# ---- fcmp_pipe ----
**fcmp_pipe: placed cells, one color a class**

Fill, decap, tap and diode cells in gray.
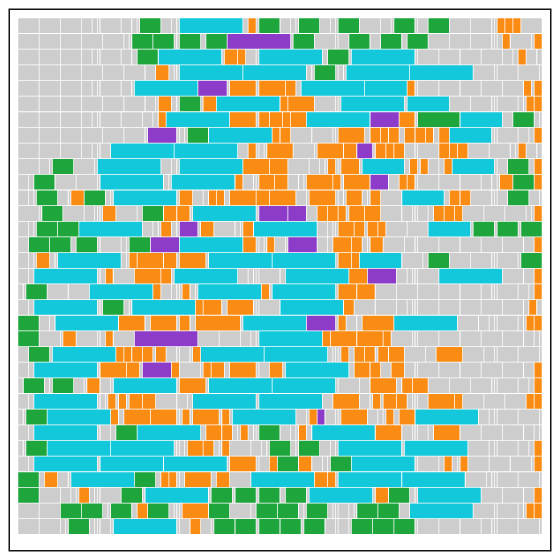

<file path="src/rtl/fcmp_pipe.sv">
// Two-stage pipelined IEEE-754 comparator (FEQ/FLT/FLE) with valid/ready flow
// control, tag passthrough and invalid-operation flag.
module fcmp_pipe #(
  parameter int EXP_W = 8,
  parameter int MAN_W = 23,
  parameter int TAG_W = 5,
  parameter int XLEN  = 32
) (
  input  logic                     clk,
  input  logic                     rst,
  input  logic                     in_valid,
  output logic                     in_ready,
  input  logic [1:0]               in_op,
  input  logic [EXP_W+MAN_W:0]     in_x1,
  input  logic [EXP_W+MAN_W:0]     in_x2,
  input  logic [TAG_W-1:0]         in_tag,
  output logic                     out_valid,
  input  logic                     out_ready,
  output logic [XLEN-1:0]          out_y,
  output logic                     out_nv,
  output logic [TAG_W-1:0]         out_tag
);

  localparam int W   = 1 + EXP_W + MAN_W;
  localparam int M_W = EXP_W + MAN_W;

  typedef enum logic [1:0] {
    OP_FEQ = 2'b00,
    OP_FLT = 2'b01,
    OP_FLE = 2'b10,
    OP_RSV = 2'b11
  } op_e;

  function automatic logic is_nan(input logic [W-1:0] x);
    return (&x[W-2:MAN_W]) && (|x[MAN_W-1:0]);
  endfunction

  function automatic logic is_snan(input logic [W-1:0] x);
    return is_nan(x) && !x[MAN_W-1];
  endfunction

  function automatic logic is_zero(input logic [W-1:0] x);
    return ~|x[W-2:0];
  endfunction

  // Ordered less-than for non-NaN operands; both-zero handled by caller.
  function automatic logic lt_ordered(input logic s1, input logic s2,
                                      input logic [M_W-1:0] m1,
                                      input logic [M_W-1:0] m2);
    logic r;
    if (s1 != s2)
      r = s1;
    else if (!s1)
      r = (m1 < m2);
    else
      r = (m1 > m2);
    return r;
  endfunction

  logic stall;
  logic adv;
  logic acc;

  logic                 vld_p1;
  op_e                  op_p1;
  logic [TAG_W-1:0]     tag_p1;
  logic                 sgn1_p1, sgn2_p1;
  logic [M_W-1:0]       mag1_p1, mag2_p1;
  logic                 nan1_p1, nan2_p1;
  logic                 snan1_p1, snan2_p1;
  logic                 zero1_p1, zero2_p1;

  logic                 vld_p2;
  logic                 y_p2;
  logic                 nv_p2;
  logic [TAG_W-1:0]     tag_p2;

  logic                 any_nan;
  logic                 any_snan;
  logic                 both_zero;
  logic                 feq_c;
  logic                 flt_c;
  logic                 y_c;
  logic                 nv_c;

  assign stall    = vld_p2 & ~out_ready;
  assign adv      = ~stall;
  assign in_ready = adv;
  assign acc      = in_valid & in_ready;

  // ---- S1: classify operands ----
  always_ff @(posedge clk) begin
    if (rst) begin
      vld_p1 <= 1'b0;
    end else if (adv) begin
      vld_p1 <= in_valid;
    end
  end

  always_ff @(posedge clk) begin
    if (acc) begin
      op_p1    <= op_e'(in_op);
      tag_p1   <= in_tag;
      sgn1_p1  <= in_x1[W-1];
      sgn2_p1  <= in_x2[W-1];
      mag1_p1  <= in_x1[M_W-1:0];
      mag2_p1  <= in_x2[M_W-1:0];
      nan1_p1  <= is_nan(in_x1);
      nan2_p1  <= is_nan(in_x2);
      snan1_p1 <= is_snan(in_x1);
      snan2_p1 <= is_snan(in_x2);
      zero1_p1 <= is_zero(in_x1);
      zero2_p1 <= is_zero(in_x2);
    end
  end

  always_comb begin
    any_nan   = nan1_p1 | nan2_p1;
    any_snan  = snan1_p1 | snan2_p1;
    both_zero = zero1_p1 & zero2_p1;
    feq_c     = both_zero |
                ((sgn1_p1 == sgn2_p1) && (mag1_p1 == mag2_p1));
    flt_c     = both_zero ? 1'b0 :
                lt_ordered(sgn1_p1, sgn2_p1, mag1_p1, mag2_p1);
    y_c       = 1'b0;
    nv_c      = 1'b0;
    case (op_p1)
      OP_FEQ: begin
        y_c  = ~any_nan & feq_c;
        nv_c = any_snan;
      end
      OP_FLT: begin
        y_c  = ~any_nan & flt_c;
        nv_c = any_nan;
      end
      OP_FLE: begin
        y_c  = ~any_nan & (flt_c | feq_c);
        nv_c = any_nan;
      end
      default: begin
        y_c  = 1'b0;
        nv_c = 1'b1;
      end
    endcase
  end

  // ---- S2: registered result ----
  always_ff @(posedge clk) begin
    if (rst) begin
      vld_p2 <= 1'b0;
      y_p2   <= 1'b0;
      nv_p2  <= 1'b0;
      tag_p2 <= '0;
    end else if (adv) begin
      vld_p2 <= vld_p1;
      if (vld_p1) begin
        y_p2   <= y_c;
        nv_p2  <= nv_c;
        tag_p2 <= tag_p1;
      end
    end
  end

  assign out_valid = vld_p2;
  assign out_y     = {{(XLEN-1){1'b0}}, y_p2};
  assign out_nv    = nv_p2;
  assign out_tag   = tag_p2;

endmodule

</file>
<file path="config.mk">
export PLATFORM = sky130hd
export DESIGN_NAME = fcmp_pipe
export DESIGN_NICKNAME = d
export VERILOG_FILES = /design/src/rtl/fcmp_pipe.sv
export SDC_FILE = /design/constraint.sdc
export NUM_CORES = 1
export LEC_CHECK = 0
export CAP_MARGIN = 20
export CORE_UTILIZATION = 48
export DETAILED_ROUTE_END_ITERATION = 10
export PLACE_DENSITY = 0.8
export SLEW_MARGIN = 20
export SYNTH_ARGS = -nofsm -noshare
export SYNTH_HDL_FRONTEND = slang
export SYNTH_SLANG_ARGS = --single-unit
</file>
<file path="constraint.sdc">
create_clock -name clk -period 4.4 [get_ports clk]
set_input_delay 0.88 -clock clk [delete_from_list [all_inputs] [get_ports clk]]
set_output_delay 0.88 -clock clk [all_outputs]
set_load 0.005 [all_outputs]
</file>
# ---- fifo_reader_flat ----
===== config.mk =====
export PLATFORM = sky130hd
export DESIGN_NAME = fifo_reader_flat
export DESIGN_NICKNAME = d
export VERILOG_FILES = /design/src/rtl/fifo_pkg.sv /design/src/rtl/fifo_reader_if.sv /design/src/rtl/skid_buffer2.sv /design/src/rtl/fifo_reader.sv /design/src/flat_wrapper.sv
export SDC_FILE = /design/constraint.sdc
export NUM_CORES = 1
export LEC_CHECK = 0
export ABC_CLOCK_PERIOD_IN_PS = 1650
export CORE_MARGIN = 2
export CORE_UTILIZATION = 40
export DETAILED_ROUTE_END_ITERATION = 10
export GPL_TIMING_DRIVEN = 0
export PLACE_DENSITY = 0.69
export SLEW_MARGIN = 20
export SYNTH_ARGS = -nofsm -noshare
export SYNTH_HDL_FRONTEND = slang
export SYNTH_SLANG_ARGS = --single-unit

===== constraint.sdc =====
create_clock -name rdclk -period 1.65 [get_ports rdclk]
set_input_delay 0.33 -clock rdclk [delete_from_list [all_inputs] [get_ports rdclk]]
set_output_delay 0.33 -clock rdclk [all_outputs]
set_load 0.02 [all_outputs]

===== src/rtl/fifo_pkg.sv =====
// Shared constants for the async FIFO read path: output-buffer state encodings and depths.
// Pure definitions, no logic; imported by fifo_reader and skid_buffer2.
package fifo_pkg;

    typedef enum logic [1:0] {
        BUF_EMPTY = 2'd0,
        BUF_ONE   = 2'd1,
        BUF_TWO   = 2'd2
    } buf_state_t;

    localparam int unsigned BUF_DEPTH        = 2;
    localparam int unsigned FIFO_RD_LATENCY  = 1;
    localparam int unsigned FIFO_SYNC_STAGES = 2;

endpackage


===== src/rtl/fifo_reader_if.sv =====
// FIFO read-side and downstream valid/ready bundle for fifo_reader; pop_count exists only
// with FIFO_READER_STATS_EN. slave = fifo_reader view, master = FIFO/consumer view.
interface fifo_reader_if #(
    parameter int p_WIDTH = 8
`ifdef FIFO_READER_STATS_EN
    ,
    parameter int p_CNT_WIDTH = 32
`endif
);
    logic               fifo_empty;
    logic [p_WIDTH-1:0] fifo_rddata;
    logic               fifo_rdena;
    logic               m_valid;
    logic               m_ready;
    logic [p_WIDTH-1:0] m_data;
    logic [1:0]         level;
`ifdef FIFO_READER_STATS_EN
    logic [p_CNT_WIDTH-1:0] pop_count;

    modport slave (
        input  fifo_empty, fifo_rddata, m_ready,
        output fifo_rdena, m_valid, m_data, level, pop_count
    );
    modport master (
        output fifo_empty, fifo_rddata, m_ready,
        input  fifo_rdena, m_valid, m_data, level, pop_count
    );
`else
    modport slave (
        input  fifo_empty, fifo_rddata, m_ready,
        output fifo_rdena, m_valid, m_data, level
    );
    modport master (
        output fifo_empty, fifo_rddata, m_ready,
        input  fifo_rdena, m_valid, m_data, level
    );
`endif
endinterface


===== src/rtl/skid_buffer2.sv =====
// Two-entry (head, skid) output buffer; load writes the word arriving this cycle, pop retires head.
// Registered outputs, zero-cycle pop; the caller must never load into a full buffer without a pop.
module skid_buffer2
    import fifo_pkg::*;
#(
    parameter int p_WIDTH = 8
) (
    input  logic               clk,
    input  logic               rst_n,
    input  logic               load,
    input  logic [p_WIDTH-1:0] load_dat,
    input  logic               pop,
    output logic               head_vld,
    output logic [p_WIDTH-1:0] head_dat,
    output logic [1:0]         level
);

    buf_state_t         state_q, state_d;
    logic [p_WIDTH-1:0] head_q, head_d;
    logic [p_WIDTH-1:0] skid_q, skid_d;

    always_ff @(posedge clk) begin
        if (!rst_n) begin
            state_q <= BUF_EMPTY;
        end else begin
            state_q <= state_d;
        end
    end

    // Data entries carry no reset: they are only observed while state marks them occupied.
    always_ff @(posedge clk) begin
        head_q <= head_d;
        skid_q <= skid_d;
    end

    always_comb begin
        state_d = state_q;
        head_d  = head_q;
        skid_d  = skid_q;
        case (state_q)
            BUF_EMPTY: begin
                if (load) begin
                    head_d  = load_dat;
                    state_d = BUF_ONE;
                end
            end
            BUF_ONE: begin
                if (pop && load) begin
                    head_d = load_dat;
                end else if (pop) begin
                    state_d = BUF_EMPTY;
                end else if (load) begin
                    skid_d  = load_dat;
                    state_d = BUF_TWO;
                end
            end
            BUF_TWO: begin
                if (pop) begin
                    head_d = skid_q;
                    if (load) begin
                        skid_d = load_dat;
                    end else begin
                        state_d = BUF_ONE;
                    end
                end
            end
            default: state_d = BUF_EMPTY;
        endcase
    end

    assign head_vld = (state_q != BUF_EMPTY);
    assign head_dat = head_q;
    assign level    = state_q;

    a_no_overflow: assert property (@(posedge clk) disable iff (!rst_n)
        !(state_q == BUF_TWO && load && !pop));

endmodule


===== src/rtl/fifo_reader.sv =====
// Drains a FIFO read port (1-cycle read latency) into a valid/ready stream; 2 cycles empty-to-valid, 1 word/cycle.
// Reads are throttled so buffered + in-flight words never exceed 2; FIFO_READER_STATS_EN adds pop_count.
module fifo_reader
    import fifo_pkg::*;
#(
    parameter int p_WIDTH     = 8,
    parameter int p_CNT_WIDTH = 32
) (
    input  logic          rdclk,
    input  logic          rdrst_n,
    fifo_reader_if.slave  bus
);

    if (p_WIDTH < 1 || p_CNT_WIDTH < 1) begin : g_bad_param
        $error("fifo_reader: widths must be >= 1");
    end

    logic               inflight_q, inflight_d;
    logic               pop;
    logic               rdena;
    logic [2:0]         occupancy;
    logic               head_vld;
    logic [p_WIDTH-1:0] head_dat;
    logic [1:0]         level;

    // Occupancy counts the word about to leave, so a full buffer can still refill in a draining cycle.
    always_comb begin
        pop        = head_vld & bus.m_ready;
        occupancy  = {1'b0, level} + {2'b00, inflight_q} - {2'b00, pop};
        rdena      = rdrst_n & ~bus.fifo_empty & (occupancy < 3'(BUF_DEPTH));
        inflight_d = rdena;
    end

    always_ff @(posedge rdclk) begin
        if (!rdrst_n) begin
            inflight_q <= 1'b0;
        end else begin
            inflight_q <= inflight_d;
        end
    end

    skid_buffer2 #(
        .p_WIDTH (p_WIDTH)
    ) u_buf (
        .clk      (rdclk),
        .rst_n    (rdrst_n),
        .load     (inflight_q),
        .load_dat (bus.fifo_rddata),
        .pop      (pop),
        .head_vld (head_vld),
        .head_dat (head_dat),
        .level    (level)
    );

    assign bus.fifo_rdena = rdena;
    assign bus.m_valid    = head_vld;
    assign bus.m_data     = head_dat;
    assign bus.level      = level;

`ifdef FIFO_READER_STATS_EN
    logic [p_CNT_WIDTH-1:0] pop_count_q, pop_count_d;

    always_comb begin
        pop_count_d = pop_count_q;
        if (pop) begin
            pop_count_d = pop_count_q + p_CNT_WIDTH'(1);
        end
    end

    always_ff @(posedge rdclk) begin
        if (!rdrst_n) begin
            pop_count_q <= '0;
        end else begin
            pop_count_q <= pop_count_d;
        end
    end

    assign bus.pop_count = pop_count_q;
`endif

endmodule


===== src/flat_wrapper.sv =====
// flat-port wrapper written by rule: the top's interface ports become plain ports
module fifo_reader_flat import fifo_pkg::*;
#(
    parameter int p_WIDTH     = 8,
    parameter int p_CNT_WIDTH = 32
)
  (rdclk, rdrst_n, bus_fifo_empty, bus_fifo_rddata, bus_m_ready, bus_fifo_rdena, bus_m_valid, bus_m_data, bus_level);
  fifo_reader_if #(.p_WIDTH(p_WIDTH)) bus_i ();
  input  logic rdclk;
  input  logic rdrst_n;
  input wire logic [$bits(bus_i.fifo_empty)-1:0] bus_fifo_empty;
  input wire logic [$bits(bus_i.fifo_rddata)-1:0] bus_fifo_rddata;
  input wire logic [$bits(bus_i.m_ready)-1:0] bus_m_ready;
  output wire logic [$bits(bus_i.fifo_rdena)-1:0] bus_fifo_rdena;
  output wire logic [$bits(bus_i.m_valid)-1:0] bus_m_valid;
  output wire logic [$bits(bus_i.m_data)-1:0] bus_m_data;
  output wire logic [$bits(bus_i.level)-1:0] bus_level;
  assign bus_i.fifo_empty = bus_fifo_empty;
  assign bus_i.fifo_rddata = bus_fifo_rddata;
  assign bus_i.m_ready = bus_m_ready;
  assign bus_fifo_rdena = bus_i.fifo_rdena;
  assign bus_m_valid = bus_i.m_valid;
  assign bus_m_data = bus_i.m_data;
  assign bus_level = bus_i.level;
  fifo_reader #(.p_WIDTH(p_WIDTH), .p_CNT_WIDTH(p_CNT_WIDTH)) u_core (.rdclk(rdclk), .rdrst_n(rdrst_n), .bus(bus_i));
endmodule

# ---- layer_merge_scanner ----
$ cat src/rtl/layer_merge_scanner.sv
// Merges LAYERS bit-plane frames (OR/XOR/AND) into a shadow buffer and row-scans a display buffer onto row_sel/col_data.
// Latency: load captures at that edge (pending next cycle); row_sel/col_data are registered, valid one cycle after the state change.
// No backpressure: load is always accepted; the shadow is committed at frame end while scanning, or on the next edge when idle.
module layer_merge_scanner #(
    parameter int ROWS     = 8,
    parameter int COLS     = 8,
    parameter int LAYERS   = 2,
    parameter int SCAN_DIV = 4
) (
    input  logic                          clk,
    input  logic                          rst_n,
    input  logic [LAYERS*ROWS*COLS-1:0]   layers_flat,
    input  logic [LAYERS-1:0]             layer_en,
    input  logic [1:0]                    mode,
    input  logic                          load,
    input  logic                          enable,
    output logic [ROWS-1:0]               row_sel,
    output logic [COLS-1:0]               col_data,
    output logic                          frame_done,
    output logic                          pending
);

    localparam int RW = (ROWS > 1) ? $clog2(ROWS) : 1;
    localparam int DW = (SCAN_DIV > 1) ? $clog2(SCAN_DIV) : 1;

    typedef enum logic {
        IDLE = 1'b0,
        SCAN = 1'b1
    } state_t;

    state_t          state, state_nxt;
    logic [RW-1:0]   row_idx, row_nxt;
    logic [DW-1:0]   div_cnt, div_nxt;
    logic            commit;
    logic            frame_done_nxt;
    logic            pending_nxt;
    logic [ROWS-1:0] row_sel_nxt;
    logic [COLS-1:0] col_data_nxt;
    logic [COLS-1:0] acc;
    logic [COLS-1:0] lv;

    logic [COLS-1:0] merged      [ROWS];
    logic [COLS-1:0] shadow      [ROWS];
    logic [COLS-1:0] display     [ROWS];
    logic [COLS-1:0] display_nxt [ROWS];

    // Bitwise merge of enabled layers per row; AND starts from all-ones so a disabled layer zeroes the result.
    always_comb begin
        acc = '0;
        lv  = '0;
        for (int r = 0; r < ROWS; r++) begin
            acc = (mode == 2'b10) ? {COLS{1'b1}} : {COLS{1'b0}};
            for (int l = 0; l < LAYERS; l++) begin
                lv = layer_en[l] ? layers_flat[(l*ROWS + r)*COLS +: COLS] : {COLS{1'b0}};
                case (mode)
                    2'b01:   acc = acc ^ lv;
                    2'b10:   acc = acc & lv;
                    default: acc = acc | lv;
                endcase
            end
            merged[r] = acc;
        end
    end

    // Next-state, scan counters, commit decision and the registered-output next values.
    always_comb begin
        state_nxt      = state;
        row_nxt        = row_idx;
        div_nxt        = div_cnt;
        frame_done_nxt = 1'b0;
        commit         = 1'b0;
        case (state)
            IDLE: begin
                commit = pending;
                if (enable) begin
                    state_nxt = SCAN;
                    row_nxt   = '0;
                    div_nxt   = '0;
                end
            end
            SCAN: begin
                if (!enable) begin
                    // Mid-frame exit drops the scan position; pending is left for the idle commit.
                    state_nxt = IDLE;
                    row_nxt   = '0;
                    div_nxt   = '0;
                end else if (div_cnt == DW'(SCAN_DIV - 1)) begin
                    div_nxt = '0;
                    if (row_idx == RW'(ROWS - 1)) begin
                        row_nxt        = '0;
                        frame_done_nxt = 1'b1;
                        commit         = pending;
                    end else begin
                        row_nxt = row_idx + 1'b1;
                    end
                end else begin
                    div_nxt = div_cnt + 1'b1;
                end
            end
            default: state_nxt = IDLE;
        endcase

        // A load on the commit edge refills the shadow after the old one is taken, so pending stays set.
        pending_nxt = load ? 1'b1 : (commit ? 1'b0 : pending);

        for (int r = 0; r < ROWS; r++) begin
            display_nxt[r] = commit ? shadow[r] : display[r];
        end

        // Outputs are derived from next-cycle values so col_data always matches display[row index].
        row_sel_nxt  = '0;
        col_data_nxt = '0;
        if (state_nxt == SCAN) begin
            row_sel_nxt[row_nxt] = 1'b1;
            col_data_nxt         = display_nxt[row_nxt];
        end
    end

    // State register and scan counters.
    always_ff @(posedge clk) begin
        if (!rst_n) begin
            state   <= IDLE;
            row_idx <= '0;
            div_cnt <= '0;
        end else begin
            state   <= state_nxt;
            row_idx <= row_nxt;
            div_cnt <= div_nxt;
        end
    end

    // Shadow capture on load, display update on commit, pending flag.
    always_ff @(posedge clk) begin
        if (!rst_n) begin
            pending <= 1'b0;
            for (int r = 0; r < ROWS; r++) begin
                shadow[r]  <= '0;
                display[r] <= '0;
            end
        end else begin
            pending <= pending_nxt;
            for (int r = 0; r < ROWS; r++) begin
                display[r] <= display_nxt[r];
                if (load) begin
                    shadow[r] <= merged[r];
                end
            end
        end
    end

    // Registered display drive and frame-end pulse.
    always_ff @(posedge clk) begin
        if (!rst_n) begin
            row_sel    <= '0;
            col_data   <= '0;
            frame_done <= 1'b0;
        end else begin
            row_sel    <= row_sel_nxt;
            col_data   <= col_data_nxt;
            frame_done <= frame_done_nxt;
        end
    end

endmodule
$ cat config.mk
export PLATFORM = sky130hd
export DESIGN_NAME = layer_merge_scanner
export DESIGN_NICKNAME = d
export VERILOG_FILES = /design/src/rtl/layer_merge_scanner.sv
export SDC_FILE = /design/constraint.sdc
export NUM_CORES = 1
export LEC_CHECK = 0
export CORE_MARGIN = 5
export CORE_UTILIZATION = 45
export CTS_CLUSTER_SIZE = 25
export DETAILED_ROUTE_END_ITERATION = 12
export PLACE_DENSITY_LB_ADDON = 0.2
export SYNTH_ARGS = -nofsm -noshare
export SYNTH_HDL_FRONTEND = slang
export SYNTH_SLANG_ARGS = --single-unit
$ cat constraint.sdc
create_clock -name clk -period 17.35 [get_ports clk]
set_clock_uncertainty 0.2 [all_clocks]
set_input_delay 3.47 -clock clk [delete_from_list [all_inputs] [get_ports clk]]
set_output_delay 3.47 -clock clk [all_outputs]
set_load 0.005 [all_outputs]
**layer_merge_scanner: pin map**

Pins as bars across the die edge, other pins in gray.
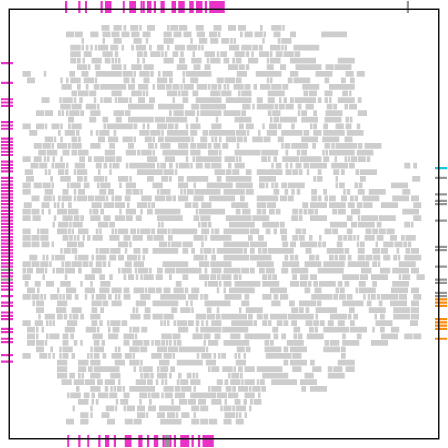
Key: cyan = rst_n [pins 1, direction input, edge east]; magenta = layers_flat [pins 128, direction input, edge 63 west, 36 north, 29 south]; orange = row_sel [pins 8, direction output, edge east]

==> results.txt, layer_merge_scanner <==
Purpose: to document the outcome of synthesis and place and route.

Clocking
The buffer type at the clock tree root is clkbuf_16. TritonCTS built the clock tree. The maximum buffer depth of the clock tree is 2. The clock drives 152 sinks.

Finish
Leaving out fill and tap cells, the most frequent cells in the layout are ha_1, inv_1, nand2_1, clkdlybuf4s50_1, a211oi_1. The antenna diode instance count is 0. After the flow finishes, the layout carries non-filler instances totaling 1892.

Synthesis
Summing every instance area after synthesis gives 12600 um^2. After Yosys synthesis, XOR and XNOR cells account for 0% of the synthesized area. Per the synthesis report, the adder-cell share of the synthesized area is 25.9%. The cell-mix breakdown from Yosys lists the simple-gate area share as 11.9%.

Setup path
The worst flop-to-flop path startpoint is pending.

Routing
The number of vias in the routed layout is 10378.

Final timing
The pin closest to its max-slew limit shows a slew of 1.07 ns.

Global route
The met1 usage is 32.1%. The global-route usage over all layers is 20.8%.

Run status
The flow ran to the end, and the final reports show no timing, DRC or antenna violations.

Placed design
The weighted congestion at the end of routability-driven global placement is 0.813. The placed cell count is 1860.

Die
According to the floorplan report, the total die area is 31500 um^2.

Power
The maximum ir drop on the vdd rail is 0.0700 mV.
layer_merge_scanner: registers in the layout, indices dropped and copies added (netlist names):
| signal | cells |
|---|---|
| div_cnt | 2 |
| row_idx | 3 |
| col_data | 8 |
| shadow | 64 |
| row_sel | 8 |
| display | 64 |
| pending | 1 |
| state | 1 |
| frame_done | 1 |
layer_merge_scanner: power groups by stage:
stage                     Sequential (mW)  Clock [mW]  Combinational (mW)
after floorplan                     0.413           0               0.167
after global placement              0.422           0               0.234
after detailed placement            0.423           0               0.245
after CTS                           0.415       0.372               0.246
after global routing                0.418       0.389               0.280
final                               0.416       0.367               0.244
layer_merge_scanner: layout make-up:
type,count,area [um^2]
repair buffers,166,1610
flip-flops and latches,152,3680
clock inverters,8,52.6
inverters,198,743
clock buffers,24,537
well taps,378,473
multi-input cells,966,7740
fillers,2579,12900
layer_merge_scanner: through the flow:
stage          power (mW)  hold slack (ns)
2_1_floorplan       0.580            0.245
3_3_place_gp        0.656            0.259
3_5_place_dp        0.667            0.277
4_1_cts              1.03            0.283
5_1_grt              1.09            0.318
6_report             1.03            0.274
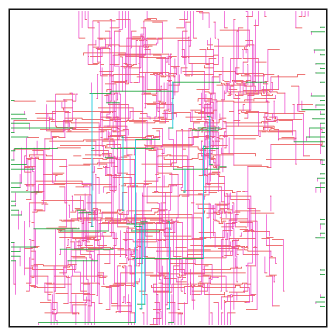
**Above:** fcmp_pipe (metal layers overlaid).
Key: cyan = M4 [wire length 258 um]; magenta = M2 [wire length 4030 um]; green = M3 [wire length 417 um]; red = M1 [wire length 3040 um]

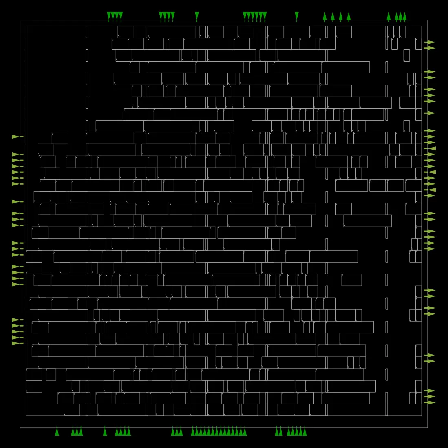
**Above:** fcmp_pipe (cell placement).
site row count: 33
layout filler cell count: 620

Notes on 'placed cells, one color a class' of fcmp_pipe above:
Key: cyan = registers [cells 86]; orange = remaining logic cells [cells 225]; purple = clock drivers and dummy loads [cells 16]; green = remaining buffers and delay cells [cells 84]

==> results.txt, fcmp_pipe <==
Purpose: to document the outcome of synthesis and place and route.

Power
In this run the power density over the cells is 348 nW/um^2. Registers are responsible for 54.0% of the overall power. Ranked by power, first place goes to sequential cells. The clock network power consumption is 0.609 mW.

Combinational power for this build is 0.209 mW. The sequential power reported by the tool is 0.961 mW.

Clocking
TritonCTS created 9 clock buffers. Once the clock tree was built, the setup fixing pass inserted 0 buffers. The count of clock tree sinks is 86.

The H-tree level count is 3.

Setup path
STA classifies the critical path startpoint as an input port. STA classifies the critical path endpoint as a primary output. The master of the slowest instance on the critical path is clkdlybuf4s50_1.

Global route
The pin count of the biggest net entering global routing is 79. Global routing put the most usage on met2.

Routing
The aggregate routed wire length is 7740 um. In the detailed route, the total length drawn on met2 is 4030 um. The mean number of vias per cell is 5.20.

Synthesis
Grouping non-sequential cells by family puts the most area in simple AND/OR/NAND/NOR gates. After synthesis, the cell types taking the most area are edfxtp_1, ha_1, buf_4. The synthesized design spends more area on one cell type than any other, namely edfxtp_1. The yosys stat cell total is 316. The area fraction in and, or, nand and nor cells after synthesis is 11.2%.

Final timing
Static timing analysis puts the maximum clock frequency at 319 MHz. The share of the clock period used by the worst path is 71.3%. For reference, the final report shows the max-slew violation count at 0.

Finish
The finished layout holds 516 standard cells, fillers aside. According to the finish report, the design has a final net count of 517. The finished cells cover 5110 um^2.

Run status
The run finished with clean final reports.

Die
The die is 93.8 um wide.

Flow run
Max-cap violations in this run came to 0.
fcmp_pipe: flip-flops by register name, indices dropped and copies added, names as in the netlist, 2 cells and up:
register  flops
mag1_p1      31
mag2_p1      31
op_p1         2
out_tag       5
tag_p1        5
fcmp_pipe: worst register-to-register path: stages, from the launching register on:
cell	delay [ns]
edfxtp_1	0.38
ha_1	0.35
nand4_2	0.17
nor4_4	0.39
o221ai_2	0.17
a31o_1	0.24
and3_1	0.16
o41ai_1	0.33
fcmp_pipe: path summary, 6_finish.rpt:
path,from,cells past startpoint,slack (ns),to
worst max-delay path,out_ready,3,1.26,in_ready
worst min-delay path,out_tag[4],2,0.46,out_tag[4]
worst max register to register,mag1_p1[21],7,2.12,y_p2
worst min register to register,out_tag[4],2,0.46,out_tag[4]
fcmp_pipe: layout make-up:
cell class                      count  area [um^2]  area share (%)
Tap cell                          105          131            2.57
Inverter                           35          131            2.57
Timing Repair Buffer               84          851            16.6
Clock buffer                        9          124            2.42
Sequential cell                    86         2490            48.7
Clock inverter                      7         97.6            1.91
Multi-Input combinational cell    190         1290            25.2
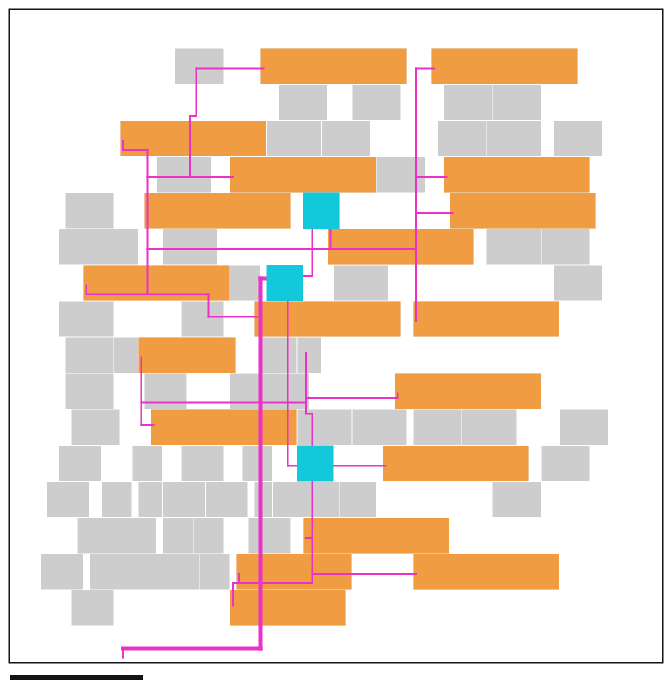
**Above:** fifo_reader_flat (clock distribution).
Scale bar: 10 um.
Key: cyan = clock-net drivers [count 3]; magenta = clock wires [length 222 um]; orange = flip-flops [count 19]
There are 4 routed clock nets.

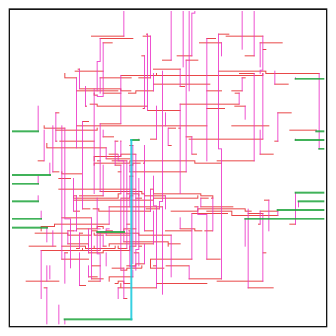
**Above:** fifo_reader_flat (metal layers overlaid).
Key: red = M1 [wire length 647 um]; cyan = M4 [wire length 27.9 um]; magenta = M2 [wire length 776 um]; green = M3 [wire length 80.7 um]

==> results.txt, fifo_reader_flat <==
Purpose: to document the outcome of synthesis and place and route.

Run status
The run finished, with violations left. The final reports fail on setup timing.

Synthesis
Multiplexer cells account for 11.1% of the synthesized area. Of the synthesized area, sequential elements account for 66.4%. For this run, the chip area from Yosys synthesis comes to 815 um^2.

The yosys stat cell total is 51.

Final timing
The total count of max-transition violations in the final report is 0. Endpoints with negative setup slack in the final report add up to 1. The setup slack after layout is -0.592 ns. The final hold violation count recorded for this run is 0.

Routing
Dividing the detail-routed via count by the number of cells gives 4.93.

Die
The pre-placement core utilization is 41.9%.

Finish
By instance count after routing, the leading logic cell type is clkdlybuf4s50_1. The antenna diode instance count is 0. Per the run report, area growth between synthesis and finish was 42.1%.

Placed design
Detailed placement finished with a half-perimeter wire length of 1060 um. In this run the tool buffered the top-level ports with 23 buffer cells.
-- fifo_reader_flat: metrics by stage --
step                      instance area, um^2  power [mW]  utilization (%)
after floorplan                           841       0.627                -
after global placement                   1100       0.697             56.9
after detailed placement                 1100       0.701             56.9
after CTS                                1150       0.930             59.3
after global routing                     1160       0.964             59.6
final                                    1160       0.923             59.6
-- fifo_reader_flat: timing repair --
action,CTS,global route
pin swaps,0,0
buffers inserted,2,0
resized,12,3
endpoints found under the setup margin,12,4
-- fifo_reader_flat: critical path, cell delays in order (launching register included) --
cell and delay [ns]:
dfxtp_4 0.36, or2_4 0.24, and2_1 0.15, fa_2 0.37
xor2_2 0.18, nor3_4 0.19, buf_6 0.14
-- fifo_reader_flat: where the power goes --
part | internal [mW] | switching (mW)
clock | 0.0900 | 0.141
sequential | 0.538 | 0.00787
combinational | 0.0785 | 0.0672
total | 0.707 | 0.216
-- fifo_reader_flat: routing by layer --
metal | wire length, um | vias to the layer above | global-route usage (%) | part of all wire (%)
met5 | 0 | - | 0 | 0
met3 | 80 | 2 | 2.15 | 5.2
met4 | 27 | 0 | 8.57 | 1.8
met1 | 646 | 257 | 17.1 | 42
met2 | 775 | 19 | 20.9 | 51
li1 | - | 250 | - | -

# ---- ad9361_capture_ctrl_flat ----
**ad9361_capture_ctrl_flat: clock distribution**

Scale bar: 50 um.
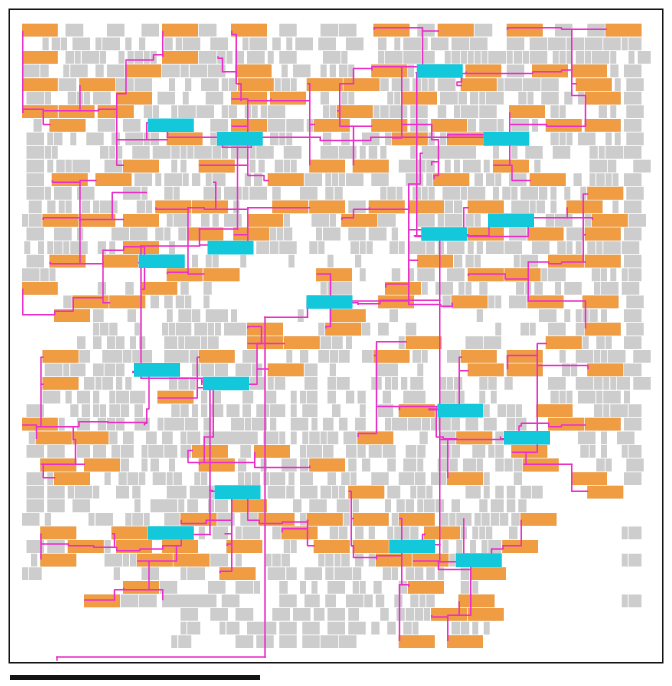

$ cat config.mk
export PLATFORM = sky130hd
export DESIGN_NAME = ad9361_capture_ctrl_flat
export DESIGN_NICKNAME = d
export VERILOG_FILES = /design/src/rtl/ad9361_capture_ctrl_if.sv /design/src/rtl/ad9361_capture_ctrl.sv /design/src/flat_wrapper.sv
export SDC_FILE = /design/constraint.sdc
export NUM_CORES = 1
export LEC_CHECK = 0
export CAP_MARGIN = 0
export CORE_MARGIN = 2
export CORE_UTILIZATION = 45
export DETAILED_ROUTE_END_ITERATION = 10
export GPL_TIMING_DRIVEN = 0
export PLACE_DENSITY = 0.8
export RECOVER_POWER = 50
export SLEW_MARGIN = 15
export SYNTH_ARGS = -nofsm -noshare
export SYNTH_HDL_FRONTEND = slang
export SYNTH_SLANG_ARGS = --single-unit
export TNS_END_PERCENT = 10
$ cat constraint.sdc
create_clock -name clk -period 3.08 [get_ports clk]
set_clock_uncertainty 0.2 [all_clocks]
set_input_delay 0.308 -clock clk [delete_from_list [all_inputs] [get_ports clk]]
set_output_delay 0.308 -clock clk [all_outputs]
set_load 0.02 [all_outputs]
$ cat src/rtl/ad9361_capture_ctrl_if.sv
// AXI-stream style handshake bundle used for both the serializer input
// and the packet output of ad9361_capture_ctrl.
interface ad9361_capture_ctrl_if #(
   parameter int DATA_WIDTH = 96
);
   logic                  tvalid;
   logic                  tready;
   logic [DATA_WIDTH-1:0] tdata;
   logic                  tlast;

   modport master (output tvalid, output tdata, output tlast, input tready);
   modport slave  (input tvalid, input tdata, input tlast, output tready);
endinterface

$ cat src/rtl/ad9361_capture_ctrl.sv
// Arm/trigger/delay capture sequencer forwarding N beats as one packet.
// Define CAPTURE_STALL_CNT_EN to build the saturating stall counter.
module ad9361_capture_ctrl #(
   parameter int DATA_WIDTH  = 96,
   parameter int LEN_WIDTH   = 16,
   parameter int DELAY_WIDTH = 16,
   parameter int STALL_WIDTH = 16
) (
   input  logic                   clk,
   input  logic                   rst,
   input  logic [LEN_WIDTH-1:0]   cfg_length,
   input  logic [DELAY_WIDTH-1:0] cfg_delay,
   input  logic                   cfg_continuous,
   input  logic                   arm,
   input  logic                   abort,
   input  logic                   trigger,
   ad9361_capture_ctrl_if.slave   s_axis,
   ad9361_capture_ctrl_if.master  m_axis,
   output logic                   busy,
   output logic                   done,
   output logic [STALL_WIDTH-1:0] stall_cnt
);
   typedef enum logic [2:0] {S_IDLE, S_ARMED, S_DELAY, S_CAPTURE, S_DRAIN} state_e;

   localparam logic [LEN_WIDTH-1:0]   LEN_ONE   = 1;
   localparam logic [DELAY_WIDTH-1:0] DELAY_ONE = 1;

   state_e                 state_q, state_d;
   logic [LEN_WIDTH-1:0]   len_cfg_q, len_cfg_d;
   logic [DELAY_WIDTH-1:0] delay_cfg_q, delay_cfg_d;
   logic                   cont_q, cont_d;
   logic [LEN_WIDTH-1:0]   beat_cnt_q, beat_cnt_d;
   logic [DELAY_WIDTH-1:0] delay_cnt_q, delay_cnt_d;
   logic                   out_valid_q, out_valid_d;
   logic [DATA_WIDTH-1:0]  out_data_q, out_data_d;
   logic                   out_last_q, out_last_d;
   logic                   aborted_q, aborted_d;
   logic                   s_ready;
   logic                   m_hs;

   assign m_hs = out_valid_q & m_axis.tready;

   always_comb begin
      state_d     = state_q;
      len_cfg_d   = len_cfg_q;
      delay_cfg_d = delay_cfg_q;
      cont_d      = cont_q;
      beat_cnt_d  = beat_cnt_q;
      delay_cnt_d = delay_cnt_q;
      out_valid_d = out_valid_q;
      out_data_d  = out_data_q;
      out_last_d  = out_last_q;
      aborted_d   = aborted_q;
      s_ready     = 1'b0;
      done        = 1'b0;

      if (m_hs) out_valid_d = 1'b0;

      unique case (state_q)
         S_IDLE: begin
            s_ready = 1'b1;
            if (arm && !abort && cfg_length != '0) begin
               len_cfg_d   = cfg_length;
               delay_cfg_d = cfg_delay;
               cont_d      = cfg_continuous;
               state_d     = S_ARMED;
            end
         end
         S_ARMED: begin
            s_ready = 1'b1;
            if (abort) begin
               cont_d  = 1'b0;
               state_d = S_IDLE;
            end else if (trigger) begin
               beat_cnt_d  = len_cfg_q;
               delay_cnt_d = delay_cfg_q;
               state_d     = (delay_cfg_q != '0) ? S_DELAY : S_CAPTURE;
            end
         end
         S_DELAY: begin
            s_ready = 1'b1;
            if (abort) begin
               cont_d  = 1'b0;
               state_d = S_IDLE;
            end else if (s_axis.tvalid) begin
               delay_cnt_d = delay_cnt_q - DELAY_ONE;
               if (delay_cnt_q == DELAY_ONE) state_d = S_CAPTURE;
            end
         end
         S_CAPTURE: begin
            if (abort) begin
               // A beat still waiting downstream closes the packet; an empty
               // (or just-draining) register leaves it open for the timeout.
               cont_d = 1'b0;
               if (out_valid_q && !m_axis.tready) begin
                  out_last_d = 1'b1;
                  aborted_d  = 1'b1;
                  state_d    = S_DRAIN;
               end else begin
                  state_d = S_IDLE;
               end
            end else begin
               s_ready = ~out_valid_q | m_axis.tready;
               if (s_ready && s_axis.tvalid) begin
                  out_valid_d = 1'b1;
                  out_data_d  = s_axis.tdata;
                  out_last_d  = (beat_cnt_q == LEN_ONE);
                  beat_cnt_d  = beat_cnt_q - LEN_ONE;
                  if (beat_cnt_q == LEN_ONE) state_d = S_DRAIN;
               end
            end
         end
         S_DRAIN: begin
            if (abort) cont_d = 1'b0;
            if (m_hs) begin
               done       = ~aborted_q;
               out_last_d = 1'b0;
               aborted_d  = 1'b0;
               state_d    = (cont_q && !abort && !aborted_q) ? S_ARMED : S_IDLE;
            end
         end
         default: state_d = S_IDLE;
      endcase
   end

   always_ff @(posedge clk) begin
      if (rst) begin
         state_q     <= S_IDLE;
         len_cfg_q   <= '0;
         delay_cfg_q <= '0;
         cont_q      <= 1'b0;
         beat_cnt_q  <= '0;
         delay_cnt_q <= '0;
         out_valid_q <= 1'b0;
         out_data_q  <= '0;
         out_last_q  <= 1'b0;
         aborted_q   <= 1'b0;
      end else begin
         state_q     <= state_d;
         len_cfg_q   <= len_cfg_d;
         delay_cfg_q <= delay_cfg_d;
         cont_q      <= cont_d;
         beat_cnt_q  <= beat_cnt_d;
         delay_cnt_q <= delay_cnt_d;
         out_valid_q <= out_valid_d;
         out_data_q  <= out_data_d;
         out_last_q  <= out_last_d;
         aborted_q   <= aborted_d;
      end
   end

   assign s_axis.tready = s_ready;
   assign m_axis.tvalid = out_valid_q;
   assign m_axis.tdata  = out_data_q;
   assign m_axis.tlast  = out_last_q;
   assign busy          = (state_q != S_IDLE);

`ifdef CAPTURE_STALL_CNT_EN
   logic [STALL_WIDTH-1:0] stall_q, stall_d;
   logic                   arm_accept;

   assign arm_accept = (state_q == S_IDLE) && arm && !abort && (cfg_length != '0);

   always_comb begin
      stall_d = stall_q;
      if (arm_accept)
         stall_d = '0;
      else if (state_q == S_CAPTURE && s_axis.tvalid && !s_ready && stall_q != '1)
         stall_d = stall_q + STALL_WIDTH'(1);
   end

   always_ff @(posedge clk) begin
      if (rst) stall_q <= '0;
      else     stall_q <= stall_d;
   end

   assign stall_cnt = stall_q;
`else
   assign stall_cnt = '0;
`endif
endmodule
$ cat src/flat_wrapper.sv
// flat-port wrapper written by rule: the top's interface ports become plain ports
module ad9361_capture_ctrl_flat 
#(
   parameter int DATA_WIDTH  = 96,
   parameter int LEN_WIDTH   = 16,
   parameter int DELAY_WIDTH = 16,
   parameter int STALL_WIDTH = 16
)
  (clk, rst, cfg_length, cfg_delay, cfg_continuous, arm, abort, trigger, busy, done, stall_cnt, s_axis_tvalid, s_axis_tdata, s_axis_tlast, s_axis_tready, m_axis_tvalid, m_axis_tdata, m_axis_tlast, m_axis_tready);
  ad9361_capture_ctrl_if #(.DATA_WIDTH(DATA_WIDTH)) s_axis_i ();
  ad9361_capture_ctrl_if #(.DATA_WIDTH(DATA_WIDTH)) m_axis_i ();
  input  logic clk;
  input  logic rst;
  input  logic [LEN_WIDTH-1:0] cfg_length;
  input  logic [DELAY_WIDTH-1:0] cfg_delay;
  input  logic cfg_continuous;
  input  logic arm;
  input  logic abort;
  input  logic trigger;
  output logic busy;
  output logic done;
  output logic [STALL_WIDTH-1:0] stall_cnt;
  input wire logic [$bits(s_axis_i.tvalid)-1:0] s_axis_tvalid;
  input wire logic [$bits(s_axis_i.tdata)-1:0] s_axis_tdata;
  input wire logic [$bits(s_axis_i.tlast)-1:0] s_axis_tlast;
  output wire logic [$bits(s_axis_i.tready)-1:0] s_axis_tready;
  output wire logic [$bits(m_axis_i.tvalid)-1:0] m_axis_tvalid;
  output wire logic [$bits(m_axis_i.tdata)-1:0] m_axis_tdata;
  output wire logic [$bits(m_axis_i.tlast)-1:0] m_axis_tlast;
  input wire logic [$bits(m_axis_i.tready)-1:0] m_axis_tready;
  assign s_axis_i.tvalid = s_axis_tvalid;
  assign s_axis_i.tdata = s_axis_tdata;
  assign s_axis_i.tlast = s_axis_tlast;
  assign s_axis_tready = s_axis_i.tready;
  assign m_axis_tvalid = m_axis_i.tvalid;
  assign m_axis_tdata = m_axis_i.tdata;
  assign m_axis_tlast = m_axis_i.tlast;
  assign m_axis_i.tready = m_axis_tready;
  ad9361_capture_ctrl #(.DATA_WIDTH(DATA_WIDTH), .LEN_WIDTH(LEN_WIDTH), .DELAY_WIDTH(DELAY_WIDTH), .STALL_WIDTH(STALL_WIDTH)) u_core (.clk(clk), .rst(rst), .cfg_length(cfg_length), .cfg_delay(cfg_delay), .cfg_continuous(cfg_continuous), .arm(arm), .abort(abort), .trigger(trigger), .s_axis(s_axis_i), .m_axis(m_axis_i), .busy(busy), .done(done), .stall_cnt(stall_cnt));
endmodule
# ---- pipe_stage_buf ----
<file path="src/rtl/pipe_stage_buf.sv">
// -----------------------------------------------------------------------------
// pipe_stage_buf
//
// Purpose:
//   Generic handshaked pipeline-stage register with a two-entry skid buffer.
//   It carries a wide payload (DATA_W) and a control field (CTRL_W). The
//   control field is zeroed whenever an entry is invalidated (bubble or flush)
//   so that downstream write-enables can never fire from a stale entry.
//   in_ready is a function of the state register only, so the backpressure
//   seen upstream is registered. One entry per cycle is sustained when
//   downstream keeps accepting.
//
// Optional feature:
//   Define PIPE_STAGE_BUF_PERF_EN to build the saturating stall/bubble
//   performance counters. Without it, stall_cnt and bubble_cnt are tied to
//   zero and no counter flops exist.
//
// Ports:
//   CLK        in   1       clock, rising edge
//   RST        in   1       asynchronous, active-high reset
//   in_valid   in   1       upstream entry present
//   in_ready   out  1       stage can accept (state register only)
//   in_ctrl    in   CTRL_W  upstream control bits
//   in_data    in   DATA_W  upstream payload
//   flush      in   1       squash all held entries
//   hold       in   1       external stall; blocks drain only
//   out_valid  out  1       head entry valid
//   out_ready  in   1       downstream accepts head
//   out_ctrl   out  CTRL_W  head control; 0 when out_valid = 0
//   out_data   out  DATA_W  head payload; keeps last value when invalid
//   occupancy  out  2       entries held (0..2)
//   stall_cnt  out  CNT_W   cycles with head valid but not drained
//   bubble_cnt out  CNT_W   cycles with out_valid = 0
// -----------------------------------------------------------------------------
module pipe_stage_buf #(
  parameter int DATA_W = 256,
  parameter int CTRL_W = 16,
  parameter int CNT_W  = 32
) (
  input  logic              CLK,
  input  logic              RST,
  input  logic              in_valid,
  output logic              in_ready,
  input  logic [CTRL_W-1:0] in_ctrl,
  input  logic [DATA_W-1:0] in_data,
  input  logic              flush,
  input  logic              hold,
  output logic              out_valid,
  input  logic              out_ready,
  output logic [CTRL_W-1:0] out_ctrl,
  output logic [DATA_W-1:0] out_data,
  output logic [1:0]        occupancy,
  output logic [CNT_W-1:0]  stall_cnt,
  output logic [CNT_W-1:0]  bubble_cnt
);

  typedef enum logic [1:0] {
    ST_EMPTY = 2'd0,
    ST_ONE   = 2'd1,
    ST_FULL  = 2'd2
  } state_e;

  state_e             state_q, state_d;
  logic [CTRL_W-1:0]  main_ctrl_q, main_ctrl_d;
  logic [DATA_W-1:0]  main_data_q, main_data_d;
  logic [CTRL_W-1:0]  skid_ctrl_q, skid_ctrl_d;
  logic [DATA_W-1:0]  skid_data_q, skid_data_d;

  logic accept;
  logic drain;

  assign in_ready  = (state_q != ST_FULL);
  assign out_valid = (state_q != ST_EMPTY);
  assign accept    = in_valid & in_ready & ~flush;
  assign drain     = out_valid & out_ready & ~hold;

  assign out_ctrl  = out_valid ? main_ctrl_q : '0;
  assign out_data  = main_data_q;

  always_comb begin
    unique case (state_q)
      ST_ONE:  occupancy = 2'd1;
      ST_FULL: occupancy = 2'd2;
      default: occupancy = 2'd0;
    endcase
  end

  // Next-state and storage update.
  always_comb begin
    // NOTE: every output of this block gets its hold value first, so no path
    // leaves a signal unassigned and no latch is inferred.
    state_d     = state_q;
    main_ctrl_d = main_ctrl_q;
    main_data_d = main_data_q;
    skid_ctrl_d = skid_ctrl_q;
    skid_data_d = skid_data_q;

    if (flush) begin
      // Squash both entries; payload is left in place (only ctrl matters for
      // side effects). A drain in this same cycle is already consumed.
      state_d     = ST_EMPTY;
      main_ctrl_d = '0;
      skid_ctrl_d = '0;
    end else begin
      unique case (state_q)
        ST_EMPTY: begin
          if (accept) begin
            state_d     = ST_ONE;
            main_ctrl_d = in_ctrl;
            main_data_d = in_data;
          end
        end
        ST_ONE: begin
          if (accept && drain) begin
            main_ctrl_d = in_ctrl;
            main_data_d = in_data;
          end else if (accept) begin
            state_d     = ST_FULL;
            skid_ctrl_d = in_ctrl;
            skid_data_d = in_data;
          end else if (drain) begin
            state_d     = ST_EMPTY;
            main_ctrl_d = '0;
          end
        end
        ST_FULL: begin
          // in_ready is low here, so only a drain can move the state.
          if (drain) begin
            state_d     = ST_ONE;
            main_ctrl_d = skid_ctrl_q;
            main_data_d = skid_data_q;
            skid_ctrl_d = '0;
          end
        end
        default: state_d = ST_EMPTY;
      endcase
    end
  end

  // NOTE: the payload registers are reset too, because out_data must read 0
  // straight out of reset; for wide data this costs reset fan-out, not logic.
  always_ff @(posedge CLK or posedge RST) begin
    if (RST) begin
      state_q     <= ST_EMPTY;
      main_ctrl_q <= '0;
      main_data_q <= '0;
      skid_ctrl_q <= '0;
      skid_data_q <= '0;
    end else begin
      // NOTE: non-blocking assignments so every flop samples the pre-edge
      // values of the others, independent of statement order.
      state_q     <= state_d;
      main_ctrl_q <= main_ctrl_d;
      main_data_q <= main_data_d;
      skid_ctrl_q <= skid_ctrl_d;
      skid_data_q <= skid_data_d;
    end
  end

`ifdef PIPE_STAGE_BUF_PERF_EN
  logic [CNT_W-1:0] stall_cnt_q;
  logic [CNT_W-1:0] bubble_cnt_q;
  logic             stall_evt;
  logic             bubble_evt;

  assign stall_evt  = out_valid & (~out_ready | hold);
  assign bubble_evt = ~out_valid;

  // Saturating counters; flush deliberately leaves them untouched.
  always_ff @(posedge CLK or posedge RST) begin
    if (RST) begin
      stall_cnt_q  <= '0;
      bubble_cnt_q <= '0;
    end else begin
      if (stall_evt && (stall_cnt_q != '1)) begin
        stall_cnt_q <= stall_cnt_q + CNT_W'(1);
      end
      if (bubble_evt && (bubble_cnt_q != '1)) begin
        bubble_cnt_q <= bubble_cnt_q + CNT_W'(1);
      end
    end
  end

  assign stall_cnt  = stall_cnt_q;
  assign bubble_cnt = bubble_cnt_q;
`else
  assign stall_cnt  = '0;
  assign bubble_cnt = '0;
`endif

endmodule

</file>
<file path="config.mk">
export PLATFORM = sky130hd
export DESIGN_NAME = pipe_stage_buf
export DESIGN_NICKNAME = d
export VERILOG_FILES = /design/src/rtl/pipe_stage_buf.sv
export SDC_FILE = /design/constraint.sdc
export NUM_CORES = 1
export LEC_CHECK = 0
export CAP_MARGIN = 20
export CORE_ASPECT_RATIO = 0.6
export CORE_MARGIN = 10
export CORE_UTILIZATION = 45
export DETAILED_ROUTE_END_ITERATION = 12
export GPL_ROUTABILITY_DRIVEN = 0
export GPL_TIMING_DRIVEN = 0
export PLACE_DENSITY = 0.81
export SLEW_MARGIN = 25
export SYNTH_ARGS = -nofsm -noshare
export SYNTH_HDL_FRONTEND = slang
export SYNTH_SLANG_ARGS = --single-unit
</file>
<file path="constraint.sdc">
create_clock -name CLK -period 16.7 [get_ports CLK]
set_input_delay 2.505 -clock CLK [delete_from_list [all_inputs] [get_ports CLK]]
set_output_delay 2.505 -clock CLK [all_outputs]
set_load 0.05 [all_outputs]
</file>
# ---- voice_allocator ----
`src/rtl/voice_allocator.sv`:
```
// voice_allocator: maps one decoded MIDI note stream onto NUM_VOICES
// synthesis pipelines (retrigger, free-first, release-steal, held-steal).
// Ports: clock_50_000_000 / reset_l (async, active-low) clock and reset;
//   note + note_ready      incoming event and its one-cycle strobe;
//   voice_idle             per-voice "envelope back at zero";
//   voice_note/voice_ready per-voice registered event and strobe;
//   voice_active           voice is held or releasing;
//   stolen                 last ON took a voice that was still held.
package MIDI;
  typedef enum logic {OFF = 1'b0, ON = 1'b1} status_t;
  typedef struct packed {
    logic [6:0] note_number;
    logic [6:0] velocity;
    status_t    status;
  } note_change_t;
endpackage

module voice_allocator
  import MIDI::*;
#(
  parameter int NUM_VOICES = 4,
  parameter int AGE_WIDTH  = 8
) (
  input  logic                          clock_50_000_000,
  input  logic                          reset_l,
  input  note_change_t                  note,
  input  logic                          note_ready,
  input  logic [NUM_VOICES-1:0]         voice_idle,
  output note_change_t [NUM_VOICES-1:0] voice_note,
  output logic [NUM_VOICES-1:0]         voice_ready,
  output logic [NUM_VOICES-1:0]         voice_active,
  output logic                          stolen
);
  typedef enum logic [1:0] {
    V_FREE = 2'd0,
    V_HELD = 2'd1,
    V_REL  = 2'd2
  } vstate_e;
  typedef logic [NUM_VOICES-1:0] vmask_t;
  typedef logic [AGE_WIDTH-1:0]  age_t;

  localparam vmask_t ONE     = vmask_t'(1);
  localparam age_t   AGE_ONE = age_t'(1);
  localparam age_t   AGE_MAX = '1;

  vstate_e st_q  [NUM_VOICES];
  vstate_e st_d  [NUM_VOICES];
  age_t    age_q [NUM_VOICES];
  age_t    age_d [NUM_VOICES];
  logic [6:0] nn_q [NUM_VOICES];
  logic [6:0] nn_d [NUM_VOICES];

  note_change_t [NUM_VOICES-1:0] vn_q, vn_d;
  vmask_t rdy_q, rdy_d, act_q, act_d;
  logic   stl_q, stl_d;

  logic is_on, is_off, steal;
  vmask_t held, rel, avail, match, match_lo;
  vmask_t old_rel, old_held, pick;
  age_t best_rel, best_held;
  note_change_t ev;

  function automatic vmask_t lowest(input vmask_t m);
    return m & (~m + ONE);
  endfunction

  // A velocity-0 ON behaves exactly like an OFF.
  assign is_on  = note_ready && note.status == ON &&
                  note.velocity != 7'd0;
  assign is_off = note_ready && !is_on;

  always_comb begin
    ev = note;
    ev.status = is_on ? ON : OFF;
  end

  always_comb begin
    held  = '0;
    rel   = '0;
    avail = '0;
    match = '0;
    for (int i = 0; i < NUM_VOICES; i++) begin
      held[i]  = st_q[i] == V_HELD;
      rel[i]   = st_q[i] == V_REL;
      avail[i] = st_q[i] == V_FREE ||
                 (rel[i] && voice_idle[i]);
      match[i] = held[i] &&
                 nn_q[i] == note.note_number;
    end
  end

  // Oldest candidates; strict '>' keeps the lowest index on ties.
  always_comb begin
    old_rel   = '0;
    old_held  = '0;
    best_rel  = '0;
    best_held = '0;
    for (int i = 0; i < NUM_VOICES; i++) begin
      if (rel[i] && !voice_idle[i] &&
          (old_rel == '0 || age_q[i] > best_rel)) begin
        old_rel  = ONE << i;
        best_rel = age_q[i];
      end
      if (held[i] &&
          (old_held == '0 || age_q[i] > best_held)) begin
        old_held  = ONE << i;
        best_held = age_q[i];
      end
    end
  end

  always_comb begin
    pick     = '0;
    steal    = 1'b0;
    match_lo = lowest(match);
    priority case (1'b1)
      (match != '0):   pick = match_lo;
      (avail != '0):   pick = lowest(avail);
      (old_rel != '0): pick = old_rel;
      default: begin
        pick  = old_held;
        steal = 1'b1;
      end
    endcase
  end

  always_comb begin
    rdy_d = '0;
    act_d = '0;
    stl_d = is_on && steal;
    vn_d  = vn_q;
    for (int i = 0; i < NUM_VOICES; i++) begin
      st_d[i]  = st_q[i];
      age_d[i] = age_q[i];
      nn_d[i]  = nn_q[i];
      if (rel[i] && voice_idle[i]) st_d[i] = V_FREE;
      if (is_on && pick[i]) begin
        st_d[i]  = V_HELD;
        age_d[i] = '0;
        nn_d[i]  = note.note_number;
        rdy_d[i] = 1'b1;
      end else if (is_on && st_q[i] != V_FREE &&
                   age_q[i] != AGE_MAX) begin
        age_d[i] = age_q[i] + AGE_ONE;
      end else if (is_off && match_lo[i]) begin
        st_d[i]  = V_REL;
        rdy_d[i] = 1'b1;
      end
      if (rdy_d[i]) vn_d[i] = ev;
      act_d[i] = st_d[i] != V_FREE;
    end
  end

  always_ff @(posedge clock_50_000_000 or negedge reset_l) begin
    if (!reset_l) begin
      for (int i = 0; i < NUM_VOICES; i++) begin
        st_q[i]  <= V_FREE;
        age_q[i] <= '0;
        nn_q[i]  <= '0;
      end
      vn_q  <= '0;
      rdy_q <= '0;
      act_q <= '0;
      stl_q <= 1'b0;
    end else begin
      for (int i = 0; i < NUM_VOICES; i++) begin
        st_q[i]  <= st_d[i];
        age_q[i] <= age_d[i];
        nn_q[i]  <= nn_d[i];
      end
      vn_q  <= vn_d;
      rdy_q <= rdy_d;
      act_q <= act_d;
      stl_q <= stl_d;
    end
  end

  assign voice_note   = vn_q;
  assign voice_ready  = rdy_q;
  assign voice_active = act_q;
  assign stolen       = stl_q;
endmodule

```
`config.mk`:
```
export PLATFORM = sky130hd
export DESIGN_NAME = voice_allocator
export DESIGN_NICKNAME = d
export VERILOG_FILES = /design/src/rtl/voice_allocator.sv
export SDC_FILE = /design/constraint.sdc
export NUM_CORES = 1
export LEC_CHECK = 0
export ABC_AREA = 1
export CELL_PAD_IN_SITES_DETAIL_PLACEMENT = 0
export CELL_PAD_IN_SITES_GLOBAL_PLACEMENT = 1
export CORE_ASPECT_RATIO = 1.25
export CORE_MARGIN = 8
export CORE_UTILIZATION = 42
export CTS_CLUSTER_SIZE = 40
export DETAILED_ROUTE_END_ITERATION = 10
export PLACE_DENSITY_LB_ADDON = 0.3
export SLEW_MARGIN = 20
export SYNTH_ARGS = -nofsm -noshare
export SYNTH_HDL_FRONTEND = slang
export SYNTH_SLANG_ARGS = --single-unit
```
`constraint.sdc`:
```
create_clock -name clock_50_000_000 -period 5.69 [get_ports clock_50_000_000]
set_input_delay 1.4225 -clock clock_50_000_000 [delete_from_list [all_inputs] [get_ports clock_50_000_000]]
set_output_delay 1.4225 -clock clock_50_000_000 [all_outputs]
set_load 0.03 [all_outputs]
```
# ---- control_loop_sequencer_flat ----
### src/rtl/control_loop_sequencer_if.sv
// Handshake bundle between the control-loop sequencer, the measurement stage
// feeding it, and the PI control loop it drives.
interface control_loop_sequencer_if #(
    parameter int DW = 32,
    parameter int CW = 16
);
    logic          step_req;
    logic [DW-1:0] ref_1;
    logic [DW-1:0] meas_1;
    logic [DW-1:0] ref_2;
    logic [DW-1:0] meas_2;
    logic          loop_done;
    logic [DW-1:0] loop_out_1;
    logic [DW-1:0] loop_out_2;
    logic [DW-1:0] loop_in_1;
    logic [DW-1:0] loop_in_2;
    logic [DW-1:0] loop_in_3;
    logic [DW-1:0] loop_in_4;
    logic          loop_sta;
    logic          done_read_x;
    logic [DW-1:0] ctrl_1;
    logic [DW-1:0] ctrl_2;
    logic          ctrl_valid;
    logic          busy;
    logic          timeout_err;
    logic          overrun_err;
    logic [CW-1:0] step_count;

    modport master (
        input  step_req, ref_1, meas_1, ref_2, meas_2,
               loop_done, loop_out_1, loop_out_2,
        output loop_in_1, loop_in_2, loop_in_3, loop_in_4,
               loop_sta, done_read_x, ctrl_1, ctrl_2, ctrl_valid,
               busy, timeout_err, overrun_err, step_count
    );

    modport slave (
        output step_req, ref_1, meas_1, ref_2, meas_2,
               loop_done, loop_out_1, loop_out_2,
        input  loop_in_1, loop_in_2, loop_in_3, loop_in_4,
               loop_sta, done_read_x, ctrl_1, ctrl_2, ctrl_valid,
               busy, timeout_err, overrun_err, step_count
    );
endinterface

### src/rtl/control_loop_sequencer.sv
// Initiator for one PI control-loop step: freezes operands, pulses start and
// operand-consumed, captures the loop outputs and supervises timeout/overrun.
module control_loop_sequencer #(
    parameter int DW       = 32,
    parameter int HOLD_CYC = 8,
    parameter int TIMEOUT  = 64,
    parameter int CW       = 16
) (
    input  logic                      clk,
    input  logic                      rst,
    input  logic                      rst_user,
    control_loop_sequencer_if.master  bus
);
    localparam int CNTW = $clog2(TIMEOUT);
    localparam logic [CNTW-1:0] HOLD_LAST = CNTW'(HOLD_CYC - 1);
    localparam logic [CNTW-1:0] TO_LAST   = CNTW'(TIMEOUT - 1);
    localparam logic [CNTW-1:0] CNT_ONE   = CNTW'(1);
    localparam logic [CW-1:0]   STEP_ONE  = CW'(1);

    typedef enum logic [1:0] {IDLE, ISSUE, HOLD, WAIT} state_t;

    state_t          state_q;
    logic [CNTW-1:0] cnt_q;
    logic            loop_sta_q;
    logic [DW-1:0]   ctrl_1_q;
    logic [DW-1:0]   ctrl_2_q;
    logic            ctrl_valid_q;
    logic            timeout_q;
    logic            overrun_q;
    logic [CW-1:0]   step_count_q;
    logic            ret_q;          // first cycle back in IDLE still counts as busy

    logic            clr;
    logic            latch_en;
    logic            in_loop;
    logic [DW-1:0]   opnd [4];
    logic [DW-1:0]   loop_in_w [4];

    assign clr      = rst | rst_user;
    assign latch_en = (state_q == IDLE) && bus.step_req && !ret_q;
    assign in_loop  = (state_q == HOLD) || (state_q == WAIT);

    assign opnd[0] = bus.ref_1;
    assign opnd[1] = bus.meas_1;
    assign opnd[2] = bus.ref_2;
    assign opnd[3] = bus.meas_2;

    genvar gi;
    generate
        for (gi = 0; gi < 4; gi++) begin : g_opnd
            logic [DW-1:0] opnd_q;
            always_ff @(posedge clk) begin
                if (clr) begin
                    opnd_q <= '0;
                end else if (latch_en) begin
                    opnd_q <= opnd[gi];
                end
            end
            assign loop_in_w[gi] = opnd_q;
        end
    endgenerate

    always_ff @(posedge clk) begin
        if (clr) begin
            state_q      <= IDLE;
            cnt_q        <= '0;
            loop_sta_q   <= 1'b0;
            ctrl_1_q     <= '0;
            ctrl_2_q     <= '0;
            ctrl_valid_q <= 1'b0;
            timeout_q    <= 1'b0;
            overrun_q    <= 1'b0;
            step_count_q <= '0;
            ret_q        <= 1'b0;
        end else begin
            loop_sta_q   <= 1'b0;
            ctrl_valid_q <= 1'b0;
            ret_q        <= 1'b0;
            if (bus.step_req && ((state_q != IDLE) || ret_q)) begin
                overrun_q <= 1'b1;
            end
            // Completion takes priority over the timeout check in the same cycle.
            if (in_loop && bus.loop_done) begin
                ctrl_1_q     <= bus.loop_out_1;
                ctrl_2_q     <= bus.loop_out_2;
                ctrl_valid_q <= 1'b1;
                step_count_q <= step_count_q + STEP_ONE;
                state_q      <= IDLE;
                ret_q        <= 1'b1;
            end else begin
                case (state_q)
                    IDLE: begin
                        if (latch_en) begin
                            state_q    <= ISSUE;
                            loop_sta_q <= 1'b1;
                            cnt_q      <= '0;
                        end
                    end
                    ISSUE: begin
                        cnt_q   <= cnt_q + CNT_ONE;
                        state_q <= (cnt_q == HOLD_LAST) ? WAIT : HOLD;
                    end
                    HOLD: begin
                        cnt_q <= cnt_q + CNT_ONE;
                        if (cnt_q == HOLD_LAST) begin
                            state_q <= WAIT;
                        end
                    end
                    WAIT: begin
                        if (cnt_q == TO_LAST) begin
                            timeout_q <= 1'b1;
                            state_q   <= IDLE;
                            ret_q     <= 1'b1;
                        end else begin
                            cnt_q <= cnt_q + CNT_ONE;
                        end
                    end
                    default: state_q <= IDLE;
                endcase
            end
        end
    end

    // The early-completion case must acknowledge the operands in the same
    // cycle as loop_done, so this strobe is decoded rather than registered.
    assign bus.done_read_x = ((state_q == ISSUE) && (cnt_q == HOLD_LAST)) ||
                             ((state_q == HOLD) && ((cnt_q == HOLD_LAST) || bus.loop_done));

    assign bus.loop_in_1   = loop_in_w[0];
    assign bus.loop_in_2   = loop_in_w[1];
    assign bus.loop_in_3   = loop_in_w[2];
    assign bus.loop_in_4   = loop_in_w[3];
    assign bus.loop_sta    = loop_sta_q;
    assign bus.ctrl_1      = ctrl_1_q;
    assign bus.ctrl_2      = ctrl_2_q;
    assign bus.ctrl_valid  = ctrl_valid_q;
    assign bus.busy        = (state_q != IDLE);
    assign bus.timeout_err = timeout_q;
    assign bus.overrun_err = overrun_q;
    assign bus.step_count  = step_count_q;
endmodule
### src/flat_wrapper.sv
// flat-port wrapper written by rule: the top's interface ports become plain ports
module control_loop_sequencer_flat 
#(
    parameter int DW       = 32,
    parameter int HOLD_CYC = 8,
    parameter int TIMEOUT  = 64,
    parameter int CW       = 16
)
  (clk, rst, rst_user, bus_step_req, bus_ref_1, bus_meas_1, bus_ref_2, bus_meas_2, bus_loop_done, bus_loop_out_1, bus_loop_out_2, bus_loop_in_1, bus_loop_in_2, bus_loop_in_3, bus_loop_in_4, bus_loop_sta, bus_done_read_x, bus_ctrl_1, bus_ctrl_2, bus_ctrl_valid, bus_busy, bus_timeout_err, bus_overrun_err, bus_step_count);
  control_loop_sequencer_if #(.DW(DW), .CW(CW)) bus_i ();
  input  logic clk;
  input  logic rst;
  input  logic rst_user;
  input wire logic [$bits(bus_i.step_req)-1:0] bus_step_req;
  input wire logic [$bits(bus_i.ref_1)-1:0] bus_ref_1;
  input wire logic [$bits(bus_i.meas_1)-1:0] bus_meas_1;
  input wire logic [$bits(bus_i.ref_2)-1:0] bus_ref_2;
  input wire logic [$bits(bus_i.meas_2)-1:0] bus_meas_2;
  input wire logic [$bits(bus_i.loop_done)-1:0] bus_loop_done;
  input wire logic [$bits(bus_i.loop_out_1)-1:0] bus_loop_out_1;
  input wire logic [$bits(bus_i.loop_out_2)-1:0] bus_loop_out_2;
  output wire logic [$bits(bus_i.loop_in_1)-1:0] bus_loop_in_1;
  output wire logic [$bits(bus_i.loop_in_2)-1:0] bus_loop_in_2;
  output wire logic [$bits(bus_i.loop_in_3)-1:0] bus_loop_in_3;
  output wire logic [$bits(bus_i.loop_in_4)-1:0] bus_loop_in_4;
  output wire logic [$bits(bus_i.loop_sta)-1:0] bus_loop_sta;
  output wire logic [$bits(bus_i.done_read_x)-1:0] bus_done_read_x;
  output wire logic [$bits(bus_i.ctrl_1)-1:0] bus_ctrl_1;
  output wire logic [$bits(bus_i.ctrl_2)-1:0] bus_ctrl_2;
  output wire logic [$bits(bus_i.ctrl_valid)-1:0] bus_ctrl_valid;
  output wire logic [$bits(bus_i.busy)-1:0] bus_busy;
  output wire logic [$bits(bus_i.timeout_err)-1:0] bus_timeout_err;
  output wire logic [$bits(bus_i.overrun_err)-1:0] bus_overrun_err;
  output wire logic [$bits(bus_i.step_count)-1:0] bus_step_count;
  assign bus_i.step_req = bus_step_req;
  assign bus_i.ref_1 = bus_ref_1;
  assign bus_i.meas_1 = bus_meas_1;
  assign bus_i.ref_2 = bus_ref_2;
  assign bus_i.meas_2 = bus_meas_2;
  assign bus_i.loop_done = bus_loop_done;
  assign bus_i.loop_out_1 = bus_loop_out_1;
  assign bus_i.loop_out_2 = bus_loop_out_2;
  assign bus_loop_in_1 = bus_i.loop_in_1;
  assign bus_loop_in_2 = bus_i.loop_in_2;
  assign bus_loop_in_3 = bus_i.loop_in_3;
  assign bus_loop_in_4 = bus_i.loop_in_4;
  assign bus_loop_sta = bus_i.loop_sta;
  assign bus_done_read_x = bus_i.done_read_x;
  assign bus_ctrl_1 = bus_i.ctrl_1;
  assign bus_ctrl_2 = bus_i.ctrl_2;
  assign bus_ctrl_valid = bus_i.ctrl_valid;
  assign bus_busy = bus_i.busy;
  assign bus_timeout_err = bus_i.timeout_err;
  assign bus_overrun_err = bus_i.overrun_err;
  assign bus_step_count = bus_i.step_count;
  control_loop_sequencer #(.DW(DW), .HOLD_CYC(HOLD_CYC), .TIMEOUT(TIMEOUT), .CW(CW)) u_core (.clk(clk), .rst(rst), .rst_user(rst_user), .bus(bus_i));
endmodule
### config.mk
export PLATFORM = sky130hd
export DESIGN_NAME = control_loop_sequencer_flat
export DESIGN_NICKNAME = d
export VERILOG_FILES = /design/src/rtl/control_loop_sequencer_if.sv /design/src/rtl/control_loop_sequencer.sv /design/src/flat_wrapper.sv
export SDC_FILE = /design/constraint.sdc
export NUM_CORES = 1
export LEC_CHECK = 0
export CAP_MARGIN = 20
export CORE_AREA = 2 2 162 164
export CTS_CLUSTER_SIZE = 10
export DETAILED_ROUTE_END_ITERATION = 6
export DIE_AREA = 0 0 164 166
export PLACE_DENSITY = 0.72
export SKIP_LAST_GASP = 1
export SLEW_MARGIN = 20
export SYNTH_ARGS = -nofsm -noshare
export SYNTH_HDL_FRONTEND = slang
export SYNTH_SLANG_ARGS = --single-unit
### constraint.sdc
create_clock -name clk -period 1.69 [get_ports clk]
set_clock_uncertainty 0.2 [all_clocks]
set_input_delay 0.169 -clock clk [delete_from_list [all_inputs] [get_ports clk]]
set_output_delay 0.169 -clock clk [all_outputs]
set_load 0.02 [all_outputs]
**control_loop_sequencer_flat: pin map**

Pins as bars across the die edge, other pins in gray.
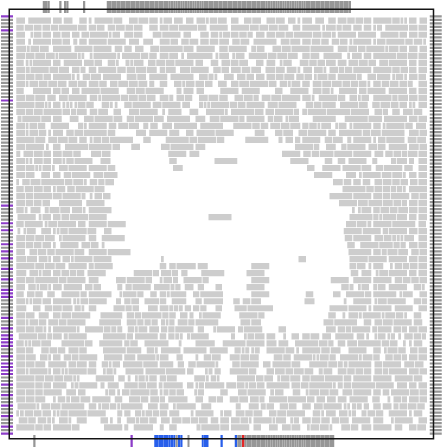
Key: blue = bus_step_count [pins 16, direction output, edge south]; red = rst_user [pins 1, direction input, edge south]; purple = bus_ctrl_1 [pins 32, direction output, edge 31 west, 1 south]
All pins by edge: 120 east, 120 west, 110 north, 61 south.

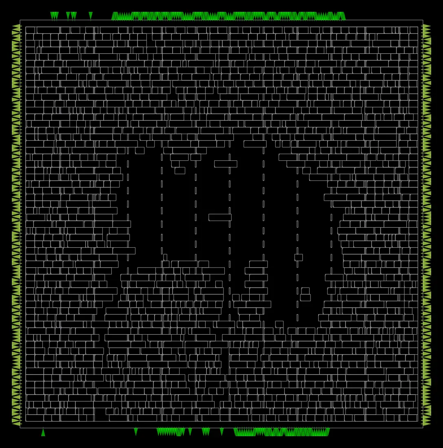
**Above:** control_loop_sequencer_flat (cell placement).
Tapcell Cnt: 335
Post-Route Utilization: 72.4%
non-filler cells, final: 2008
core footprint: 25600 um^2
Seq area share: 23.9%

==> results.txt, control_loop_sequencer_flat <==
Purpose: to document the outcome of synthesis and place and route.

Final timing
Across all setup checks in the final design, the least slack found is -0.426 ns. The total negative slack for setup checks is -20.47 ns. Per the finish-stage timing summary, setup violations number 216.

The final hold violation count recorded for this run is 0. The transition time of the tightest slew-check pin is 0.385 ns.

Synthesis
The cell-mix breakdown from Yosys lists the simple-gate area share as 23.1%. The top cell type's share of synthesized area is 55.1%. The fraction of registers with async set/reset is 0%.

Clocking
Counting every sink on the clock net gives 221.

Setup path
Data on the critical path is required at its endpoint by 1.32 ns. The worst register-to-register path depth is 10. The worst flop-to-flop path startpoint is u_core.state_q[1].

The critical path crosses 7 cells after its start point.

Routing
Per the detail_route report, vias per standard cell equal 5.15.

Run status
The flow ran to the end, but the final reports show violations. The final reports fail on setup timing.

Finish
After layout, the inverter instance count without clock inverters stands at 6. The library cells used most frequently in the layout, excluding fill and tap cells, are dfxtp_1, dlygate4sd2_1, clkdlybuf4s50_1, nand2_1, a21oi_2.
[control_loop_sequencer_flat: routing by layer]
layer / vias up / global-route usage (%) / share of wire, %
li1: 4615 / - / -
met1: 5045 / 23.1 / 36
met2: 508 / 39.6 / 51
met3: 165 / 6.44 / 7.5
met4: 0 / 7.82 / 5.3
met5: - / 0 / 0
[control_loop_sequencer_flat: worst min-delay path, cell delays in order]
cell and delay [ns]:
clkdlybuf4s50_1 0.41, nand2_1 0.07, a21oi_1 0.05
[control_loop_sequencer_flat: stage by stage]
stage | hold slack, ns | instance area (um^2)
4_1_cts | 0.00112 | 15300
3_3_place_gp | 0.238 | 13200
2_1_floorplan | 0.105 | 8090
5_1_grt | 0.0212 | 18600
6_report | 0.0340 | 18600
3_5_place_dp | 0.245 | 13200
[control_loop_sequencer_flat: logic make-up (layout without fill, tap and decap cells)]
logic type | Yosys count | after routing
other cells | 0 | 2
xor+xnor | 12 | 12
fa+ha+maj | 7 | 7
compound gates | 227 | 227
simple gates | 459 | 462
buf+inv | 74 | 742
flops | 221 | 221
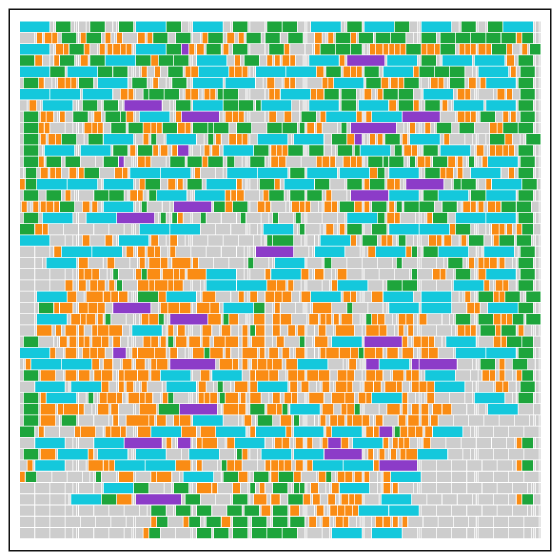
**Above:** ad9361_capture_ctrl_flat (placed cells, one color a class).
Fill, decap, tap and diode cells in gray.
Key: cyan = registers [cells 167]; purple = clock drivers and dummy loads [cells 30]; orange = remaining logic cells [cells 693]; green = remaining buffers and delay cells [cells 318]

About 'clock distribution' of ad9361_capture_ctrl_flat:
Key: orange = flip-flops [count 167]; cyan = clock-net drivers [count 17]; magenta = clock wires [length 1950 um]
There are 18 routed clock nets.

==> results.txt, ad9361_capture_ctrl_flat <==
Purpose: to document the outcome of synthesis and place and route.

Final timing
The worst slew margin relative to its limit is 43.9%. Looking at the max-slew report, the worst-margin pin has a slew of 0.834 ns. The setup slack after layout is 0.0810 ns. Derived from the worst setup path, the maximum achievable clock frequency is 333 MHz.

Die
The number of placed I/O pins is 254.

Hold path
Counting instances, the worst hold path has a depth of 3. The launch point of the worst hold path is rst.

Clocking
Per the CTS log, the maximum H-tree level is 4. The count of clock tree sinks is 167.

Synthesis
Sequential cells were found to cover 46.4% of the synthesized design area. The total of flip-flops plus latches after synthesis is 167. Summed over all instances, the cell type with the most area after synthesis is dfxtp_1.

The yosys synthesis warning count is 0. Summed over its instances, the top area cell type makes up 46.4% of the synthesized netlist area. After synthesis, the design contains 929 cells according to Yosys. The count of cell types in the netlist is 57.

Run status
The flow ran to the end, and the final reports show no timing, DRC or antenna violations.

Setup path
The critical path endpoint has a required time of 2.57 ns. In this run the critical register-to-register path is captured at u_core.m_axis.tdata[41]. The worst setup path is launched from a flip-flop.

Global route
The global-route met2 utilization is 44.9%.

Placed design
The detailed-placement wirelength estimate is 17400 um.

Routing
The initial detailed-routing violation count is 484.

Finish
The area overhead of the layout relative to synthesis is 44.8%.
-- ad9361_capture_ctrl_flat: area by class of cell --
cell class	count	area [um^2]	area share [%]
clock inverter	12	156	1.50
sequential	167	3340	32.1
multi-input combinational	681	3420	32.8
buffer	84	423	4.06
clock buffer	18	429	4.12
inverter	12	45.0	0.432
timing repair buffer	234	2340	22.5
tap	216	270	2.59
-- ad9361_capture_ctrl_flat: logic make-up (layout without fill, tap and decap cells) --
logic type,after synthesis,after routing,share of synthesized area (%)
AND/OR/NAND/NOR,400,400,24.6
AND-OR/OR-AND,244,244,19.0
flip-flops,167,167,46.4
buffers and inverters,96,360,6.84
multiplexers,16,16,2.22
adder cells (fa/ha/maj),5,5,0.834
other,1,16,0.0521
-- ad9361_capture_ctrl_flat: stage by stage --
| step | instances |
|---|---|
| 3_3_place_gp | 1394 |
| 5_1_grt | 1424 |
| 3_5_place_dp | 1394 |
| 4_1_cts | 1424 |
| 2_1_floorplan | 944 |
| 6_report | 1424 |
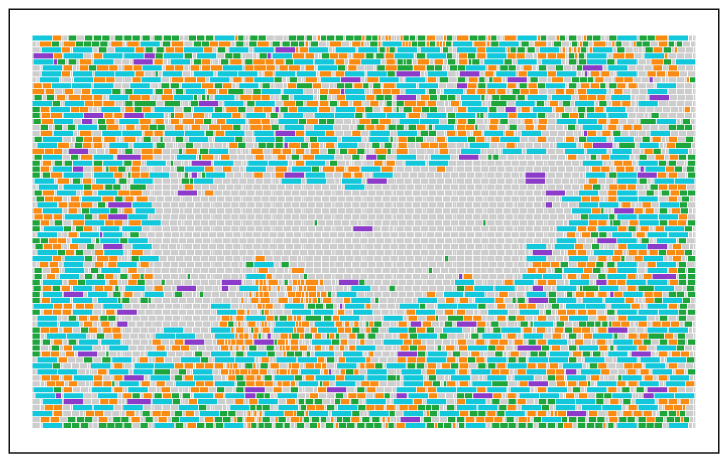
**Above:** pipe_stage_buf (placed cells, one color a class).
Fill, decap, tap and diode cells in gray.
Key: purple = clock drivers and dummy loads [cells 92]; orange = remaining logic cells [cells 984]; green = remaining buffers and delay cells [cells 731]; cyan = registers [cells 546]

==> results.txt, pipe_stage_buf <==
Purpose: to document the outcome of synthesis and place and route.

Global route
The initial antenna violation count is 10. The global-route met2 utilization is 36.6%. The pin count of the biggest net entering global routing is 34. Per the GRT congestion report, total overflow comes to 0.

Setup path
For the worst reg-to-reg path, the endpoint reported by OpenROAD is out_data[89].

Synthesis
After synthesis, the mean cell area works out to 15.2 um^2. The summed instance area of the synthesized netlist is 24800 um^2. Per the synthesis report, the XOR/XNOR share of the synthesized area is 0%.

The area fraction in and, or, nand and nor cells after synthesis is 1.57%. The count of cell types in the netlist is 31.

Routing
Nets still carrying antenna violations after routing amount to 0. The initial detailed-routing violation count is 761.

Run status
The flow ran to the end, and the final reports show no timing, DRC or antenna violations.

Finish
In the final layout, flip-flops and latches take up 40.6% of the cell area. The portion of the layout cell area used by clock cells is 5.36%.

Clocking
The maximum buffer depth of the clock tree is 3.

Die
The number of placed I/O pins is 618. The number of tapcells is 714.

Final timing
The final critical delay including setup and external delays is 5.37 ns. The final layout reports a setup TNS of 0 ns.
==> pipe_stage_buf: synth_stat cells, types with 2 or more instances <==
master | number | share of area, %
a21oi_1 | 5 | 0.10
a221o_1 | 16 | 0.65
a22o_1 | 16 | 0.57
buf_1 | 3 | 0.045
buf_2 | 34 | 0.69
buf_4 | 77 | 2.3
buf_6 | 14 | 0.64
clkbuf_1 | 33 | 0.50
dfrtp_1 | 546 | 55
ha_1 | 5 | 0.25
inv_1 | 22 | 0.33
mux2_1 | 140 | 6.4
mux2_2 | 528 | 24
mux2_4 | 100 | 6.1
mux2i_1 | 17 | 0.69
nand2_1 | 17 | 0.26
nor2_1 | 6 | 0.091
nor2b_1 | 32 | 0.81
nor3_4 | 2 | 0.13
o21ai_0 | 3 | 0.061
or4_1 | 2 | 0.061
==> pipe_stage_buf: metrics by stage <==
step	hold WS, ns	util (%)	cell area (um^2)	std cells
finish	0.488	61.9	33600	3072
floorplan	0.458	-	25000	1691
detailed placement	0.481	58.6	31800	2975
global placement	0.472	57.9	31500	2957
CTS	0.497	61.9	33600	3067
global route	0.505	61.9	33600	3071
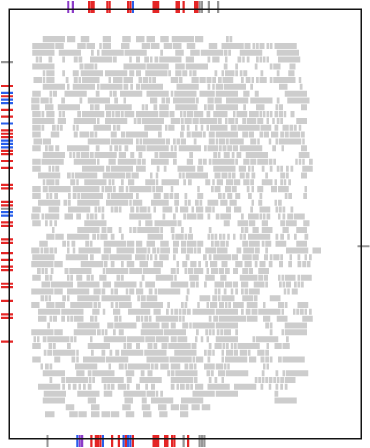
**Above:** voice_allocator (pin map).
Pins as bars across the die edge, other pins in gray.
Key: purple = voice_ready [pins 4, direction output, edge 2 north, 2 south]; red = voice_note [pins 60, direction output, edge 29 west, 16 south, 15 north]; blue = note [pins 15, direction input, edge 9 west, 5 south, 1 north]
All pins by edge: 40 west, 28 south, 22 north, 1 east.

==> results.txt, voice_allocator <==
Purpose: to document the outcome of synthesis and place and route.

Synthesis
The fraction of registers with async set/reset is 100%. The most frequently used library cell after synthesis is nand2_1. Summing the areas of all xor and xnor instances in the mapped netlist gives 3.05% of the synthesized area. The yosys stat cell total is 1031. For this run, the chip area from Yosys synthesis comes to 8050 um^2. By area the synthesized netlist is led by dfrtp_1, nand2_1, ha_1. The synthesis report names the predominant flop master as dfrtp_1.

After synthesis, the largest family of logic cells by area is simple AND/OR/NAND/NOR gates.

Die
The initial utilization of the core area, before any placement, comes to 42.8%. The die covers 23900 um^2. The design received a total of 232 well taps at floorplan.

Run status
The flow ran to the end, and the final reports show no timing, DRC or antenna violations.

Final timing
The final hold violation count is 0.

Setup path
The worst setup path startpoint is voice_idle[0]. The master of the slowest instance on the critical path is ha_1. The critical path data arrival time is 5.96 ns.

Finish
The flow measured a signed area growth from synthesis to layout of 38.5%. Summing all flip-flop and latch instances after layout gives 3430 um^2.

Routing
TritonRoute output was used to compute an average wire per cell of 16.5 um. The mean number of vias per cell is 5.07.

Global route
The global-route wire length before repair is 37100 um.

Flow run
Warnings raised by the tools during the run amount to 27.
voice_allocator: registers in the layout, indices dropped and copies added (netlist names):
name	flops
voice_note	60
age_q	32
nn_q	28
st_q	8
voice_active	4
voice_ready	4
stolen	1
voice_allocator: per-layer routing:
layer  routed length (um)  vias to the layer above  global-route usage, %
met4                  578                        0                   6.43
met5                    0                        -                      0
met1                 9920                     3459                   21.6
li1                     -                     3697                      -
met2                12600                      131                   37.0
met3                  793                       39                   3.51
voice_allocator: metrics by stage:
step | cell area [um^2] | worst slack (ns)
floorplan | 8070 | 0.0432
global placement | 9610 | -0.810
detailed placement | 9610 | -0.884
CTS | 10500 | 0.0452
global route | 11100 | -0.393
finish | 11100 | 0.0295
voice_allocator: cell usage in the layout (no fill, tap or decap), types with 21 or more instances in the layout:
master / netlist / routed
clkdlybuf4s50_1: 0 / 88
nand3_1: 77 / 72
ha_1: 52 / 43
nand2_2: 6 / 41
xor2_1: 21 / 21
o21ai_1: 23 / 31
nor2_1: 79 / 74
inv_1: 90 / 81
a21oi_1: 35 / 30
buf_4: 16 / 58
dfrtp_1: 137 / 137
o21ai_0: 59 / 42
nand2_1: 329 / 277


## Gallery

Cell placement.
panel A
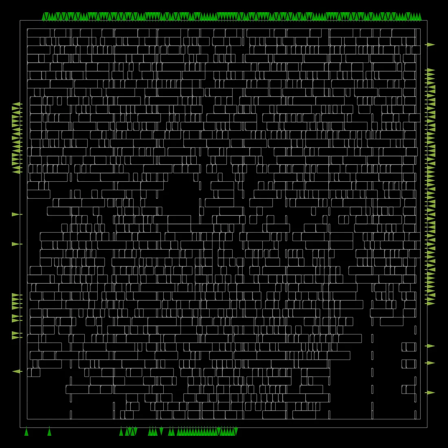
panel B
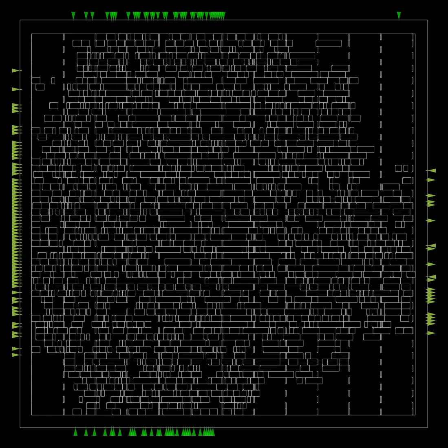
panel C
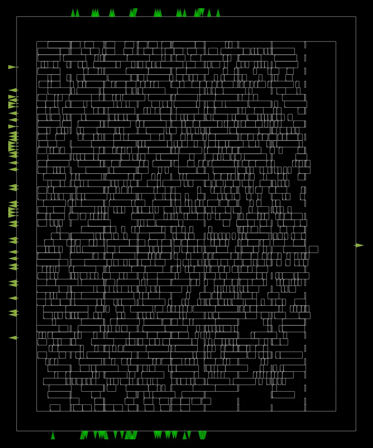
panel D
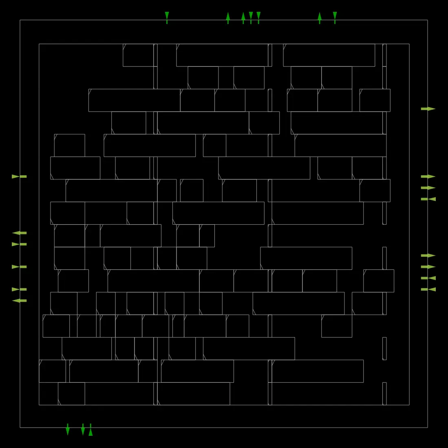
panel E
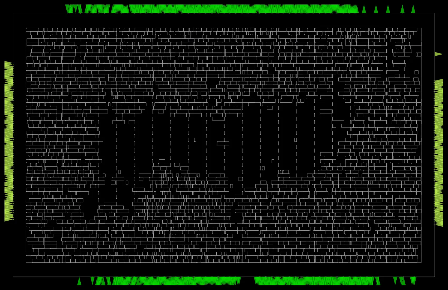
- most cells: panel E
- fewest cells: panel D
fifo_reader_flat is panel D.
ad9361_capture_ctrl_flat is panel A.
voice_allocator is panel C.
layer_merge_scanner is panel B.
pipe_stage_buf is panel E.


## Gallery

Pin map.
Pins as bars across the die edge, other pins in gray.
shot_01.png
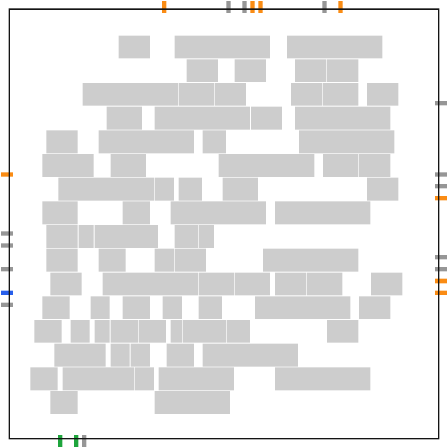
shot_02.png
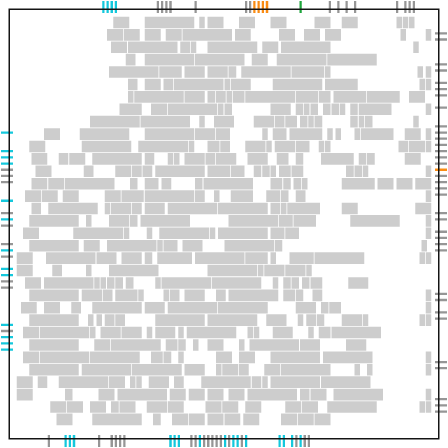
shot_03.png
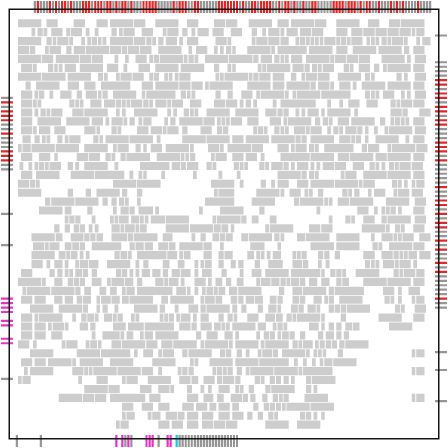
shot_04.png
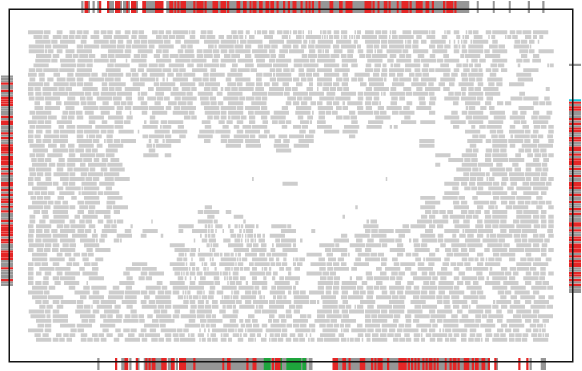
ad9361_capture_ctrl_flat is shot_03.png.
fifo_reader_flat is shot_01.png.
pipe_stage_buf is shot_04.png.
fcmp_pipe is shot_02.png.

Key to shot_03.png:
Key: cyan = abort [pins 1, direction input, edge south]; magenta = cfg_delay [pins 16, direction input, edge 8 south, 8 west]; red = s_axis_tdata [pins 96, direction input, edge 65 north, 23 east, 8 west]
All pins by edge: 132 north, 60 east, 34 south, 28 west.

Power is estimated from default activity; no workload was simulated.
